=== block 1 ===
### Track usage over the die, block 1

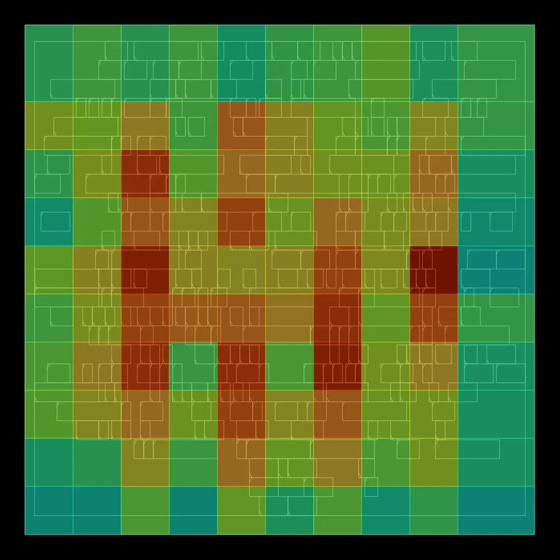

## src/rtl/vga_fb_scanner.sv

```systemverilog
// Display-side reader of the 40x30 cell framebuffer: 640x480@60Hz timing generator,
// framebuffer read addressing and registered RRRGGGBB pixel / sync outputs.
module vga_fb_scanner #(
    parameter int CLK_DIV   = 4,
    parameter int H_VISIBLE = 640,
    parameter int H_FP      = 16,
    parameter int H_SYNC    = 96,
    parameter int H_BP      = 48,
    parameter int V_VISIBLE = 480,
    parameter int V_FP      = 10,
    parameter int V_SYNC    = 2,
    parameter int V_BP      = 33
) (
    input  logic        CLK,
    input  logic        RST,
    output logic [10:0] FB_ADDR,
    input  logic [7:0]  FB_DATA,
    output logic [7:0]  VGA_RGB,
    output logic        VGA_HS,
    output logic        VGA_VS,
    output logic        ACTIVE,
    output logic        FRAME_START
);

    localparam int H_TOTAL = H_VISIBLE + H_FP + H_SYNC + H_BP;
    localparam int V_TOTAL = V_VISIBLE + V_FP + V_SYNC + V_BP;
    localparam int DIV_W   = (CLK_DIV > 1) ? $clog2(CLK_DIV) : 1;

    localparam logic [9:0] H_LAST   = 10'(H_TOTAL - 1);
    localparam logic [9:0] V_LAST   = 10'(V_TOTAL - 1);
    localparam logic [9:0] H_VIS    = 10'(H_VISIBLE);
    localparam logic [9:0] V_VIS    = 10'(V_VISIBLE);
    localparam logic [9:0] HS_FIRST = 10'(H_VISIBLE + H_FP);
    localparam logic [9:0] HS_LAST  = 10'(H_VISIBLE + H_FP + H_SYNC - 1);
    localparam logic [9:0] VS_FIRST = 10'(V_VISIBLE + V_FP);
    localparam logic [9:0] VS_LAST  = 10'(V_VISIBLE + V_FP + V_SYNC - 1);

    logic       pix_tick;
    logic [9:0] h_cnt_reg;
    logic [9:0] v_cnt_reg;
    logic       vis;
    logic       hs_zone;
    logic       vs_zone;

    logic [7:0] rgb_reg;
    logic       hs_reg;
    logic       vs_reg;
    logic       active_reg;
    logic       frame_start_reg;

    // With no division every clock is a pixel, so the divider disappears entirely.
    generate
        if (CLK_DIV == 1) begin : g_nodiv
            assign pix_tick = 1'b1;
        end else begin : g_div
            localparam logic [DIV_W-1:0] DIV_LAST = DIV_W'(CLK_DIV - 1);
            logic [DIV_W-1:0] div_cnt_reg;

            always_ff @(posedge CLK or posedge RST) begin
                if (RST) begin
                    div_cnt_reg <= '0;
                end else if (div_cnt_reg == DIV_LAST) begin
                    div_cnt_reg <= '0;
                end else begin
                    div_cnt_reg <= div_cnt_reg + 1'b1;
                end
            end

            assign pix_tick = (div_cnt_reg == DIV_LAST);
        end
    endgenerate

    always_ff @(posedge CLK or posedge RST) begin
        if (RST) begin
            h_cnt_reg <= '0;
            v_cnt_reg <= '0;
        end else if (pix_tick) begin
            if (h_cnt_reg == H_LAST) begin
                h_cnt_reg <= '0;
                v_cnt_reg <= (v_cnt_reg == V_LAST) ? 10'd0 : v_cnt_reg + 1'b1;
            end else begin
                h_cnt_reg <= h_cnt_reg + 1'b1;
            end
        end
    end

    assign vis     = (h_cnt_reg < H_VIS) && (v_cnt_reg < V_VIS);
    assign hs_zone = (h_cnt_reg >= HS_FIRST) && (h_cnt_reg <= HS_LAST);
    assign vs_zone = (v_cnt_reg >= VS_FIRST) && (v_cnt_reg <= VS_LAST);

    // Each cell is 16x16 pixels, so the cell coordinates are the counters shifted by 4.
    assign FB_ADDR = vis ? {v_cnt_reg[8:4], h_cnt_reg[9:4]} : 11'd0;

    always_ff @(posedge CLK or posedge RST) begin
        if (RST) begin
            rgb_reg         <= 8'h00;
            hs_reg          <= 1'b1;
            vs_reg          <= 1'b1;
            active_reg      <= 1'b0;
            frame_start_reg <= 1'b0;
        end else begin
            frame_start_reg <= pix_tick && (h_cnt_reg == 10'd0) && (v_cnt_reg == 10'd0);
            if (pix_tick) begin
                rgb_reg    <= vis ? FB_DATA : 8'h00;
                active_reg <= vis;
                hs_reg     <= ~hs_zone;
                vs_reg     <= ~vs_zone;
            end
        end
    end

    assign VGA_RGB     = rgb_reg;
    assign VGA_HS      = hs_reg;
    assign VGA_VS      = vs_reg;
    assign ACTIVE      = active_reg;
    assign FRAME_START = frame_start_reg;

endmodule
```

## config.mk

```make
export PLATFORM = sky130hd
export DESIGN_NAME = vga_fb_scanner
export DESIGN_NICKNAME = d
export VERILOG_FILES = /design/src/rtl/vga_fb_scanner.sv
export SDC_FILE = /design/constraint.sdc
export NUM_CORES = 1
export LEC_CHECK = 0
export ABC_AREA = 1
export CAP_MARGIN = 40
export CORE_UTILIZATION = 39
export CTS_BUF_LIST = sky130_fd_sc_hd__clkbuf_4
export DETAILED_ROUTE_END_ITERATION = 12
export SETUP_SLACK_MARGIN = 0.05
export SLEW_MARGIN = 20
export SYNTH_ARGS = -nofsm -noshare
export SYNTH_HDL_FRONTEND = slang
export SYNTH_SLANG_ARGS = --single-unit
```

## constraint.sdc

```tcl
create_clock -name CLK -period 1.6 [get_ports CLK]
set_input_delay 0.32 -clock CLK [delete_from_list [all_inputs] [get_ports CLK]]
set_output_delay 0.32 -clock CLK [all_outputs]
set_load 0.01 [all_outputs]
```

=== block 2 ===
### src/rtl/psum_quant_out_pkg.sv
`default_nettype none
// +--------------------------------------------------------------------------+
// | psum_quant_out_pkg : widths, log2 helper and FSM encoding shared with MAC |
// | Rev 1.0                                                                   |
// +--------------------------------------------------------------------------+
package psum_quant_out_pkg;

  function automatic int C_LOG_2(input int value);
    int res;
    res = 0;
    while ((1 << res) < value) res = res + 1;
    return res;
  endfunction

  localparam int DATA_WIDTH  = 8;
  localparam int BLOCK_DEPTH = 32;
  localparam int PSUM_WIDTH  = 2 * DATA_WIDTH + C_LOG_2(BLOCK_DEPTH * 3);
  localparam int FIFO_DEPTH  = 4;
  localparam int CNT_WIDTH   = 12;
  localparam int SHIFT_WIDTH = 5;
  localparam int FIFO_CNT_W  = C_LOG_2(FIFO_DEPTH + 1);

  typedef enum logic [1:0] {
    ST_IDLE  = 2'd0,
    ST_RUN   = 2'd1,
    ST_DRAIN = 2'd2,
    ST_DONE  = 2'd3
  } state_e;

endpackage
`default_nettype wire

### src/rtl/psum_quant_out_if.sv
`default_nettype none
// +--------------------------------------------------------------------------+
// | psum_quant_out_if : tile control, psum input and result output bundle     |
// | Rev 1.0                                                                   |
// +--------------------------------------------------------------------------+
interface psum_quant_out_if;
  import psum_quant_out_pkg::*;

  logic                          sta;
  logic [SHIFT_WIDTH-1:0]        cfg_shift;
  logic                          cfg_relu;
  logic [CNT_WIDTH-1:0]          cfg_num;
  logic                          psum_val;
  logic signed [PSUM_WIDTH-1:0]  psum;
  logic                          psum_rdy;
  logic                          out_val;
  logic [DATA_WIDTH-1:0]         out_data;
  logic                          out_last;
  logic                          out_rdy;
  logic                          done;
  logic                          busy;

  modport master (
    output sta, cfg_shift, cfg_relu, cfg_num, psum_val, psum, out_rdy,
    input  psum_rdy, out_val, out_data, out_last, done, busy
  );

  modport slave (
    input  sta, cfg_shift, cfg_relu, cfg_num, psum_val, psum, out_rdy,
    output psum_rdy, out_val, out_data, out_last, done, busy
  );

endinterface
`default_nettype wire

### src/rtl/psum_quant_out_fifo.sv
`default_nettype none
// +--------------------------------------------------------------------------+
// | psum_fifo : synchronous first-word-fall-through FIFO holding data + last  |
// | Rev 1.0                                                                   |
// +--------------------------------------------------------------------------+
module psum_fifo
  import psum_quant_out_pkg::*;
#(
  parameter int DW    = DATA_WIDTH,
  parameter int DEPTH = FIFO_DEPTH
) (
  input  logic                          clk,
  input  logic                          rst_n,
  input  logic                          wr_en_i,
  input  logic [DW-1:0]                 wr_data_i,
  input  logic                          wr_last_i,
  input  logic                          rd_en_i,
  output logic                          rd_val_o,
  output logic [DW-1:0]                 rd_data_o,
  output logic                          rd_last_o,
  output logic [C_LOG_2(DEPTH+1)-1:0]   count_o
);
  localparam int AW = C_LOG_2(DEPTH);
  localparam int CW = C_LOG_2(DEPTH + 1);

  logic [DW:0]   mem_q [DEPTH];
  logic [AW-1:0] wr_ptr_q, wr_ptr_d, rd_ptr_q, rd_ptr_d;
  logic [CW-1:0] count_q, count_d;
  logic          empty, rd_fire, bypass, push, pop;

  // An empty FIFO presents the incoming word directly, so a write can leave
  // in the same cycle without ever being stored.
  assign empty     = (count_q == '0);
  assign rd_val_o  = !empty || wr_en_i;
  assign {rd_last_o, rd_data_o} = empty ? {wr_last_i, wr_data_i} : mem_q[rd_ptr_q];
  assign rd_fire   = rd_en_i && rd_val_o;
  assign bypass    = empty && wr_en_i && rd_fire;
  assign push      = wr_en_i && !bypass;
  assign pop       = rd_fire && !empty;
  assign count_o   = count_q;

  always_comb begin
    wr_ptr_d = wr_ptr_q;
    rd_ptr_d = rd_ptr_q;
    count_d  = count_q;
    if (push) wr_ptr_d = wr_ptr_q + AW'(1);
    if (pop)  rd_ptr_d = rd_ptr_q + AW'(1);
    if (push && !pop)      count_d = count_q + CW'(1);
    else if (pop && !push) count_d = count_q - CW'(1);
  end

  always_ff @(posedge clk) begin
    if (!rst_n) begin
      wr_ptr_q <= '0;
      rd_ptr_q <= '0;
      count_q  <= '0;
    end else begin
      wr_ptr_q <= wr_ptr_d;
      rd_ptr_q <= rd_ptr_d;
      count_q  <= count_d;
    end
  end

  always_ff @(posedge clk) begin
    if (push) mem_q[wr_ptr_q] <= {wr_last_i, wr_data_i};
  end

endmodule
`default_nettype wire

### src/rtl/psum_quant_out.sv
`default_nettype none
// +--------------------------------------------------------------------------+
// | psum_quant_out : shift / ReLU / saturate MAC partial sums into a FIFO     |
// | Option macro PSUM_ROUND_EN adds round-half-up before the shift. Rev 1.0   |
// +--------------------------------------------------------------------------+
module psum_quant_out
  import psum_quant_out_pkg::*;
(
  input  logic             clk,
  input  logic             rst_n,
  psum_quant_out_if.slave  bus
);
  localparam int EXT_W = PSUM_WIDTH + 1;
  localparam logic signed [EXT_W-1:0] SAT_MAX = EXT_W'(2 ** (DATA_WIDTH - 1) - 1);
  localparam logic signed [EXT_W-1:0] SAT_MIN = EXT_W'(-(2 ** (DATA_WIDTH - 1)));

  state_e                   state_q, state_d;
  logic [SHIFT_WIDTH-1:0]   shift_q, shift_d;
  logic                     relu_q, relu_d;
  logic [CNT_WIDTH-1:0]     num_q, num_d;
  logic [CNT_WIDTH-1:0]     in_cnt_q, in_cnt_d;
  logic [CNT_WIDTH-1:0]     out_cnt_q, out_cnt_d;

  logic                     s1_val_q, s1_last_q;
  logic signed [EXT_W-1:0]  s1_data_q;
  logic                     s2_val_q, s2_last_q;
  logic [DATA_WIDTH-1:0]    s2_data_q;

  logic [FIFO_CNT_W-1:0]    fifo_count;
  logic [FIFO_CNT_W:0]      occupancy;
  logic                     psum_rdy, accept, out_hs;
  logic signed [EXT_W-1:0]  ext_w, biased_w, shifted_w, relu_w;
  logic [DATA_WIDTH-1:0]    sat_w;

  // Credit check counts both pipeline stages so every accepted psum has a slot.
  assign occupancy = {1'b0, fifo_count} + (FIFO_CNT_W+1)'(s1_val_q) + (FIFO_CNT_W+1)'(s2_val_q);
  assign psum_rdy  = (state_q == ST_RUN) && (occupancy < (FIFO_CNT_W+1)'(FIFO_DEPTH));
  assign accept    = bus.psum_val && psum_rdy;
  assign out_hs    = bus.out_val && bus.out_rdy;

  assign bus.psum_rdy = psum_rdy;
  assign bus.done     = (state_q == ST_DONE);
  assign bus.busy     = (state_q != ST_IDLE);

  assign ext_w = {bus.psum[PSUM_WIDTH-1], bus.psum};
`ifdef PSUM_ROUND_EN
  logic [EXT_W-1:0] round_w;
  assign round_w  = (shift_q != '0) ? (EXT_W'(1) << (shift_q - SHIFT_WIDTH'(1))) : '0;
  assign biased_w = ext_w + $signed(round_w);
`else
  assign biased_w = ext_w;
`endif
  assign shifted_w = biased_w >>> shift_q;

  always_comb begin
    relu_w = (relu_q && s1_data_q[EXT_W-1]) ? '0 : s1_data_q;
    if (relu_w > SAT_MAX)      sat_w = SAT_MAX[DATA_WIDTH-1:0];
    else if (relu_w < SAT_MIN) sat_w = SAT_MIN[DATA_WIDTH-1:0];
    else                       sat_w = relu_w[DATA_WIDTH-1:0];
  end

  always_comb begin
    state_d   = state_q;
    shift_d   = shift_q;
    relu_d    = relu_q;
    num_d     = num_q;
    in_cnt_d  = in_cnt_q;
    out_cnt_d = out_cnt_q;
    if (accept) in_cnt_d  = in_cnt_q + CNT_WIDTH'(1);
    if (out_hs) out_cnt_d = out_cnt_q + CNT_WIDTH'(1);
    unique case (state_q)
      ST_IDLE: begin
        if (bus.sta) begin
          state_d   = ST_RUN;
          shift_d   = bus.cfg_shift;
          relu_d    = bus.cfg_relu;
          num_d     = bus.cfg_num;
          in_cnt_d  = '0;
          out_cnt_d = '0;
        end
      end
      ST_RUN:   if (accept && (in_cnt_d == num_q)) state_d = ST_DRAIN;
      ST_DRAIN: if (out_hs && (out_cnt_d == num_q)) state_d = ST_DONE;
      ST_DONE:  state_d = ST_IDLE;
      default:  state_d = ST_IDLE;
    endcase
  end

  always_ff @(posedge clk) begin
    if (!rst_n) begin
      state_q   <= ST_IDLE;
      shift_q   <= '0;
      relu_q    <= 1'b0;
      num_q     <= '0;
      in_cnt_q  <= '0;
      out_cnt_q <= '0;
    end else begin
      state_q   <= state_d;
      shift_q   <= shift_d;
      relu_q    <= relu_d;
      num_q     <= num_d;
      in_cnt_q  <= in_cnt_d;
      out_cnt_q <= out_cnt_d;
    end
  end

  always_ff @(posedge clk) begin
    if (!rst_n) begin
      s1_val_q  <= 1'b0;
      s1_last_q <= 1'b0;
      s1_data_q <= '0;
      s2_val_q  <= 1'b0;
      s2_last_q <= 1'b0;
      s2_data_q <= '0;
    end else begin
      s1_val_q <= accept;
      s2_val_q <= s1_val_q;
      if (accept) begin
        s1_data_q <= shifted_w;
        s1_last_q <= (in_cnt_q == (num_q - CNT_WIDTH'(1)));
      end
      if (s1_val_q) begin
        s2_data_q <= sat_w;
        s2_last_q <= s1_last_q;
      end
    end
  end

  always_ff @(posedge clk) begin
    if (rst_n && (state_q == ST_IDLE) && bus.sta) begin
      assert (bus.cfg_num != '0);
    end
  end

  psum_fifo #(
    .DW    (DATA_WIDTH),
    .DEPTH (FIFO_DEPTH)
  ) u_fifo (
    .clk       (clk),
    .rst_n     (rst_n),
    .wr_en_i   (s2_val_q),
    .wr_data_i (s2_data_q),
    .wr_last_i (s2_last_q),
    .rd_en_i   (bus.out_rdy),
    .rd_val_o  (bus.out_val),
    .rd_data_o (bus.out_data),
    .rd_last_o (bus.out_last),
    .count_o   (fifo_count)
  );

endmodule
`default_nettype wire

### src/flat_wrapper.sv
// flat-port wrapper written by rule: the top's interface ports become plain ports
module psum_quant_out_flat import psum_quant_out_pkg::*;
  (clk, rst_n, bus_sta, bus_cfg_shift, bus_cfg_relu, bus_cfg_num, bus_psum_val, bus_psum, bus_out_rdy, bus_psum_rdy, bus_out_val, bus_out_data, bus_out_last, bus_done, bus_busy);
  psum_quant_out_if bus_i ();
  input  logic clk;
  input  logic rst_n;
  input wire logic [$bits(bus_i.sta)-1:0] bus_sta;
  input wire logic [$bits(bus_i.cfg_shift)-1:0] bus_cfg_shift;
  input wire logic [$bits(bus_i.cfg_relu)-1:0] bus_cfg_relu;
  input wire logic [$bits(bus_i.cfg_num)-1:0] bus_cfg_num;
  input wire logic [$bits(bus_i.psum_val)-1:0] bus_psum_val;
  input wire logic [$bits(bus_i.psum)-1:0] bus_psum;
  input wire logic [$bits(bus_i.out_rdy)-1:0] bus_out_rdy;
  output wire logic [$bits(bus_i.psum_rdy)-1:0] bus_psum_rdy;
  output wire logic [$bits(bus_i.out_val)-1:0] bus_out_val;
  output wire logic [$bits(bus_i.out_data)-1:0] bus_out_data;
  output wire logic [$bits(bus_i.out_last)-1:0] bus_out_last;
  output wire logic [$bits(bus_i.done)-1:0] bus_done;
  output wire logic [$bits(bus_i.busy)-1:0] bus_busy;
  assign bus_i.sta = bus_sta;
  assign bus_i.cfg_shift = bus_cfg_shift;
  assign bus_i.cfg_relu = bus_cfg_relu;
  assign bus_i.cfg_num = bus_cfg_num;
  assign bus_i.psum_val = bus_psum_val;
  assign bus_i.psum = bus_psum;
  assign bus_i.out_rdy = bus_out_rdy;
  assign bus_psum_rdy = bus_i.psum_rdy;
  assign bus_out_val = bus_i.out_val;
  assign bus_out_data = bus_i.out_data;
  assign bus_out_last = bus_i.out_last;
  assign bus_done = bus_i.done;
  assign bus_busy = bus_i.busy;
  psum_quant_out u_core (.clk(clk), .rst_n(rst_n), .bus(bus_i));
endmodule
### config.mk
export PLATFORM = sky130hd
export DESIGN_NAME = psum_quant_out_flat
export DESIGN_NICKNAME = d
export VERILOG_FILES = /design/src/rtl/psum_quant_out_pkg.sv /design/src/rtl/psum_quant_out_if.sv /design/src/rtl/psum_quant_out_fifo.sv /design/src/rtl/psum_quant_out.sv /design/src/flat_wrapper.sv
export SDC_FILE = /design/constraint.sdc
export NUM_CORES = 1
export LEC_CHECK = 0
export CAP_MARGIN = 20
export CORE_ASPECT_RATIO = 0.9
export CORE_MARGIN = 3
export CORE_UTILIZATION = 62
export CTS_BUF_LIST = sky130_fd_sc_hd__clkbuf_4 sky130_fd_sc_hd__clkbuf_8
export DETAILED_ROUTE_END_ITERATION = 8
export MAX_ROUTING_LAYER = met4
export PLACE_DENSITY_LB_ADDON = 0.15
export SYNTH_ARGS = -nofsm -noshare
export SYNTH_HDL_FRONTEND = slang
export SYNTH_SLANG_ARGS = --single-unit
export TNS_END_PERCENT = 10
### constraint.sdc
create_clock -name clk -period 6.8 [get_ports clk]
set_input_delay 1.02 -clock clk [delete_from_list [all_inputs] [get_ports clk]]
set_output_delay 1.02 -clock clk [all_outputs]
set_load 0.01 [all_outputs]
=== block 3 ===
**src/rtl/pipes.sv**
```systemverilog
// Shared pipeline types: trap FSM states, privilege encodings, interrupt codes
// and the mstatus / exception-write-port layouts used between trap_ctrl and the CSR file.
package pipes;

    localparam logic [1:0]  PRIV_M   = 2'b11;
    localparam logic [1:0]  PRIV_U   = 2'b00;
    localparam logic [63:0] IRQ_MASK = 64'h888;

    localparam int MCAUSE_MSI = 3;
    localparam int MCAUSE_MTI = 7;
    localparam int MCAUSE_MEI = 11;

    typedef enum logic [2:0] {
        IDLE,
        DRAIN,
        CAPTURE,
        COMMIT,
        REDIRECT
    } trap_state_t;

    typedef struct packed {
        logic [50:0] hi;        // [63:13]
        logic [1:0]  mpp;       // [12:11]
        logic [2:0]  rsv_10_8;  // [10:8]
        logic        mpie;      // [7]
        logic [2:0]  rsv_6_4;   // [6:4]
        logic        mie;       // [3]
        logic [2:0]  rsv_2_0;   // [2:0]
    } mstatus_t;

    typedef struct packed {
        logic        enable;
        logic        mret;
        mstatus_t    mstatus;
        logic [63:0] mcause;
        logic [63:0] mepc;
    } excep_data_t;

endpackage

```
**src/rtl/trap_vec_calc.sv**
```systemverilog
// Fetch redirect target for trap entry / mret from latched mtvec, mepc and cause.
module trap_vec_calc #(
    parameter int MCAUSE_W = 4
) (
    input  logic [63:0]         i_mtvec,
    input  logic [63:0]         i_mepc,
    input  logic                i_is_mret,
    input  logic                i_is_irq,
    input  logic [MCAUSE_W-1:0] i_code,
    output logic [63:0]         o_pc
);

    logic [63:0] w_base;
    logic        w_vectored;

    assign w_base     = {i_mtvec[63:2], 2'b00};
    // Modes 2 and 3 are reserved and fall back to direct mode.
    assign w_vectored = (i_mtvec[1:0] == 2'b01);

    always_comb begin
        o_pc = w_base;
        if (i_is_mret) begin
            o_pc = i_mepc;
        end else if (w_vectored && i_is_irq) begin
            o_pc = w_base + (64'(i_code) << 2);
        end
    end

endmodule

```
**src/rtl/trap_ctrl.sv**
```systemverilog
// Trap-entry / mret sequencer: accept, drain memory, capture CSRs, commit the
// exception write, then redirect fetch and flush younger stages.
module trap_ctrl
    import pipes::*;
#(
    parameter int MCAUSE_W = 4
) (
    input  logic                clk,
    input  logic                reset,
    input  logic                exc_valid,
    input  logic [MCAUSE_W-1:0] exc_code,
    input  logic [63:0]         exc_pc,
    input  logic                mret_valid,
    input  logic [63:0]         csr_mie,
    input  logic [63:0]         csr_mip,
    input  logic [63:0]         csr_mtvec,
    input  logic [63:0]         csr_mepc,
    input  logic                mem_busy,
    output logic                excep_readstatus,
    input  mstatus_t            excep_mstatus,
    output excep_data_t         excep_wdata,
    output logic                stall_commit,
    output logic                redirect_valid,
    output logic [63:0]         redirect_pc,
    output logic                flush,
    output logic [1:0]          priv_mode
);

    trap_state_t         r_state;
    trap_state_t         w_state_next;
    logic                r_is_mret;
    logic                r_is_irq;
    logic [MCAUSE_W-1:0] r_code;
    logic [63:0]         r_pc;
    logic [63:0]         r_mtvec;
    logic [63:0]         r_mepc;
    mstatus_t            r_mstatus;
    logic [1:0]          r_priv;

    logic [63:0]         w_pend;
    logic                w_irq;
    logic [MCAUSE_W-1:0] w_irq_code;
    logic                w_accept;
    mstatus_t            w_new_ms;
    logic [63:0]         w_vec_pc;

    assign w_pend   = csr_mie & csr_mip & IRQ_MASK;
    assign w_irq    = excep_mstatus.mie & (|w_pend);
    assign w_accept = w_irq | exc_valid | mret_valid;

    // Fixed machine-level priority: external, then software, then timer.
    always_comb begin
        w_irq_code = MCAUSE_W'(MCAUSE_MTI);
        if (w_pend[3])  w_irq_code = MCAUSE_W'(MCAUSE_MSI);
        if (w_pend[11]) w_irq_code = MCAUSE_W'(MCAUSE_MEI);
    end

    always_comb begin
        w_new_ms = r_mstatus;
        if (r_is_mret) begin
            w_new_ms.mie  = r_mstatus.mpie;
            w_new_ms.mpie = 1'b1;
            w_new_ms.mpp  = PRIV_U;
        end else begin
            w_new_ms.mpie = r_mstatus.mie;
            w_new_ms.mie  = 1'b0;
            w_new_ms.mpp  = r_priv;
        end
    end

    trap_vec_calc #(
        .MCAUSE_W (MCAUSE_W)
    ) u_vec (
        .i_mtvec   (r_mtvec),
        .i_mepc    (r_mepc),
        .i_is_mret (r_is_mret),
        .i_is_irq  (r_is_irq),
        .i_code    (r_code),
        .o_pc      (w_vec_pc)
    );

    always_ff @(posedge clk) begin
        if (reset) r_state <= IDLE;
        else       r_state <= w_state_next;
    end

    always_comb begin
        w_state_next     = r_state;
        excep_readstatus = 1'b0;
        stall_commit     = 1'b1;
        redirect_valid   = 1'b0;
        flush            = 1'b0;
        redirect_pc      = '0;
        excep_wdata      = '0;
        case (r_state)
            IDLE: begin
                excep_readstatus = 1'b1;
                stall_commit     = 1'b0;
                if (w_accept) w_state_next = DRAIN;
            end
            DRAIN: begin
                if (!mem_busy) w_state_next = CAPTURE;
            end
            CAPTURE: begin
                excep_readstatus = 1'b1;
                w_state_next     = COMMIT;
            end
            COMMIT: begin
                excep_wdata.enable  = 1'b1;
                excep_wdata.mret    = r_is_mret;
                excep_wdata.mstatus = w_new_ms;
                if (!r_is_mret) begin
                    excep_wdata.mcause = {r_is_irq, 63'(r_code)};
                    excep_wdata.mepc   = r_pc;
                end
                w_state_next = REDIRECT;
            end
            REDIRECT: begin
                redirect_valid = 1'b1;
                flush          = 1'b1;
                redirect_pc    = w_vec_pc;
                w_state_next   = IDLE;
            end
            default: w_state_next = IDLE;
        endcase
    end

    always_ff @(posedge clk) begin
        if (reset) begin
            r_is_mret <= 1'b0;
            r_is_irq  <= 1'b0;
            r_code    <= '0;
            r_pc      <= '0;
            r_mtvec   <= '0;
            r_mepc    <= '0;
            r_mstatus <= '0;
            r_priv    <= PRIV_M;
        end else begin
            if (r_state == IDLE && w_accept) begin
                r_is_irq  <= w_irq;
                r_is_mret <= !w_irq && !exc_valid;
                r_code    <= w_irq ? w_irq_code : exc_code;
                r_pc      <= exc_pc;
            end
            if (r_state == CAPTURE) begin
                r_mstatus <= excep_mstatus;
                r_mtvec   <= csr_mtvec;
                r_mepc    <= csr_mepc;
            end
            if (r_state == COMMIT) begin
                r_priv <= r_is_mret ? r_mstatus.mpp : PRIV_M;
            end
        end
    end

    assign priv_mode = r_priv;

endmodule
```
**config.mk**
```make
export PLATFORM = sky130hd
export DESIGN_NAME = trap_ctrl
export DESIGN_NICKNAME = d
export VERILOG_FILES = /design/src/rtl/pipes.sv /design/src/rtl/trap_vec_calc.sv /design/src/rtl/trap_ctrl.sv
export SDC_FILE = /design/constraint.sdc
export NUM_CORES = 1
export LEC_CHECK = 0
export CORE_AREA = 2 2 256 258
export DETAILED_ROUTE_END_ITERATION = 8
export DIE_AREA = 0 0 258 260
export PLACE_DENSITY_LB_ADDON = 0.15
export SYNTH_ARGS = -nofsm -noshare
export SYNTH_HDL_FRONTEND = slang
export SYNTH_SLANG_ARGS = --single-unit
export TNS_END_PERCENT = 5
```
**constraint.sdc**
```tcl
create_clock -name clk -period 5.4 [get_ports clk]
set_clock_uncertainty 0.1 [all_clocks]
set_input_delay 0.54 -clock clk [delete_from_list [all_inputs] [get_ports clk]]
set_output_delay 0.54 -clock clk [all_outputs]
set_load 0.01 [all_outputs]
```
=== block 4 ===
<file path="config.mk">
export PLATFORM = sky130hd
export DESIGN_NAME = mem_arbiter
export DESIGN_NICKNAME = d
export VERILOG_FILES = /design/src/rtl/mem_arbiter_pkg.sv /design/src/rtl/mem_arb_fsm.sv /design/src/rtl/mem_arbiter.sv
export SDC_FILE = /design/constraint.sdc
export NUM_CORES = 1
export LEC_CHECK = 0
export ABC_AREA = 1
export CORE_MARGIN = 10
export CORE_UTILIZATION = 38
export CTS_CLUSTER_SIZE = 25
export DETAILED_ROUTE_END_ITERATION = 12
export GPL_TIMING_DRIVEN = 0
export PLACE_DENSITY = 0.93
export SETUP_SLACK_MARGIN = 0.05
export SYNTH_ARGS = -nofsm -noshare
export SYNTH_HDL_FRONTEND = slang
export SYNTH_SLANG_ARGS = --single-unit
</file>
<file path="constraint.sdc">
create_clock -name clk -period 2.9 [get_ports clk]
set_clock_uncertainty 0.05 [all_clocks]
set_input_delay 0.29 -clock clk [delete_from_list [all_inputs] [get_ports clk]]
set_output_delay 0.29 -clock clk [all_outputs]
set_load 0.02 [all_outputs]
</file>
<file path="src/rtl/mem_arbiter_pkg.sv">
// Shared encodings for the fetch/data arbiter in front of mem_system.
package mem_arbiter_pkg;

    typedef enum logic [1:0] {
        IDLE   = 2'd0,
        BUSY_I = 2'd1,
        BUSY_D = 2'd2
    } arb_state_t;

    typedef enum logic {
        OWN_I = 1'b0,
        OWN_D = 1'b1
    } arb_owner_t;

endpackage

</file>
<file path="src/rtl/mem_arb_fsm.sv">
// Arbiter control: state register, last-owner tracking, grant and latch enable.
module mem_arb_fsm
    import mem_arbiter_pkg::*;
(
    input  logic       clk,
    input  logic       rst,
    input  logic       i_pend,
    input  logic       d_pend,
    input  logic       mem_done,
    output arb_state_t state,
    output logic       grant,
    output logic       grant_d
);

    arb_state_t state_nx;
    arb_owner_t last_own;
    arb_owner_t last_own_nx;
    logic       port_free;
    logic       prefer_d;

    // State and last-owner registers.
    always_ff @(posedge clk) begin
        if (rst) begin
            state    <= IDLE;
            last_own <= OWN_I;
        end else begin
            state    <= state_nx;
            last_own <= last_own_nx;
        end
    end

    // Next-state and grant: the port is free in IDLE or on the completing cycle,
    // and a tie goes to whichever port did not own the last completed access.
    always_comb begin
        state_nx    = state;
        last_own_nx = last_own;
        grant       = 1'b0;
        grant_d     = 1'b0;
        port_free   = 1'b0;
        prefer_d    = (last_own == OWN_I);
        case (state)
            IDLE: begin
                port_free = 1'b1;
            end
            BUSY_I: begin
                if (mem_done) begin
                    port_free   = 1'b1;
                    last_own_nx = OWN_I;
                    prefer_d    = 1'b1;
                end
            end
            BUSY_D: begin
                if (mem_done) begin
                    port_free   = 1'b1;
                    last_own_nx = OWN_D;
                    prefer_d    = 1'b0;
                end
            end
            default: begin
                state_nx = IDLE;
            end
        endcase
        if (port_free) begin
            if (i_pend || d_pend) begin
                grant    = 1'b1;
                grant_d  = d_pend && (!i_pend || prefer_d);
                state_nx = grant_d ? BUSY_D : BUSY_I;
            end else begin
                state_nx = IDLE;
            end
        end
    end

endmodule

</file>
<file path="src/rtl/mem_arbiter.sv">
// Shares one mem_system between fetch and the data-memory stage. The granted
// request is latched and held on the memory port until mem_done; mem_stall is
// informational only and does not affect completion.
module mem_arbiter
    import mem_arbiter_pkg::*;
#(
    parameter int ADDR_W = 16,
    parameter int DATA_W = 16
) (
    input  logic              clk,
    input  logic              rst,
    input  logic              i_req,
    input  logic [ADDR_W-1:0] i_addr,
    output logic [DATA_W-1:0] i_data,
    output logic              i_done,
    output logic              i_stall,
    output logic              i_err,
    input  logic              d_rd,
    input  logic              d_wr,
    input  logic [ADDR_W-1:0] d_addr,
    input  logic [DATA_W-1:0] d_wdata,
    input  logic              d_dump,
    output logic [DATA_W-1:0] d_rdata,
    output logic              d_done,
    output logic              d_stall,
    output logic              d_err,
    output logic [ADDR_W-1:0] mem_addr,
    output logic [DATA_W-1:0] mem_data_in,
    output logic              mem_rd,
    output logic              mem_wr,
    output logic              mem_createdump,
    input  logic [DATA_W-1:0] mem_data_out,
    input  logic              mem_done,
    input  logic              mem_stall,
    input  logic              mem_err
);

    arb_state_t        state;
    logic              grant;
    logic              grant_d;
    logic              d_pend;
    logic              busy_i;
    logic              busy_d;
    logic [ADDR_W-1:0] lat_addr;
    logic [DATA_W-1:0] lat_wdata;
    logic              lat_rd;
    logic              lat_wr;
    logic              lat_dump;
    logic              unused_mem_stall;

    assign d_pend           = d_rd | d_wr;
    assign unused_mem_stall = mem_stall;

    mem_arb_fsm u_fsm (
        .clk      (clk),
        .rst      (rst),
        .i_pend   (i_req),
        .d_pend   (d_pend),
        .mem_done (mem_done),
        .state    (state),
        .grant    (grant),
        .grant_d  (grant_d)
    );

    // Request latches, loaded on every grant; a simultaneous rd+wr is a write.
    always_ff @(posedge clk) begin
        if (rst) begin
            lat_addr  <= '0;
            lat_wdata <= '0;
            lat_rd    <= 1'b0;
            lat_wr    <= 1'b0;
            lat_dump  <= 1'b0;
        end else if (grant) begin
            if (grant_d) begin
                lat_addr  <= d_addr;
                lat_wdata <= d_wdata;
                lat_rd    <= d_rd & ~d_wr;
                lat_wr    <= d_wr;
                lat_dump  <= d_dump;
            end else begin
                lat_addr  <= i_addr;
                lat_wdata <= '0;
                lat_rd    <= 1'b1;
                lat_wr    <= 1'b0;
                lat_dump  <= 1'b0;
            end
        end
    end

    // Memory port driven only from the latches, and only while an access is owned.
    always_comb begin
        mem_addr       = '0;
        mem_data_in    = '0;
        mem_rd         = 1'b0;
        mem_wr         = 1'b0;
        mem_createdump = 1'b0;
        if (state != IDLE) begin
            mem_addr       = lat_addr;
            mem_data_in    = lat_wdata;
            mem_rd         = lat_rd;
            mem_wr         = lat_wr;
            mem_createdump = lat_dump;
        end
    end

    // Route completion, data and error back to the owning port; stalls are combinational.
    always_comb begin
        busy_i  = (state == BUSY_I);
        busy_d  = (state == BUSY_D);
        i_done  = busy_i & mem_done;
        d_done  = busy_d & mem_done;
        i_err   = busy_i & mem_err;
        d_err   = busy_d & mem_err;
        i_data  = i_done ? mem_data_out : '0;
        d_rdata = d_done ? mem_data_out : '0;
        i_stall = i_req & ~i_done;
        d_stall = d_pend & ~d_done;
    end

endmodule
</file>
### Clock network drawn from the DEF, block 4

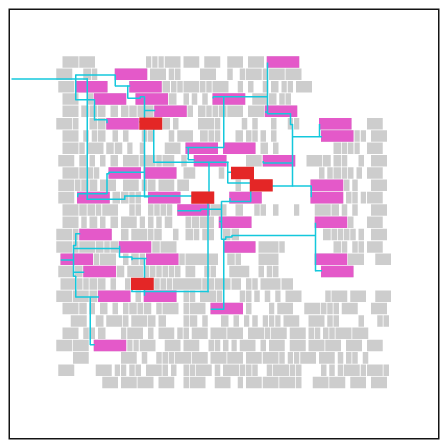
- clock wires: cyan (length 487 µm)
- flip-flops: magenta (count 38)
- clock drivers: red (count 5)
- routed clock nets: 6
insertion delay to the later sink of the worst-skew pair: 0.28 ns
Clock power frac: 14.0%

### Sequential cells grouped by signal name, block 4

Other sequential cells in the stronger gray, the rest of the logic in the fainter gray.
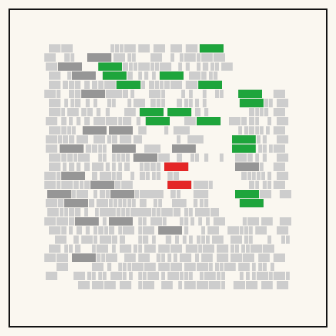
- lat_wdata: green (sequential cells 16)
- u_fsm.state: red (sequential cells 2)
sequential share of cell area: 20.5%
register area: 761 µm²
P_seq: 0.000738 W

==> flow_metrics.tcl, block 4 <==
# yosys + openroad results
set metrics [dict create \
    status "complete, no violations" \
    fin_tns_setup_ns 0 \
    synth_cells 351 \
    drive_above_1_share_pct 4.39 \
    grt_pass1_wl_um 12400 \
    synthArstFlopShare_pct 0 \
    layout.cells.most_common "clkdlybuf4s50_1" \
    top_area_cell "dfxtp_1" \
    maxClockFrequency_mhz 375 \
    met3_usage_pct 7.85 \
    clk-power_w 0.000340 \
    top_usage_layer "met2" \
    wl_um 8170 \
    synth-seq-cells 38 \
    endpoint "i_data[6]" \
    whs_ns 0.321 \
    wl_met2_um 4260 \
    initialDrtViolationCount 99 \
    diodes 0 \
    p_leak_nw 1.60 \
    cts_num_sinks 38 \
    drt-pass1-iter-count 4 \
    fp.dieW_um 94.4 \
    logic_family "simple AND/OR/NAND/NOR gates" \
    critPathKind "register to output pin" \
    powerDensity_mw_per_mm2 654 \
    power_leader "combinational cells" \
    n_all_buffers 161 \
    comb_cells 225 \
    yosysSeqAreaShare_pct 36.1 \
    required_ns 2.56 \
    ys_sh_adder_pct 2.38 \
    met3_length_um 792 \
    seq_cell_count 38 \
    slew_viol_final 0 \
    ys_types 16 \
    cp_num_cells 6 \
    post_dp_cell_area_mm2 0.00363 \
]
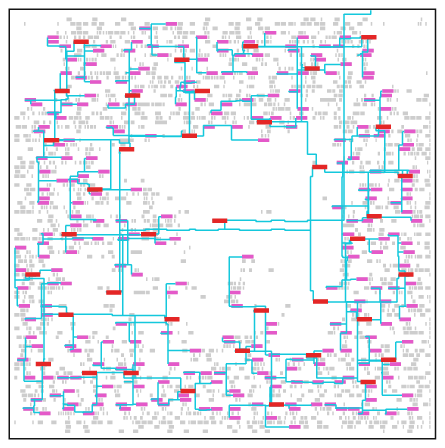
*Clock network drawn from the DEF, block 3*
- clock wires: cyan (length 4910 µm)
- clock drivers: red (count 38)
- flip-flops: magenta (count 267)
- routed clock nets: 39

==> flow_metrics.tcl, block 3 <==
# yosys + openroad results
set metrics [dict create \
    seq_cell_count 267 \
    clkbuf_count 53 \
    min_from "reset" \
    dp_slack_ns 1.33 \
    lay_top_cells "541 x nand2_1, 474 x clkdlybuf4s50_1, 300 x a21oi_1" \
    grt_use_met1_pct 21.5 \
    synth-seq-cells 267 \
    syn_area_mm2 0.0130 \
    path_clk_slew_ns 0.06 \
    clockRootBuffer "clkbuf_16" \
    finalCriticalPeriod_ns 4.66 \
    grt_max_degree 140 \
    overflow 0 \
    numCtsBuffers 38 \
    power.switching_w 0.00141 \
    drt.antenna.violating_nets 0 \
    final_hold_viol_count 0 \
    insertion_delay_ns 0.54 \
    initialDrtViolationCount 610 \
    gp_congestion 0.809 \
    clk-power_w 0.00240 \
    post_cts_resized 0 \
    worstPathMaxFanout 5 \
    synthMostInstantiatedCell "nand2_1" \
    synth.top_cell.area_share_pct 41.2 \
    comb_share_pct 35.3 \
    cts.path.max_buffers 3 \
    holdPathEnd "r_pc[32]" \
    viasPerCell 4.32 \
    reg2reg_to "r_mstatus[41]" \
    status "complete, no violations" \
    top_usage_layer "met2" \
    met3_usage_pct 4.75 \
    cts_num_sinks 267 \
    wl_met2_um 25100 \
    cts_hold_buf 0 \
]
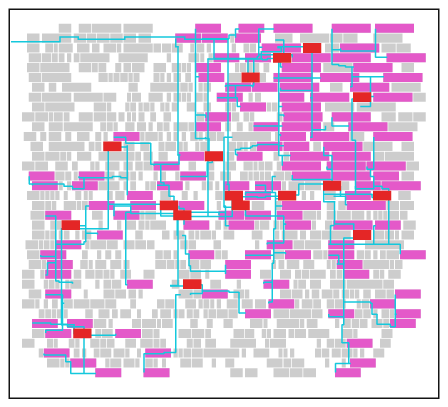
*Clock network drawn from the DEF, block 2*
- clock wires: cyan (length 1550 µm)
- flip-flops: magenta (count 124)
- clock drivers: red (count 17)
- routed clock nets: 18
- flops lie: spread over the die
Clock power frac: 26.2%
clock-net power: 0.000703 W
clock skew: 0.0113 ns

==> flow_metrics.tcl, block 2 <==
# yosys + openroad results
set metrics [dict create \
    top_usage_layer "met2" \
    reg2reg_to "u_core.state_q[0]" \
    status "complete, no violations" \
    power_leader "combinational cells" \
    comb_cells 554 \
    tightest_slew_ns 0.884 \
    holdPathEnd "u_core.s2_data_q[4]" \
    critPathBufInv 1 \
    hold_depth 2 \
    yosysSeqAreaShare_pct 40.4 \
    post_cts_buffers 0 \
    rows 36 \
    wl_met1_um 7340 \
    area_leaders "dfxtp_1 25%, edfxtp_1 15%, mux4_2 7.4%" \
    synth_cells 749 \
    post-place-cells 912 \
    critPathCaptureType "output pin" \
    dp_hpwl_um 11400 \
    edf_count 36 \
    regArea_mm2 0.00284 \
    final.fill_count 816 \
    lay_top_cells "95 x nand2_1, 88 x dfxtp_1, 70 x nor2_1" \
    cts_hold_buf 0 \
    dp_slack_ns 3.18 \
    hp-class "register to register" \
    ys_types 68 \
    avgSynthCellArea_um2 9.39 \
    cts-htree-levels 4 \
    required_ns 5.78 \
    p_leak_nw 2.79 \
    reg2reg_slack_ns 3.72 \
    tap_cells 152 \
    synthMostInstantiatedCell "nand2_1" \
    grtUsageMet2_pct 42.9 \
    min_from "u_core.s1_data_q[4]" \
    cts.path.max_buffers 2 \
    diodes 0 \
    peakVddDrop_uv 199 \
]
### Sequential cells grouped by signal name, block 1

Other sequential cells in the stronger gray, the rest of the logic in the fainter gray.
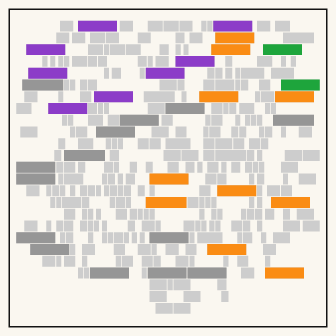
- h_cnt_reg: orange (sequential cells 10)
- VGA_RGB: purple (sequential cells 8)
- g_div.div_cnt_reg: green (sequential cells 2)
- not colored: 14

## Picture notes: 'Track usage over the die' of block 1
GR Util met1: 25.7%
GRT Max-Usage Layer: met2

==> flow_metrics.tcl, block 1 <==
# yosys + openroad results
set metrics [dict create \
    status "complete, but fails checks" \
    violations "negative setup slack" \
    p_int_w 0.00107 \
    grt_max_degree 35 \
    setup_ws_ns -0.370 \
    hp-class "primary input to asynchronous set/reset pin" \
    numCtsBuffers 5 \
    cp_num_cells 8 \
    lay_top_cells "59 x nand2_1, 30 x dfrtp_1, 26 x buf_4" \
    startpoint "h_cnt_reg[8]" \
    max_stage_delay_ns 0.46 \
    post_cts_buffers 5 \
    wl_per_cell_um 12.5 \
    whs_ns 0.312 \
    vias 1777 \
    top_layer "met4" \
    logic_area_um2 981 \
    cts_tree "done" \
    setup_viol 11 \
    crit_chain "nand2_2 -> inv_2 -> nor3_4 -> buf_6 -> nand2_4 -> buf_12 -> nor2_2 -> buf_2" \
]

=== block 5 ===
### Track usage over the die, block 5

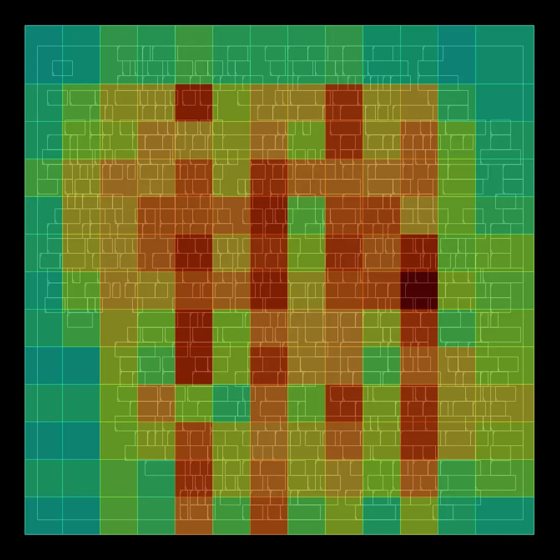

File: config.mk
export PLATFORM = sky130hd
export DESIGN_NAME = alu_result_stage_flat
export DESIGN_NICKNAME = d
export VERILOG_FILES = /design/src/rtl/alu_pkg.sv /design/src/rtl/alu_result_stage_if.sv /design/src/rtl/alu_shift_add_mult.sv /design/src/rtl/alu_result_stage.sv /design/src/flat_wrapper.sv
export SDC_FILE = /design/constraint.sdc
export NUM_CORES = 1
export LEC_CHECK = 0
export CAP_MARGIN = 20
export CORE_MARGIN = 2
export CORE_UTILIZATION = 51
export CTS_CLUSTER_SIZE = 14
export DETAILED_ROUTE_END_ITERATION = 12
export PLACE_DENSITY = 0.77
export SLEW_MARGIN = 10
export SYNTH_ARGS = -nofsm -noshare
export SYNTH_HDL_FRONTEND = slang
export SYNTH_SLANG_ARGS = --single-unit
File: constraint.sdc
create_clock -name clk -period 5.25 [get_ports clk]
set_input_delay 1.575 -clock clk [delete_from_list [all_inputs] [get_ports clk]]
set_output_delay 1.575 -clock clk [all_outputs]
set_load 0.05 [all_outputs]
File: src/rtl/alu_pkg.sv
// Shared definitions for the ALU result stage: op-select bit positions,
// FSM state encoding and the one-hot check used on the op select.
package alu_pkg;

    localparam int OP_AND  = 0;
    localparam int OP_OR   = 1;
    localparam int OP_XOR  = 2;
    localparam int OP_NOT  = 3;
    localparam int OP_ADD  = 4;
    localparam int OP_SUB  = 5;
    localparam int OP_MULT = 6;
    localparam int NUM_OPS = 7;

    typedef enum logic [1:0] {
        IDLE = 2'd0,
        MUL  = 2'd1,
        HOLD = 2'd2
    } state_t;

    // True when exactly one select bit is set (popcount == 1).
    function automatic logic is_one_hot(input logic [NUM_OPS-1:0] s);
        int cnt;
        cnt = 0;
        for (int i = 0; i < NUM_OPS; i++) begin
            cnt = cnt + int'(s[i]);
        end
        return (cnt == 1);
    endfunction

endpackage

File: src/rtl/alu_result_stage_if.sv
// Handshake and data bundle between operand fetch, the ALU stage and writeback.
// master = upstream/downstream environment, slave = the ALU stage itself.
interface alu_result_stage_if #(parameter int WIDTH = 8);
    import alu_pkg::*;

    logic                 in_valid;
    logic                 in_ready;
    logic [WIDTH-1:0]     a;
    logic [WIDTH-1:0]     b;
    logic [NUM_OPS-1:0]   sel;
    logic                 out_valid;
    logic                 out_ready;
    logic [WIDTH-1:0]     res;
    logic [WIDTH-1:0]     res_hi;
    logic                 zero;
    logic                 carry;
    logic                 ovf;
    logic                 err;

    modport master (
        output in_valid, a, b, sel, out_ready,
        input  in_ready, out_valid, res, res_hi, zero, carry, ovf, err
    );

    modport slave (
        input  in_valid, a, b, sel, out_ready,
        output in_ready, out_valid, res, res_hi, zero, carry, ovf, err
    );

endinterface

File: src/rtl/alu_shift_add_mult.sv
// Iterative unsigned shift-add multiplier: one multiplier bit per cycle, LSB first.
// The accumulator holds {partial_high, remaining_multiplier_bits}; each step adds
// the multiplicand to the high half when the current LSB is set, then shifts right.
// done pulses in the cycle the final step is computed and product carries that
// step's result combinationally, so the caller can register it on the same edge.
module alu_shift_add_mult #(
    parameter int WIDTH = 8
) (
    input  logic                 clk,
    input  logic                 rst_n,
    input  logic                 start,
    input  logic [WIDTH-1:0]     a,
    input  logic [WIDTH-1:0]     b,
    output logic                 busy,
    output logic                 done,
    output logic [2*WIDTH-1:0]   product
);

    localparam int CNT_W = $clog2(WIDTH + 1);

    logic                 busy_q, busy_d;
    logic [CNT_W-1:0]     cnt_q, cnt_d;
    logic [WIDTH-1:0]     mcand_q, mcand_d;
    logic [2*WIDTH-1:0]   acc_q, acc_d;
    logic [WIDTH:0]       partial;
    logic [2*WIDTH-1:0]   acc_step;
    logic                 last;

    // One add-shift step of the accumulator and detection of the final iteration.
    always_comb begin
        partial  = {1'b0, acc_q[2*WIDTH-1:WIDTH]} + (acc_q[0] ? {1'b0, mcand_q} : '0);
        acc_step = {partial, acc_q[WIDTH-1:1]};
        last     = busy_q && (cnt_q == CNT_W'(WIDTH - 1));
    end

    // Next-state: latch operands on start, otherwise iterate while busy.
    always_comb begin
        busy_d  = busy_q;
        cnt_d   = cnt_q;
        mcand_d = mcand_q;
        acc_d   = acc_q;
        if (start) begin
            busy_d  = 1'b1;
            cnt_d   = '0;
            mcand_d = a;
            acc_d   = {{WIDTH{1'b0}}, b};
        end else if (busy_q) begin
            acc_d = acc_step;
            cnt_d = cnt_q + CNT_W'(1);
            if (last) begin
                busy_d = 1'b0;
            end
        end
    end

    // Iteration state registers; reset abandons any multiply in flight.
    always_ff @(posedge clk) begin
        if (!rst_n) begin
            busy_q  <= 1'b0;
            cnt_q   <= '0;
            mcand_q <= '0;
            acc_q   <= '0;
        end else begin
            busy_q  <= busy_d;
            cnt_q   <= cnt_d;
            mcand_q <= mcand_d;
            acc_q   <= acc_d;
        end
    end

    assign busy    = busy_q;
    assign done    = last;
    assign product = acc_step;

endmodule

File: src/rtl/alu_result_stage.sv
// Registered ALU execute stage. Single-cycle logic/add/sub ops are registered
// straight into the output stage; MULT is handed to the shift-add multiplier
// and its product is registered when it signals done. Results are held until
// the downstream accepts them, and a HOLD with out_ready can take the next op
// in the same cycle.
module alu_result_stage
    import alu_pkg::*;
#(
    parameter int WIDTH = 8
) (
    input  logic              clk,
    input  logic              rst_n,
    alu_result_stage_if.slave alu
);

    state_t               state_q, state_d;
    logic [WIDTH-1:0]     res_q, res_d;
    logic [WIDTH-1:0]     res_hi_q, res_hi_d;
    logic                 zero_q, zero_d;
    logic                 carry_q, carry_d;
    logic                 ovf_q, ovf_d;
    logic                 err_q, err_d;

    logic                 legal;
    logic                 is_mult;
    logic                 in_ready;
    logic                 accept;
    logic                 mult_start;
    logic                 mult_busy;
    logic                 mult_done;
    logic [2*WIDTH-1:0]   mult_product;

    logic [WIDTH:0]       add_sum;
    logic [WIDTH:0]       sub_diff;
    logic [WIDTH-1:0]     alu_res;
    logic                 alu_carry;
    logic                 alu_ovf;

    alu_shift_add_mult #(.WIDTH(WIDTH)) u_mult (
        .clk     (clk),
        .rst_n   (rst_n),
        .start   (mult_start),
        .a       (alu.a),
        .b       (alu.b),
        .busy    (mult_busy),
        .done    (mult_done),
        .product (mult_product)
    );

    assign legal    = is_one_hot(alu.sel);
    assign is_mult  = legal && alu.sel[OP_MULT];
    // Held low while reset is asserted; the multiplier is never busy outside MUL.
    assign in_ready = rst_n && !mult_busy &&
                      ((state_q == IDLE) || ((state_q == HOLD) && alu.out_ready));
    assign accept   = alu.in_valid && in_ready;

    // Single-cycle ops; carry is the ADD carry-out or the SUB borrow.
    always_comb begin
        add_sum   = {1'b0, alu.a} + {1'b0, alu.b};
        sub_diff  = {1'b0, alu.a} - {1'b0, alu.b};
        alu_res   = '0;
        alu_carry = 1'b0;
        alu_ovf   = 1'b0;
        if (legal) begin
            if (alu.sel[OP_AND]) begin
                alu_res = alu.a & alu.b;
            end else if (alu.sel[OP_OR]) begin
                alu_res = alu.a | alu.b;
            end else if (alu.sel[OP_XOR]) begin
                alu_res = alu.a ^ alu.b;
            end else if (alu.sel[OP_NOT]) begin
                alu_res = ~alu.a;
            end else if (alu.sel[OP_ADD]) begin
                alu_res   = add_sum[WIDTH-1:0];
                alu_carry = add_sum[WIDTH];
                alu_ovf   = (alu.a[WIDTH-1] == alu.b[WIDTH-1]) &&
                            (add_sum[WIDTH-1] != alu.a[WIDTH-1]);
            end else if (alu.sel[OP_SUB]) begin
                alu_res   = sub_diff[WIDTH-1:0];
                alu_carry = sub_diff[WIDTH];
                alu_ovf   = (alu.a[WIDTH-1] != alu.b[WIDTH-1]) &&
                            (sub_diff[WIDTH-1] != alu.a[WIDTH-1]);
            end
        end
    end

    // FSM next-state and output-register load decisions.
    always_comb begin
        state_d    = state_q;
        res_d      = res_q;
        res_hi_d   = res_hi_q;
        zero_d     = zero_q;
        carry_d    = carry_q;
        ovf_d      = ovf_q;
        err_d      = err_q;
        mult_start = 1'b0;
        case (state_q)
            IDLE, HOLD: begin
                if (accept) begin
                    if (is_mult) begin
                        state_d    = MUL;
                        mult_start = 1'b1;
                    end else begin
                        // Illegal selects land here too: alu_res is 0, so zero=1.
                        state_d  = HOLD;
                        res_d    = alu_res;
                        res_hi_d = '0;
                        zero_d   = (alu_res == '0);
                        carry_d  = alu_carry;
                        ovf_d    = alu_ovf;
                        err_d    = !legal;
                    end
                end else if ((state_q == HOLD) && alu.out_ready) begin
                    state_d = IDLE;
                end
            end
            MUL: begin
                if (mult_done) begin
                    state_d  = HOLD;
                    res_d    = mult_product[WIDTH-1:0];
                    res_hi_d = mult_product[2*WIDTH-1:WIDTH];
                    zero_d   = (mult_product == '0);
                    carry_d  = 1'b0;
                    ovf_d    = (mult_product[2*WIDTH-1:WIDTH] != '0);
                    err_d    = 1'b0;
                end
            end
            default: begin
                state_d = IDLE;
            end
        endcase
    end

    // State and result registers; reset discards any pending result.
    always_ff @(posedge clk) begin
        if (!rst_n) begin
            state_q  <= IDLE;
            res_q    <= '0;
            res_hi_q <= '0;
            zero_q   <= 1'b0;
            carry_q  <= 1'b0;
            ovf_q    <= 1'b0;
            err_q    <= 1'b0;
        end else begin
            state_q  <= state_d;
            res_q    <= res_d;
            res_hi_q <= res_hi_d;
            zero_q   <= zero_d;
            carry_q  <= carry_d;
            ovf_q    <= ovf_d;
            err_q    <= err_d;
        end
    end

    assign alu.in_ready  = in_ready;
    assign alu.out_valid = (state_q == HOLD);
    assign alu.res       = res_q;
    assign alu.res_hi    = res_hi_q;
    assign alu.zero      = zero_q;
    assign alu.carry     = carry_q;
    assign alu.ovf       = ovf_q;
    assign alu.err       = err_q;

endmodule

File: src/flat_wrapper.sv
// flat-port wrapper written by rule: the top's interface ports become plain ports
module alu_result_stage_flat import alu_pkg::*;
#(
    parameter int WIDTH = 8
)
  (clk, rst_n, alu_in_valid, alu_a, alu_b, alu_sel, alu_out_ready, alu_in_ready, alu_out_valid, alu_res, alu_res_hi, alu_zero, alu_carry, alu_ovf, alu_err);
  alu_result_stage_if #(.WIDTH(WIDTH)) alu_i ();
  input  logic clk;
  input  logic rst_n;
  input wire logic [$bits(alu_i.in_valid)-1:0] alu_in_valid;
  input wire logic [$bits(alu_i.a)-1:0] alu_a;
  input wire logic [$bits(alu_i.b)-1:0] alu_b;
  input wire logic [$bits(alu_i.sel)-1:0] alu_sel;
  input wire logic [$bits(alu_i.out_ready)-1:0] alu_out_ready;
  output wire logic [$bits(alu_i.in_ready)-1:0] alu_in_ready;
  output wire logic [$bits(alu_i.out_valid)-1:0] alu_out_valid;
  output wire logic [$bits(alu_i.res)-1:0] alu_res;
  output wire logic [$bits(alu_i.res_hi)-1:0] alu_res_hi;
  output wire logic [$bits(alu_i.zero)-1:0] alu_zero;
  output wire logic [$bits(alu_i.carry)-1:0] alu_carry;
  output wire logic [$bits(alu_i.ovf)-1:0] alu_ovf;
  output wire logic [$bits(alu_i.err)-1:0] alu_err;
  assign alu_i.in_valid = alu_in_valid;
  assign alu_i.a = alu_a;
  assign alu_i.b = alu_b;
  assign alu_i.sel = alu_sel;
  assign alu_i.out_ready = alu_out_ready;
  assign alu_in_ready = alu_i.in_ready;
  assign alu_out_valid = alu_i.out_valid;
  assign alu_res = alu_i.res;
  assign alu_res_hi = alu_i.res_hi;
  assign alu_zero = alu_i.zero;
  assign alu_carry = alu_i.carry;
  assign alu_ovf = alu_i.ovf;
  assign alu_err = alu_i.err;
  alu_result_stage #(.WIDTH(WIDTH)) u_core (.clk(clk), .rst_n(rst_n), .alu(alu_i));
endmodule
=== block 6 ===
File: src/rtl/left_shift_sequencer.sv
// left_shift_sequencer
//   Multi-cycle left shifter. An accepted start loads the operand. The block
//   then shifts it left one bit per clock, min(shamt, width) times, and pulses
//   done for one cycle.
//   mode 0 (arithmetic): overflow flags a sign change (bit[w-1] != bit[w-2]
//     before a shift).
//   mode 1 (logical): overflow flags a lost 1 (bit[w-1] set before a shift).
//   Optional feature: define SHIFT_SAT_EN to make arithmetic mode saturate at
//   the first overflow. The result becomes 0111..1 for a non-negative operand
//   and 1000..0 for a negative one.
// Ports
//   clk       rising-edge clock
//   rst_n     synchronous active-low reset
//   start     request, sampled only in IDLE
//   in        operand, captured on an accepted start
//   shamt     shift count, captured on an accepted start (clamped to width)
//   mode      0 = arithmetic, 1 = logical, captured on an accepted start
//   out       working/result register
//   busy      high whenever the FSM is not IDLE
//   done      one-cycle pulse while the FSM is in DONE
//   overflow  sticky error flag for the current operation
module left_shift_sequencer #(
  parameter int width   = 16,
  parameter int SHAMT_W = 5
) (
  input  logic               clk,
  input  logic               rst_n,
  input  logic               start,
  input  logic [width-1:0]   in,
  input  logic [SHAMT_W-1:0] shamt,
  input  logic               mode,
  output logic [width-1:0]   out,
  output logic               busy,
  output logic               done,
  output logic               overflow
);

  localparam int CW = $clog2(width + 1);

  typedef enum logic [1:0] {
    S_IDLE,
    S_SHIFT,
    S_DONE
  } state_t;

  state_t           state_q;
  logic [width-1:0] out_q;
  logic [CW-1:0]    cnt_q;
  logic             mode_q;
  logic             ovf_q;
  logic             busy_q;
  logic             done_q;

  logic [CW-1:0]    cnt_d;
  logic [width-1:0] out_d;
  logic             lost_d;

`ifdef SHIFT_SAT_EN
  logic             sign_q;
  logic             sat_q;
`endif

  always_comb begin
    // Clamped load count: anything at or above width becomes width.
    cnt_d = '0;
    if (int'(shamt) >= width) cnt_d = CW'(width);
    else                      cnt_d = CW'(shamt);

    // Error condition for the shift about to happen, judged on the pre-shift value.
    lost_d = 1'b0;
    if (mode_q) lost_d = out_q[width-1];
    else        lost_d = out_q[width-1] ^ out_q[width-2];

    out_d = {out_q[width-2:0], 1'b0};
`ifdef SHIFT_SAT_EN
    // Once saturated, the value is frozen for the rest of the operation.
    if (sat_q) begin
      out_d = out_q;
    end else if (!mode_q && lost_d) begin
      out_d = sign_q ? {1'b1, {(width-1){1'b0}}} : {1'b0, {(width-1){1'b1}}};
    end
`endif
  end

  always_ff @(posedge clk) begin
    if (!rst_n) begin
      state_q <= S_IDLE;
      out_q   <= '0;
      cnt_q   <= '0;
      mode_q  <= 1'b0;
      ovf_q   <= 1'b0;
      busy_q  <= 1'b0;
      done_q  <= 1'b0;
`ifdef SHIFT_SAT_EN
      sign_q  <= 1'b0;
      sat_q   <= 1'b0;
`endif
    end else begin
      case (state_q)
        S_IDLE: begin
          done_q <= 1'b0;
          if (start) begin
            out_q   <= in;
            cnt_q   <= cnt_d;
            mode_q  <= mode;
            ovf_q   <= 1'b0;
            busy_q  <= 1'b1;
            state_q <= S_SHIFT;
`ifdef SHIFT_SAT_EN
            sign_q  <= in[width-1];
            sat_q   <= 1'b0;
`endif
          end
        end
        S_SHIFT: begin
          if (cnt_q != '0) begin
            out_q <= out_d;
            cnt_q <= cnt_q - CW'(1);
            if (lost_d) ovf_q <= 1'b1;
`ifdef SHIFT_SAT_EN
            if (!mode_q && lost_d) sat_q <= 1'b1;
`endif
          end else begin
            // done is registered, so it goes high together with the DONE state.
            state_q <= S_DONE;
            done_q  <= 1'b1;
          end
        end
        S_DONE: begin
          done_q  <= 1'b0;
          busy_q  <= 1'b0;
          state_q <= S_IDLE;
        end
        default: begin
          state_q <= S_IDLE;
          done_q  <= 1'b0;
          busy_q  <= 1'b0;
        end
      endcase
    end
  end

  assign out      = out_q;
  assign busy     = busy_q;
  assign done     = done_q;
  assign overflow = ovf_q;

endmodule
File: config.mk
export PLATFORM = sky130hd
export DESIGN_NAME = left_shift_sequencer
export DESIGN_NICKNAME = d
export VERILOG_FILES = /design/src/rtl/left_shift_sequencer.sv
export SDC_FILE = /design/constraint.sdc
export NUM_CORES = 1
export LEC_CHECK = 0
export CAP_MARGIN = 20
export CORE_MARGIN = 8
export CORE_UTILIZATION = 45
export DETAILED_ROUTE_END_ITERATION = 6
export HOLD_SLACK_MARGIN = 0.05
export MAX_ROUTING_LAYER = met4
export PLACE_DENSITY = 0.89
export SYNTH_ARGS = -nofsm -noshare
export SYNTH_HDL_FRONTEND = slang
export SYNTH_SLANG_ARGS = --single-unit
File: constraint.sdc
create_clock -name clk -period 2.6 [get_ports clk]
set_input_delay 0.52 -clock clk [delete_from_list [all_inputs] [get_ports clk]]
set_output_delay 0.52 -clock clk [all_outputs]
set_load 0.01 [all_outputs]
=== block 7 ===
### src/rtl/dac_spi_writer.sv
// Dual-channel SPI DAC writer: shifts an A frame and a B frame, then pulses ldac_n
// so both channels update together. Every output pin comes straight from a flop.
module dac_spi_writer #(
    parameter int unsigned CLK_DIV = 2,
    parameter logic [3:0]  HDR_A   = 4'b0011,
    parameter logic [3:0]  HDR_B   = 4'b1011
) (
    input  logic        clk,
    input  logic        reset,
    input  logic        start,
    input  logic [11:0] word_a,
    input  logic [11:0] word_b,
    output logic        busy,
    output logic        done,
    output logic        cs_n,
    output logic        sclk,
    output logic        sdi,
    output logic        ldac_n
);

    typedef enum logic [2:0] {
        StIdle, StFrameA, StGapA, StFrameB, StGapB, StLdac
    } state_t;

    localparam logic [7:0] PhaseMax = 8'(CLK_DIV - 1);

    state_t      state_q, state_d;
    logic [7:0]  phase_q, phase_d;
    logic [3:0]  bit_q, bit_d;
    logic [15:0] shift_q, shift_d;
    logic [11:0] word_b_q, word_b_d;
    logic        busy_q, busy_d, done_q, done_d, cs_n_q, cs_n_d;
    logic        sclk_q, sclk_d, sdi_q, sdi_d, ldac_n_q, ldac_n_d;
    logic        phase_last;

    assign phase_last = (phase_q == PhaseMax);

    always_ff @(posedge clk or posedge reset) begin
        if (reset) begin
            state_q  <= StIdle;
            phase_q  <= '0;
            bit_q    <= '0;
            shift_q  <= '0;
            word_b_q <= '0;
            busy_q   <= 1'b0;
            done_q   <= 1'b0;
            cs_n_q   <= 1'b1;
            sclk_q   <= 1'b0;
            sdi_q    <= 1'b0;
            ldac_n_q <= 1'b1;
        end else begin
            state_q  <= state_d;
            phase_q  <= phase_d;
            bit_q    <= bit_d;
            shift_q  <= shift_d;
            word_b_q <= word_b_d;
            busy_q   <= busy_d;
            done_q   <= done_d;
            cs_n_q   <= cs_n_d;
            sclk_q   <= sclk_d;
            sdi_q    <= sdi_d;
            ldac_n_q <= ldac_n_d;
        end
    end

    always_comb begin
        state_d  = state_q;
        phase_d  = phase_q;
        bit_d    = bit_q;
        shift_d  = shift_q;
        word_b_d = word_b_q;
        busy_d   = busy_q;
        done_d   = 1'b0;
        cs_n_d   = cs_n_q;
        sclk_d   = sclk_q;
        sdi_d    = sdi_q;
        ldac_n_d = ldac_n_q;
        case (state_q)
            StIdle: begin
                if (start) begin
                    state_d  = StFrameA;
                    shift_d  = {HDR_A, word_a};
                    sdi_d    = HDR_A[3];
                    word_b_d = word_b;
                    cs_n_d   = 1'b0;
                    busy_d   = 1'b1;
                    phase_d  = '0;
                    bit_d    = 4'd15;
                end
            end
            StFrameA, StFrameB: begin
                if (!phase_last) begin
                    phase_d = phase_q + 8'd1;
                end else begin
                    phase_d = '0;
                    if (!sclk_q) begin
                        sclk_d = 1'b1;
                    end else begin
                        // Falling sclk is the only point where sdi may move.
                        sclk_d = 1'b0;
                        if (bit_q == 4'd0) begin
                            cs_n_d  = 1'b1;
                            sdi_d   = 1'b0;
                            state_d = (state_q == StFrameA) ? StGapA : StGapB;
                        end else begin
                            bit_d   = bit_q - 4'd1;
                            shift_d = {shift_q[14:0], 1'b0};
                            sdi_d   = shift_q[14];
                        end
                    end
                end
            end
            StGapA: begin
                if (!phase_last) begin
                    phase_d = phase_q + 8'd1;
                end else begin
                    phase_d = '0;
                    state_d = StFrameB;
                    shift_d = {HDR_B, word_b_q};
                    sdi_d   = HDR_B[3];
                    cs_n_d  = 1'b0;
                    bit_d   = 4'd15;
                end
            end
            StGapB: begin
                if (!phase_last) begin
                    phase_d = phase_q + 8'd1;
                end else begin
                    phase_d  = '0;
                    state_d  = StLdac;
                    ldac_n_d = 1'b0;
                end
            end
            StLdac: begin
                if (!phase_last) begin
                    phase_d = phase_q + 8'd1;
                end else begin
                    phase_d  = '0;
                    state_d  = StIdle;
                    ldac_n_d = 1'b1;
                    busy_d   = 1'b0;
                    done_d   = 1'b1;
                end
            end
            default: state_d = StIdle;
        endcase
    end

    assign busy   = busy_q;
    assign done   = done_q;
    assign cs_n   = cs_n_q;
    assign sclk   = sclk_q;
    assign sdi    = sdi_q;
    assign ldac_n = ldac_n_q;

endmodule

### config.mk
export PLATFORM = sky130hd
export DESIGN_NAME = dac_spi_writer
export DESIGN_NICKNAME = d
export VERILOG_FILES = /design/src/rtl/dac_spi_writer.sv
export SDC_FILE = /design/constraint.sdc
export NUM_CORES = 1
export LEC_CHECK = 0
export CAP_MARGIN = 20
export CORE_MARGIN = 4
export CORE_UTILIZATION = 59
export DETAILED_ROUTE_END_ITERATION = 10
export GPL_TIMING_DRIVEN = 0
export HOLD_SLACK_MARGIN = 0.12
export PLACE_DENSITY = 0.84
export SETUP_SLACK_MARGIN = 0.05
export SKIP_CTS_REPAIR_TIMING = 1
export SYNTH_ARGS = -nofsm -noshare
export SYNTH_HDL_FRONTEND = slang
export SYNTH_SLANG_ARGS = --single-unit
### constraint.sdc
create_clock -name clk -period 4.4 [get_ports clk]
set_clock_uncertainty 0.05 [all_clocks]
set_input_delay 0.44 -clock clk [delete_from_list [all_inputs] [get_ports clk]]
set_output_delay 0.44 -clock clk [all_outputs]
set_load 0.01 [all_outputs]
=== block 8 ===
**src/rtl/led_mode_controller.sv**
```systemverilog
// ---------------------------------------------------------------------------
// led_mode_controller
//
// Debounces two raw board switches into a 2-bit mode and drives one LED:
// off, slow blink (1 Hz), fast blink (4 Hz) or solid on. Every mode change
// restarts the blink timer so that a new blink pattern always begins with a
// full high half-period.
//
// Parameters
//   CLK_HZ          input clock frequency (multiple of 8, >= 8)
//   DEBOUNCE_CYCLES stable-cycle count required to accept a switch change (>= 1)
//
// Ports
//   i_clk       clock, all logic on the rising edge
//   i_rst       synchronous active-high reset
//   i_switch_1  raw asynchronous switch, mode bit 0
//   i_switch_2  raw asynchronous switch, mode bit 1
//   o_led       registered LED drive
//   o_tick      one-cycle pulse on every blink-timer toggle of o_led
//   o_mode      registered debounced mode {switch_2, switch_1}
// ---------------------------------------------------------------------------
module led_mode_controller #(
   parameter int CLK_HZ          = 50000000,
   parameter int DEBOUNCE_CYCLES = 500000
) (
   input  logic       i_clk,
   input  logic       i_rst,
   input  logic       i_switch_1,
   input  logic       i_switch_2,
   output logic       o_led,
   output logic       o_tick,
   output logic [1:0] o_mode
);

   localparam int HALF_SLOW = CLK_HZ / 2;
   localparam int HALF_FAST = CLK_HZ / 8;
   localparam int BW        = $clog2(HALF_SLOW);
   localparam int DW        = (DEBOUNCE_CYCLES > 1) ? $clog2(DEBOUNCE_CYCLES) : 1;

   localparam logic [BW-1:0] SLOW_LAST = BW'(HALF_SLOW - 1);
   localparam logic [BW-1:0] FAST_LAST = BW'(HALF_FAST - 1);
   localparam logic [DW-1:0] DB_LAST   = DW'(DEBOUNCE_CYCLES - 1);

   localparam logic [1:0] MODE_OFF   = 2'b00;
   localparam logic [1:0] MODE_FAST  = 2'b10;
   localparam logic [1:0] MODE_SOLID = 2'b11;

   typedef enum logic [1:0] {
      S_OFF      = 2'd0,
      S_SOLID    = 2'd1,
      S_BLINK_HI = 2'd2,
      S_BLINK_LO = 2'd3
   } state_t;

   logic [1:0]    sync1_q, sync1_d;
   logic [1:0]    sync2_q, sync2_d;
   logic [1:0]    sync3_q, sync3_d;
   logic [DW-1:0] db_cnt_q, db_cnt_d;
   logic [1:0]    mode_q, mode_d;
   logic [1:0]    mode_prev_q, mode_prev_d;
   state_t        state_q, state_d;
   logic [BW-1:0] blink_cnt_q, blink_cnt_d;
   logic [BW-1:0] half_last;
   logic          led_q, led_d;
   logic          tick_q, tick_d;

   // Synchronizer and debouncer: the switch pair is debounced as one vector
   // so a simultaneous change of both switches yields a single mode step.
   always_comb begin
      sync1_d  = {i_switch_2, i_switch_1};
      sync2_d  = sync1_q;
      sync3_d  = sync2_q;
      db_cnt_d = db_cnt_q;
      mode_d   = mode_q;
      if ((sync2_q != sync3_q) || (sync2_q == mode_q)) begin
         db_cnt_d = '0;
      end else if (db_cnt_q == DB_LAST) begin
         mode_d   = sync2_q;
         db_cnt_d = '0;
      end else begin
         db_cnt_d = db_cnt_q + DW'(1);
      end
   end

   // Blink FSM: a mode change (seen one edge after o_mode moves) restarts the
   // timer and wins over a terminal count in the same cycle, without a tick.
   always_comb begin
      mode_prev_d = mode_q;
      state_d     = state_q;
      blink_cnt_d = blink_cnt_q;
      tick_d      = 1'b0;
      half_last   = (mode_q == MODE_FAST) ? FAST_LAST : SLOW_LAST;
      if (mode_q != mode_prev_q) begin
         blink_cnt_d = '0;
         case (mode_q)
            MODE_OFF:   state_d = S_OFF;
            MODE_SOLID: state_d = S_SOLID;
            default:    state_d = S_BLINK_HI;
         endcase
      end else begin
         case (state_q)
            S_BLINK_HI, S_BLINK_LO: begin
               if (blink_cnt_q >= half_last) begin
                  state_d     = (state_q == S_BLINK_HI) ? S_BLINK_LO : S_BLINK_HI;
                  blink_cnt_d = '0;
                  tick_d      = 1'b1;
               end else begin
                  blink_cnt_d = blink_cnt_q + BW'(1);
               end
            end
            default: begin
               blink_cnt_d = '0;
            end
         endcase
      end
      led_d = (state_d == S_SOLID) || (state_d == S_BLINK_HI);
   end

   // State register with synchronous reset taking priority over everything.
   always_ff @(posedge i_clk) begin
      if (i_rst) begin
         sync1_q     <= 2'b00;
         sync2_q     <= 2'b00;
         sync3_q     <= 2'b00;
         db_cnt_q    <= '0;
         mode_q      <= 2'b00;
         mode_prev_q <= 2'b00;
         state_q     <= S_OFF;
         blink_cnt_q <= '0;
         led_q       <= 1'b0;
         tick_q      <= 1'b0;
      end else begin
         sync1_q     <= sync1_d;
         sync2_q     <= sync2_d;
         sync3_q     <= sync3_d;
         db_cnt_q    <= db_cnt_d;
         mode_q      <= mode_d;
         mode_prev_q <= mode_prev_d;
         state_q     <= state_d;
         blink_cnt_q <= blink_cnt_d;
         led_q       <= led_d;
         tick_q      <= tick_d;
      end
   end

   assign o_led  = led_q;
   assign o_tick = tick_q;
   assign o_mode = mode_q;

endmodule

```
**config.mk**
```make
export PLATFORM = sky130hd
export DESIGN_NAME = led_mode_controller
export DESIGN_NICKNAME = d
export VERILOG_FILES = /design/src/rtl/led_mode_controller.sv
export SDC_FILE = /design/constraint.sdc
export NUM_CORES = 1
export LEC_CHECK = 0
export CAP_MARGIN = 10
export CORE_MARGIN = 8
export CORE_UTILIZATION = 45
export DETAILED_ROUTE_END_ITERATION = 7
export RECOVER_POWER = 100
export SETUP_SLACK_MARGIN = 0.1
export SLEW_MARGIN = 20
export SYNTH_ARGS = -nofsm -noshare
export SYNTH_HDL_FRONTEND = slang
export SYNTH_SLANG_ARGS = --single-unit
```
**constraint.sdc**
```tcl
create_clock -name i_clk -period 7.62 [get_ports i_clk]
set_input_delay 1.143 -clock i_clk [delete_from_list [all_inputs] [get_ports i_clk]]
set_output_delay 1.143 -clock i_clk [all_outputs]
set_load 0.1 [all_outputs]
```
### Cells colored by class, block 8

The bar under the picture is 20 µm long.
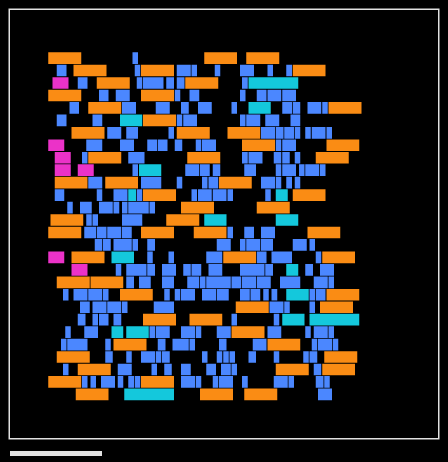
- remaining buffers and delay cells: magenta (cells 7; share of their area 2.4%)
- clock drivers and dummy loads: cyan (cells 16; share of their area 8.2%)
- combinational and other logic: blue (cells 241; share of their area 50%)
- sequential cells: orange (cells 58; share of their area 39%)

==> flow_metrics.tcl, block 8 <==
# yosys + openroad results
set metrics [dict create \
    vias 1966 \
    met3_length_um 152 \
    cts_hold_buf 0 \
    io_pins 8 \
    yosysSeqAreaShare_pct 43.0 \
    status "complete, no violations" \
    endpoint "o_mode[1]" \
    met3_usage_pct 4.33 \
    drc_errors 0 \
    wl_um 4660 \
    synthArstFlopShare_pct 0 \
    top_usage_layer "met2" \
    design_area_mm2 0.00305 \
    critPathCaptureType "output pin" \
    aoi_share_pct 4.54 \
    grt_pass1_wl_um 8070 \
    holdPathEnd "sync2_q[0]" \
    grtUsageTotal_pct 11.5 \
    wl_per_cell_um 11.7 \
    grtUsageMet2_pct 16.1 \
    powerDensity_mw_per_mm2 216 \
    peakVddDrop_uv 133 \
    clockRootBuffer "clkbuf_8" \
    diodes 0 \
    clockPowerShare_pct 52.0 \
    largest_register "blink_cnt_q" \
    grt_setup_unrepaired "false" \
    viasPerCell 4.95 \
    ys_sh_mux_pct 0.741 \
    grt_max_degree 26 \
    crit_chain "dlygate4sd3_1" \
    relSlewSlack_pct 34.1 \
]
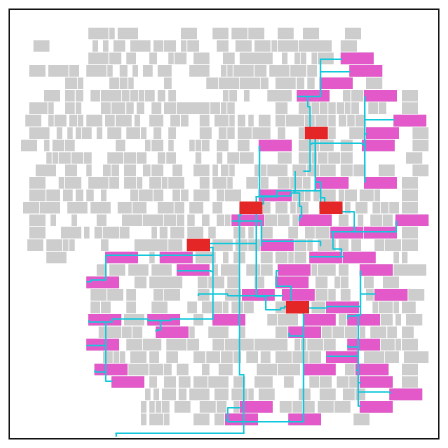
*Clock network drawn from the DEF, block 5*
- clock wires: cyan (length 623 µm)
- clock drivers: red (count 5)
- flip-flops: magenta (count 51)
- routed clock nets: 6
Clock power frac: 22.7%
clock skew: 0.0108 ns
clock-net power: 0.000242 W
insertion delay to the later sink of the worst-skew pair: 0.31 ns

## Picture notes: 'Track usage over the die' of block 5
Wirelength per Cell: 16.6 µm
final core utilization: 64.3%
GRT Max-Usage Layer: met2
gr usage total: 26.4%

==> flow_metrics.tcl, block 5 <==
# yosys + openroad results
set metrics [dict create \
    status "complete, no violations" \
    dominant_cells "combinational gates" \
    largest_reg_flops 16 \
    area_leaders "dfxtp_1 25%, ha_1 12%, nor2b_1 5.2%" \
    area_growth_pct 22.1 \
    regArea_mm2 0.00102 \
    p_int_w 0.000676 \
    power_leader "sequential cells" \
    pg_comb_w 0.000404 \
    vias 4009 \
    final.fill_count 692 \
    numCtsBuffers 5 \
    syn_nets 575 \
    cts_hold_buf 0 \
    slew_viol_final 0 \
    nets 636 \
    post_cts_resized 0 \
    dp_hpwl_um 8680 \
    clkbuf_count 5 \
    reg2reg_to "u_core.alu.zero" \
    synthFlopType "dfxtp_1" \
    reg2reg_depth 10 \
    cts_num_sinks 51 \
]
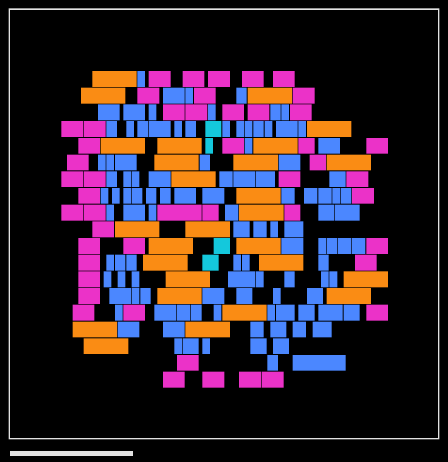
*Cells colored by class, block 6*
The bar under the picture is 20 µm long.
- clock drivers and dummy loads: cyan (cells 4; share of their area 1.5%)
- combinational and other logic: blue (cells 110; share of their area 40%)
- remaining buffers and delay cells: magenta (cells 48; share of their area 28%)
- sequential cells: orange (cells 27; share of their area 31%)

==> flow_metrics.tcl, block 6 <==
# yosys + openroad results
set metrics [dict create \
    status "complete, no violations" \
    cts.path.max_buffers 2 \
    synthFlopType "dfxtp_1" \
    met3_length_um 169 \
    grt_pass1_vias 1222 \
    startpoint "cnt_q[0]" \
    hold_depth 2 \
    lay_top_cells "43 x clkdlybuf4s50_1, 36 x nand2_1, 27 x dfxtp_1" \
    p_leak_nw 0.839 \
    slowest_stage "o21ai_2" \
    seq_cell_count 27 \
    sh_seq_area_pct 30.4 \
    grt_pass1_wl_um 5730 \
    design_area_mm2 0.00178 \
    crit_family "AND-OR/OR-AND gates" \
    synthArstFlopShare_pct 0 \
    top_usage_layer "met2" \
    worstPathMaxFanout 21 \
    post_cts_buffers 0 \
    ys_sh_adder_pct 0.963 \
    whs_ns 0.478 \
    dp_hpwl_um 2580 \
    drt.antenna.violating_nets 0 \
    dieArea_mm2 0.00486 \
    fp.dieW_um 69.7 \
    path_clk_slew_ns 0.14 \
    reg2reg_from "cnt_q[0]" \
    yosys.stat.chipArea_mm2 0.00130 \
    relSlewSlack_pct 44.6 \
    syn_area_mm2 0.00130 \
    synth_cells 148 \
    maxCapViolCount 0 \
    nets 216 \
]
### Cells colored by class, block 7

The bar under the picture is 20 µm long.
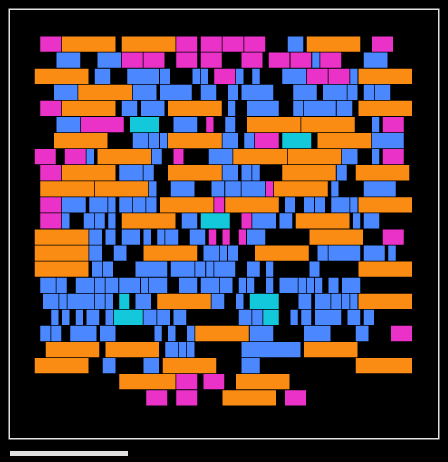
- remaining buffers and delay cells: magenta (cells 42; share of their area 13%)
- sequential cells: orange (cells 48; share of their area 42%)
- combinational and other logic: blue (cells 172; share of their area 42%)
- clock drivers and dummy loads: cyan (cells 7; share of their area 2.8%)

==> flow_metrics.tcl, block 7 <==
# yosys + openroad results
set metrics [dict create \
    dieHeight_um 72.4 \
    overflow 0 \
    drive_above_1_share_pct 17.8 \
    reg.largest.list "shift_q (15), word_b_q (12), phase_q (8)" \
    status "complete, no violations" \
    design_area_mm2 0.00293 \
    maxClockFrequency_mhz 442 \
    maxCapViolCount 0 \
    clockPowerShare_pct 33.8 \
    core-area_mm2 0.00400 \
    dominant_cells "flip-flops and latches" \
    final_cell_count_no_fill 319 \
    cp_num_cells 7 \
    swShare_pct 21.7 \
    whs_ns 0.344 \
    p_leak_nw 1.29 \
    final_hold_viol_count 0 \
    tightest_slew_ns 0.594 \
    edf_count 0 \
    top_area_cell "dfrtp_1" \
    largest_register "shift_q" \
    logic_family "simple AND/OR/NAND/NOR gates" \
]


## Gallery

Track usage over the die.
shot_01.png
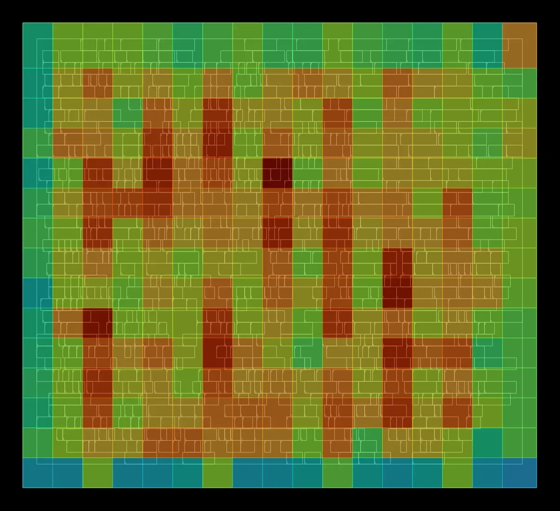
shot_02.png
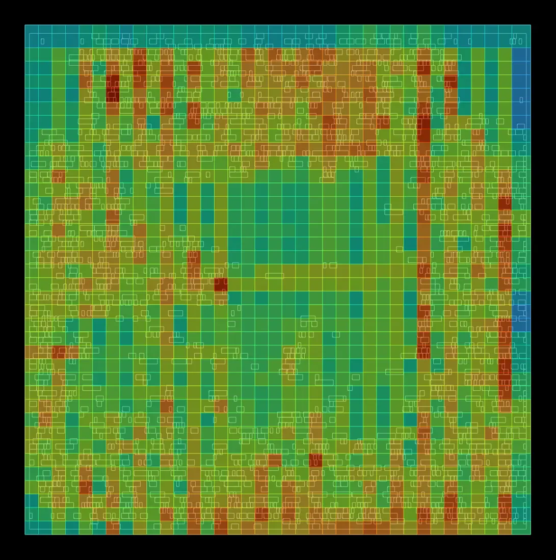
shot_03.png
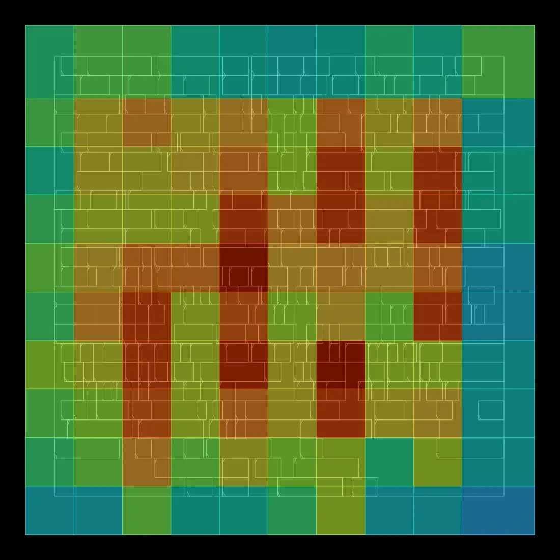
shot_04.png
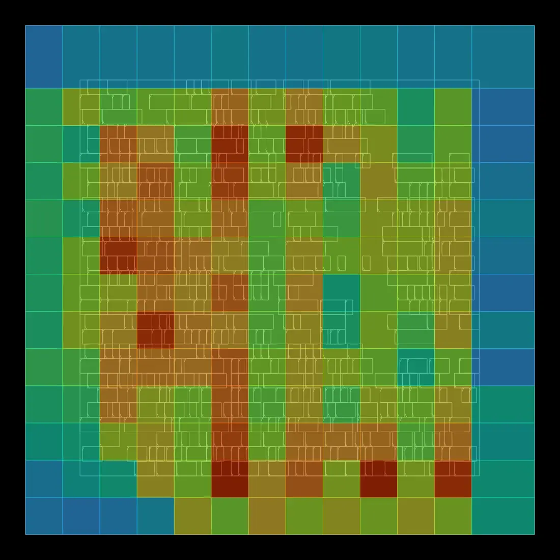
shot_05.png
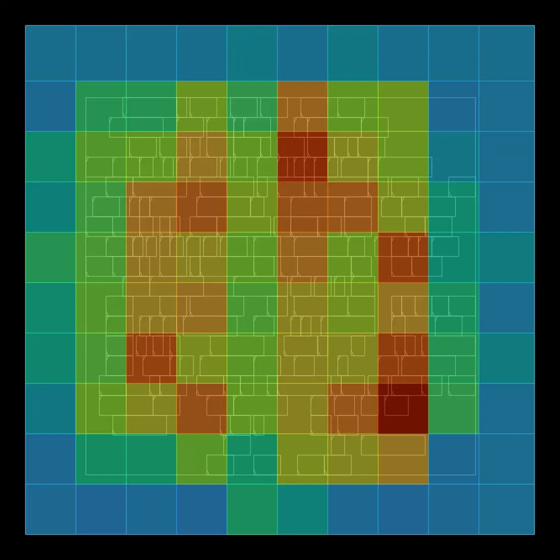
Of these, highest track usage: shot_01.png
Of these, lowest utilization: shot_02.png
shot_04.png -> block 4
shot_05.png -> block 6
shot_01.png -> block 2
shot_02.png -> block 3
shot_03.png -> block 7


==> screenshots <==
Cells colored by class.
panel A
The bar under the picture is 20 µm long.
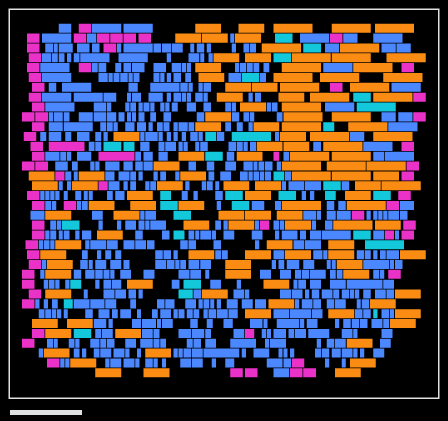
panel B
The bar under the picture is 20 µm long.
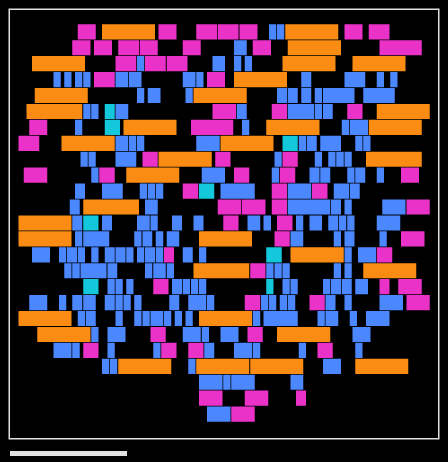
panel C
The bar under the picture is 20 µm long.
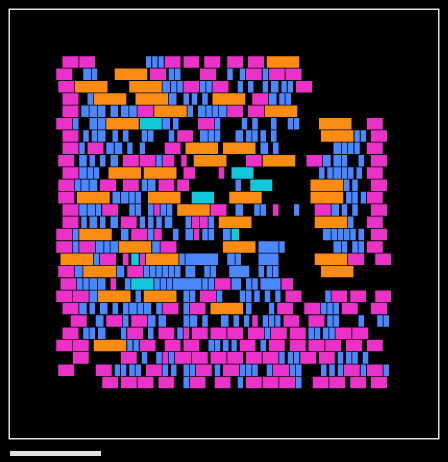
panel D
The bar under the picture is 20 µm long.
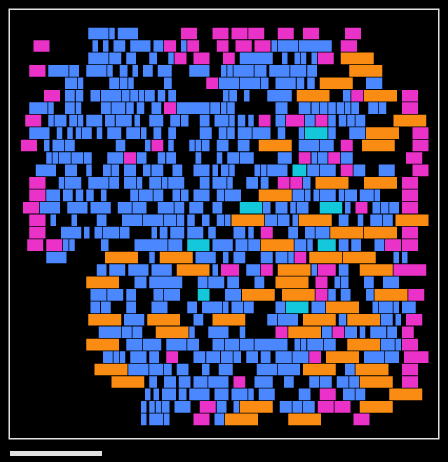
panel E
The bar under the picture is 100 µm long.
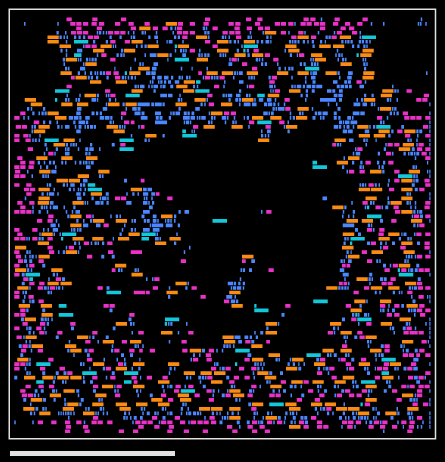
The one with the largest die is panel E.
The one with the lowest utilization is panel E.
block 4 -> panel C
block 2 -> panel A
block 5 -> panel D
block 1 -> panel B
block 3 -> panel E

Key to panel D:
- clock drivers and dummy loads: cyan (cells 8; share of their area 2.0%)
- remaining buffers and delay cells: magenta (cells 82; share of their area 16%)
- sequential cells: orange (cells 51; share of their area 21%)
- combinational and other logic: blue (cells 425; share of their area 61%)

Power and IR drop assume default switching activity.
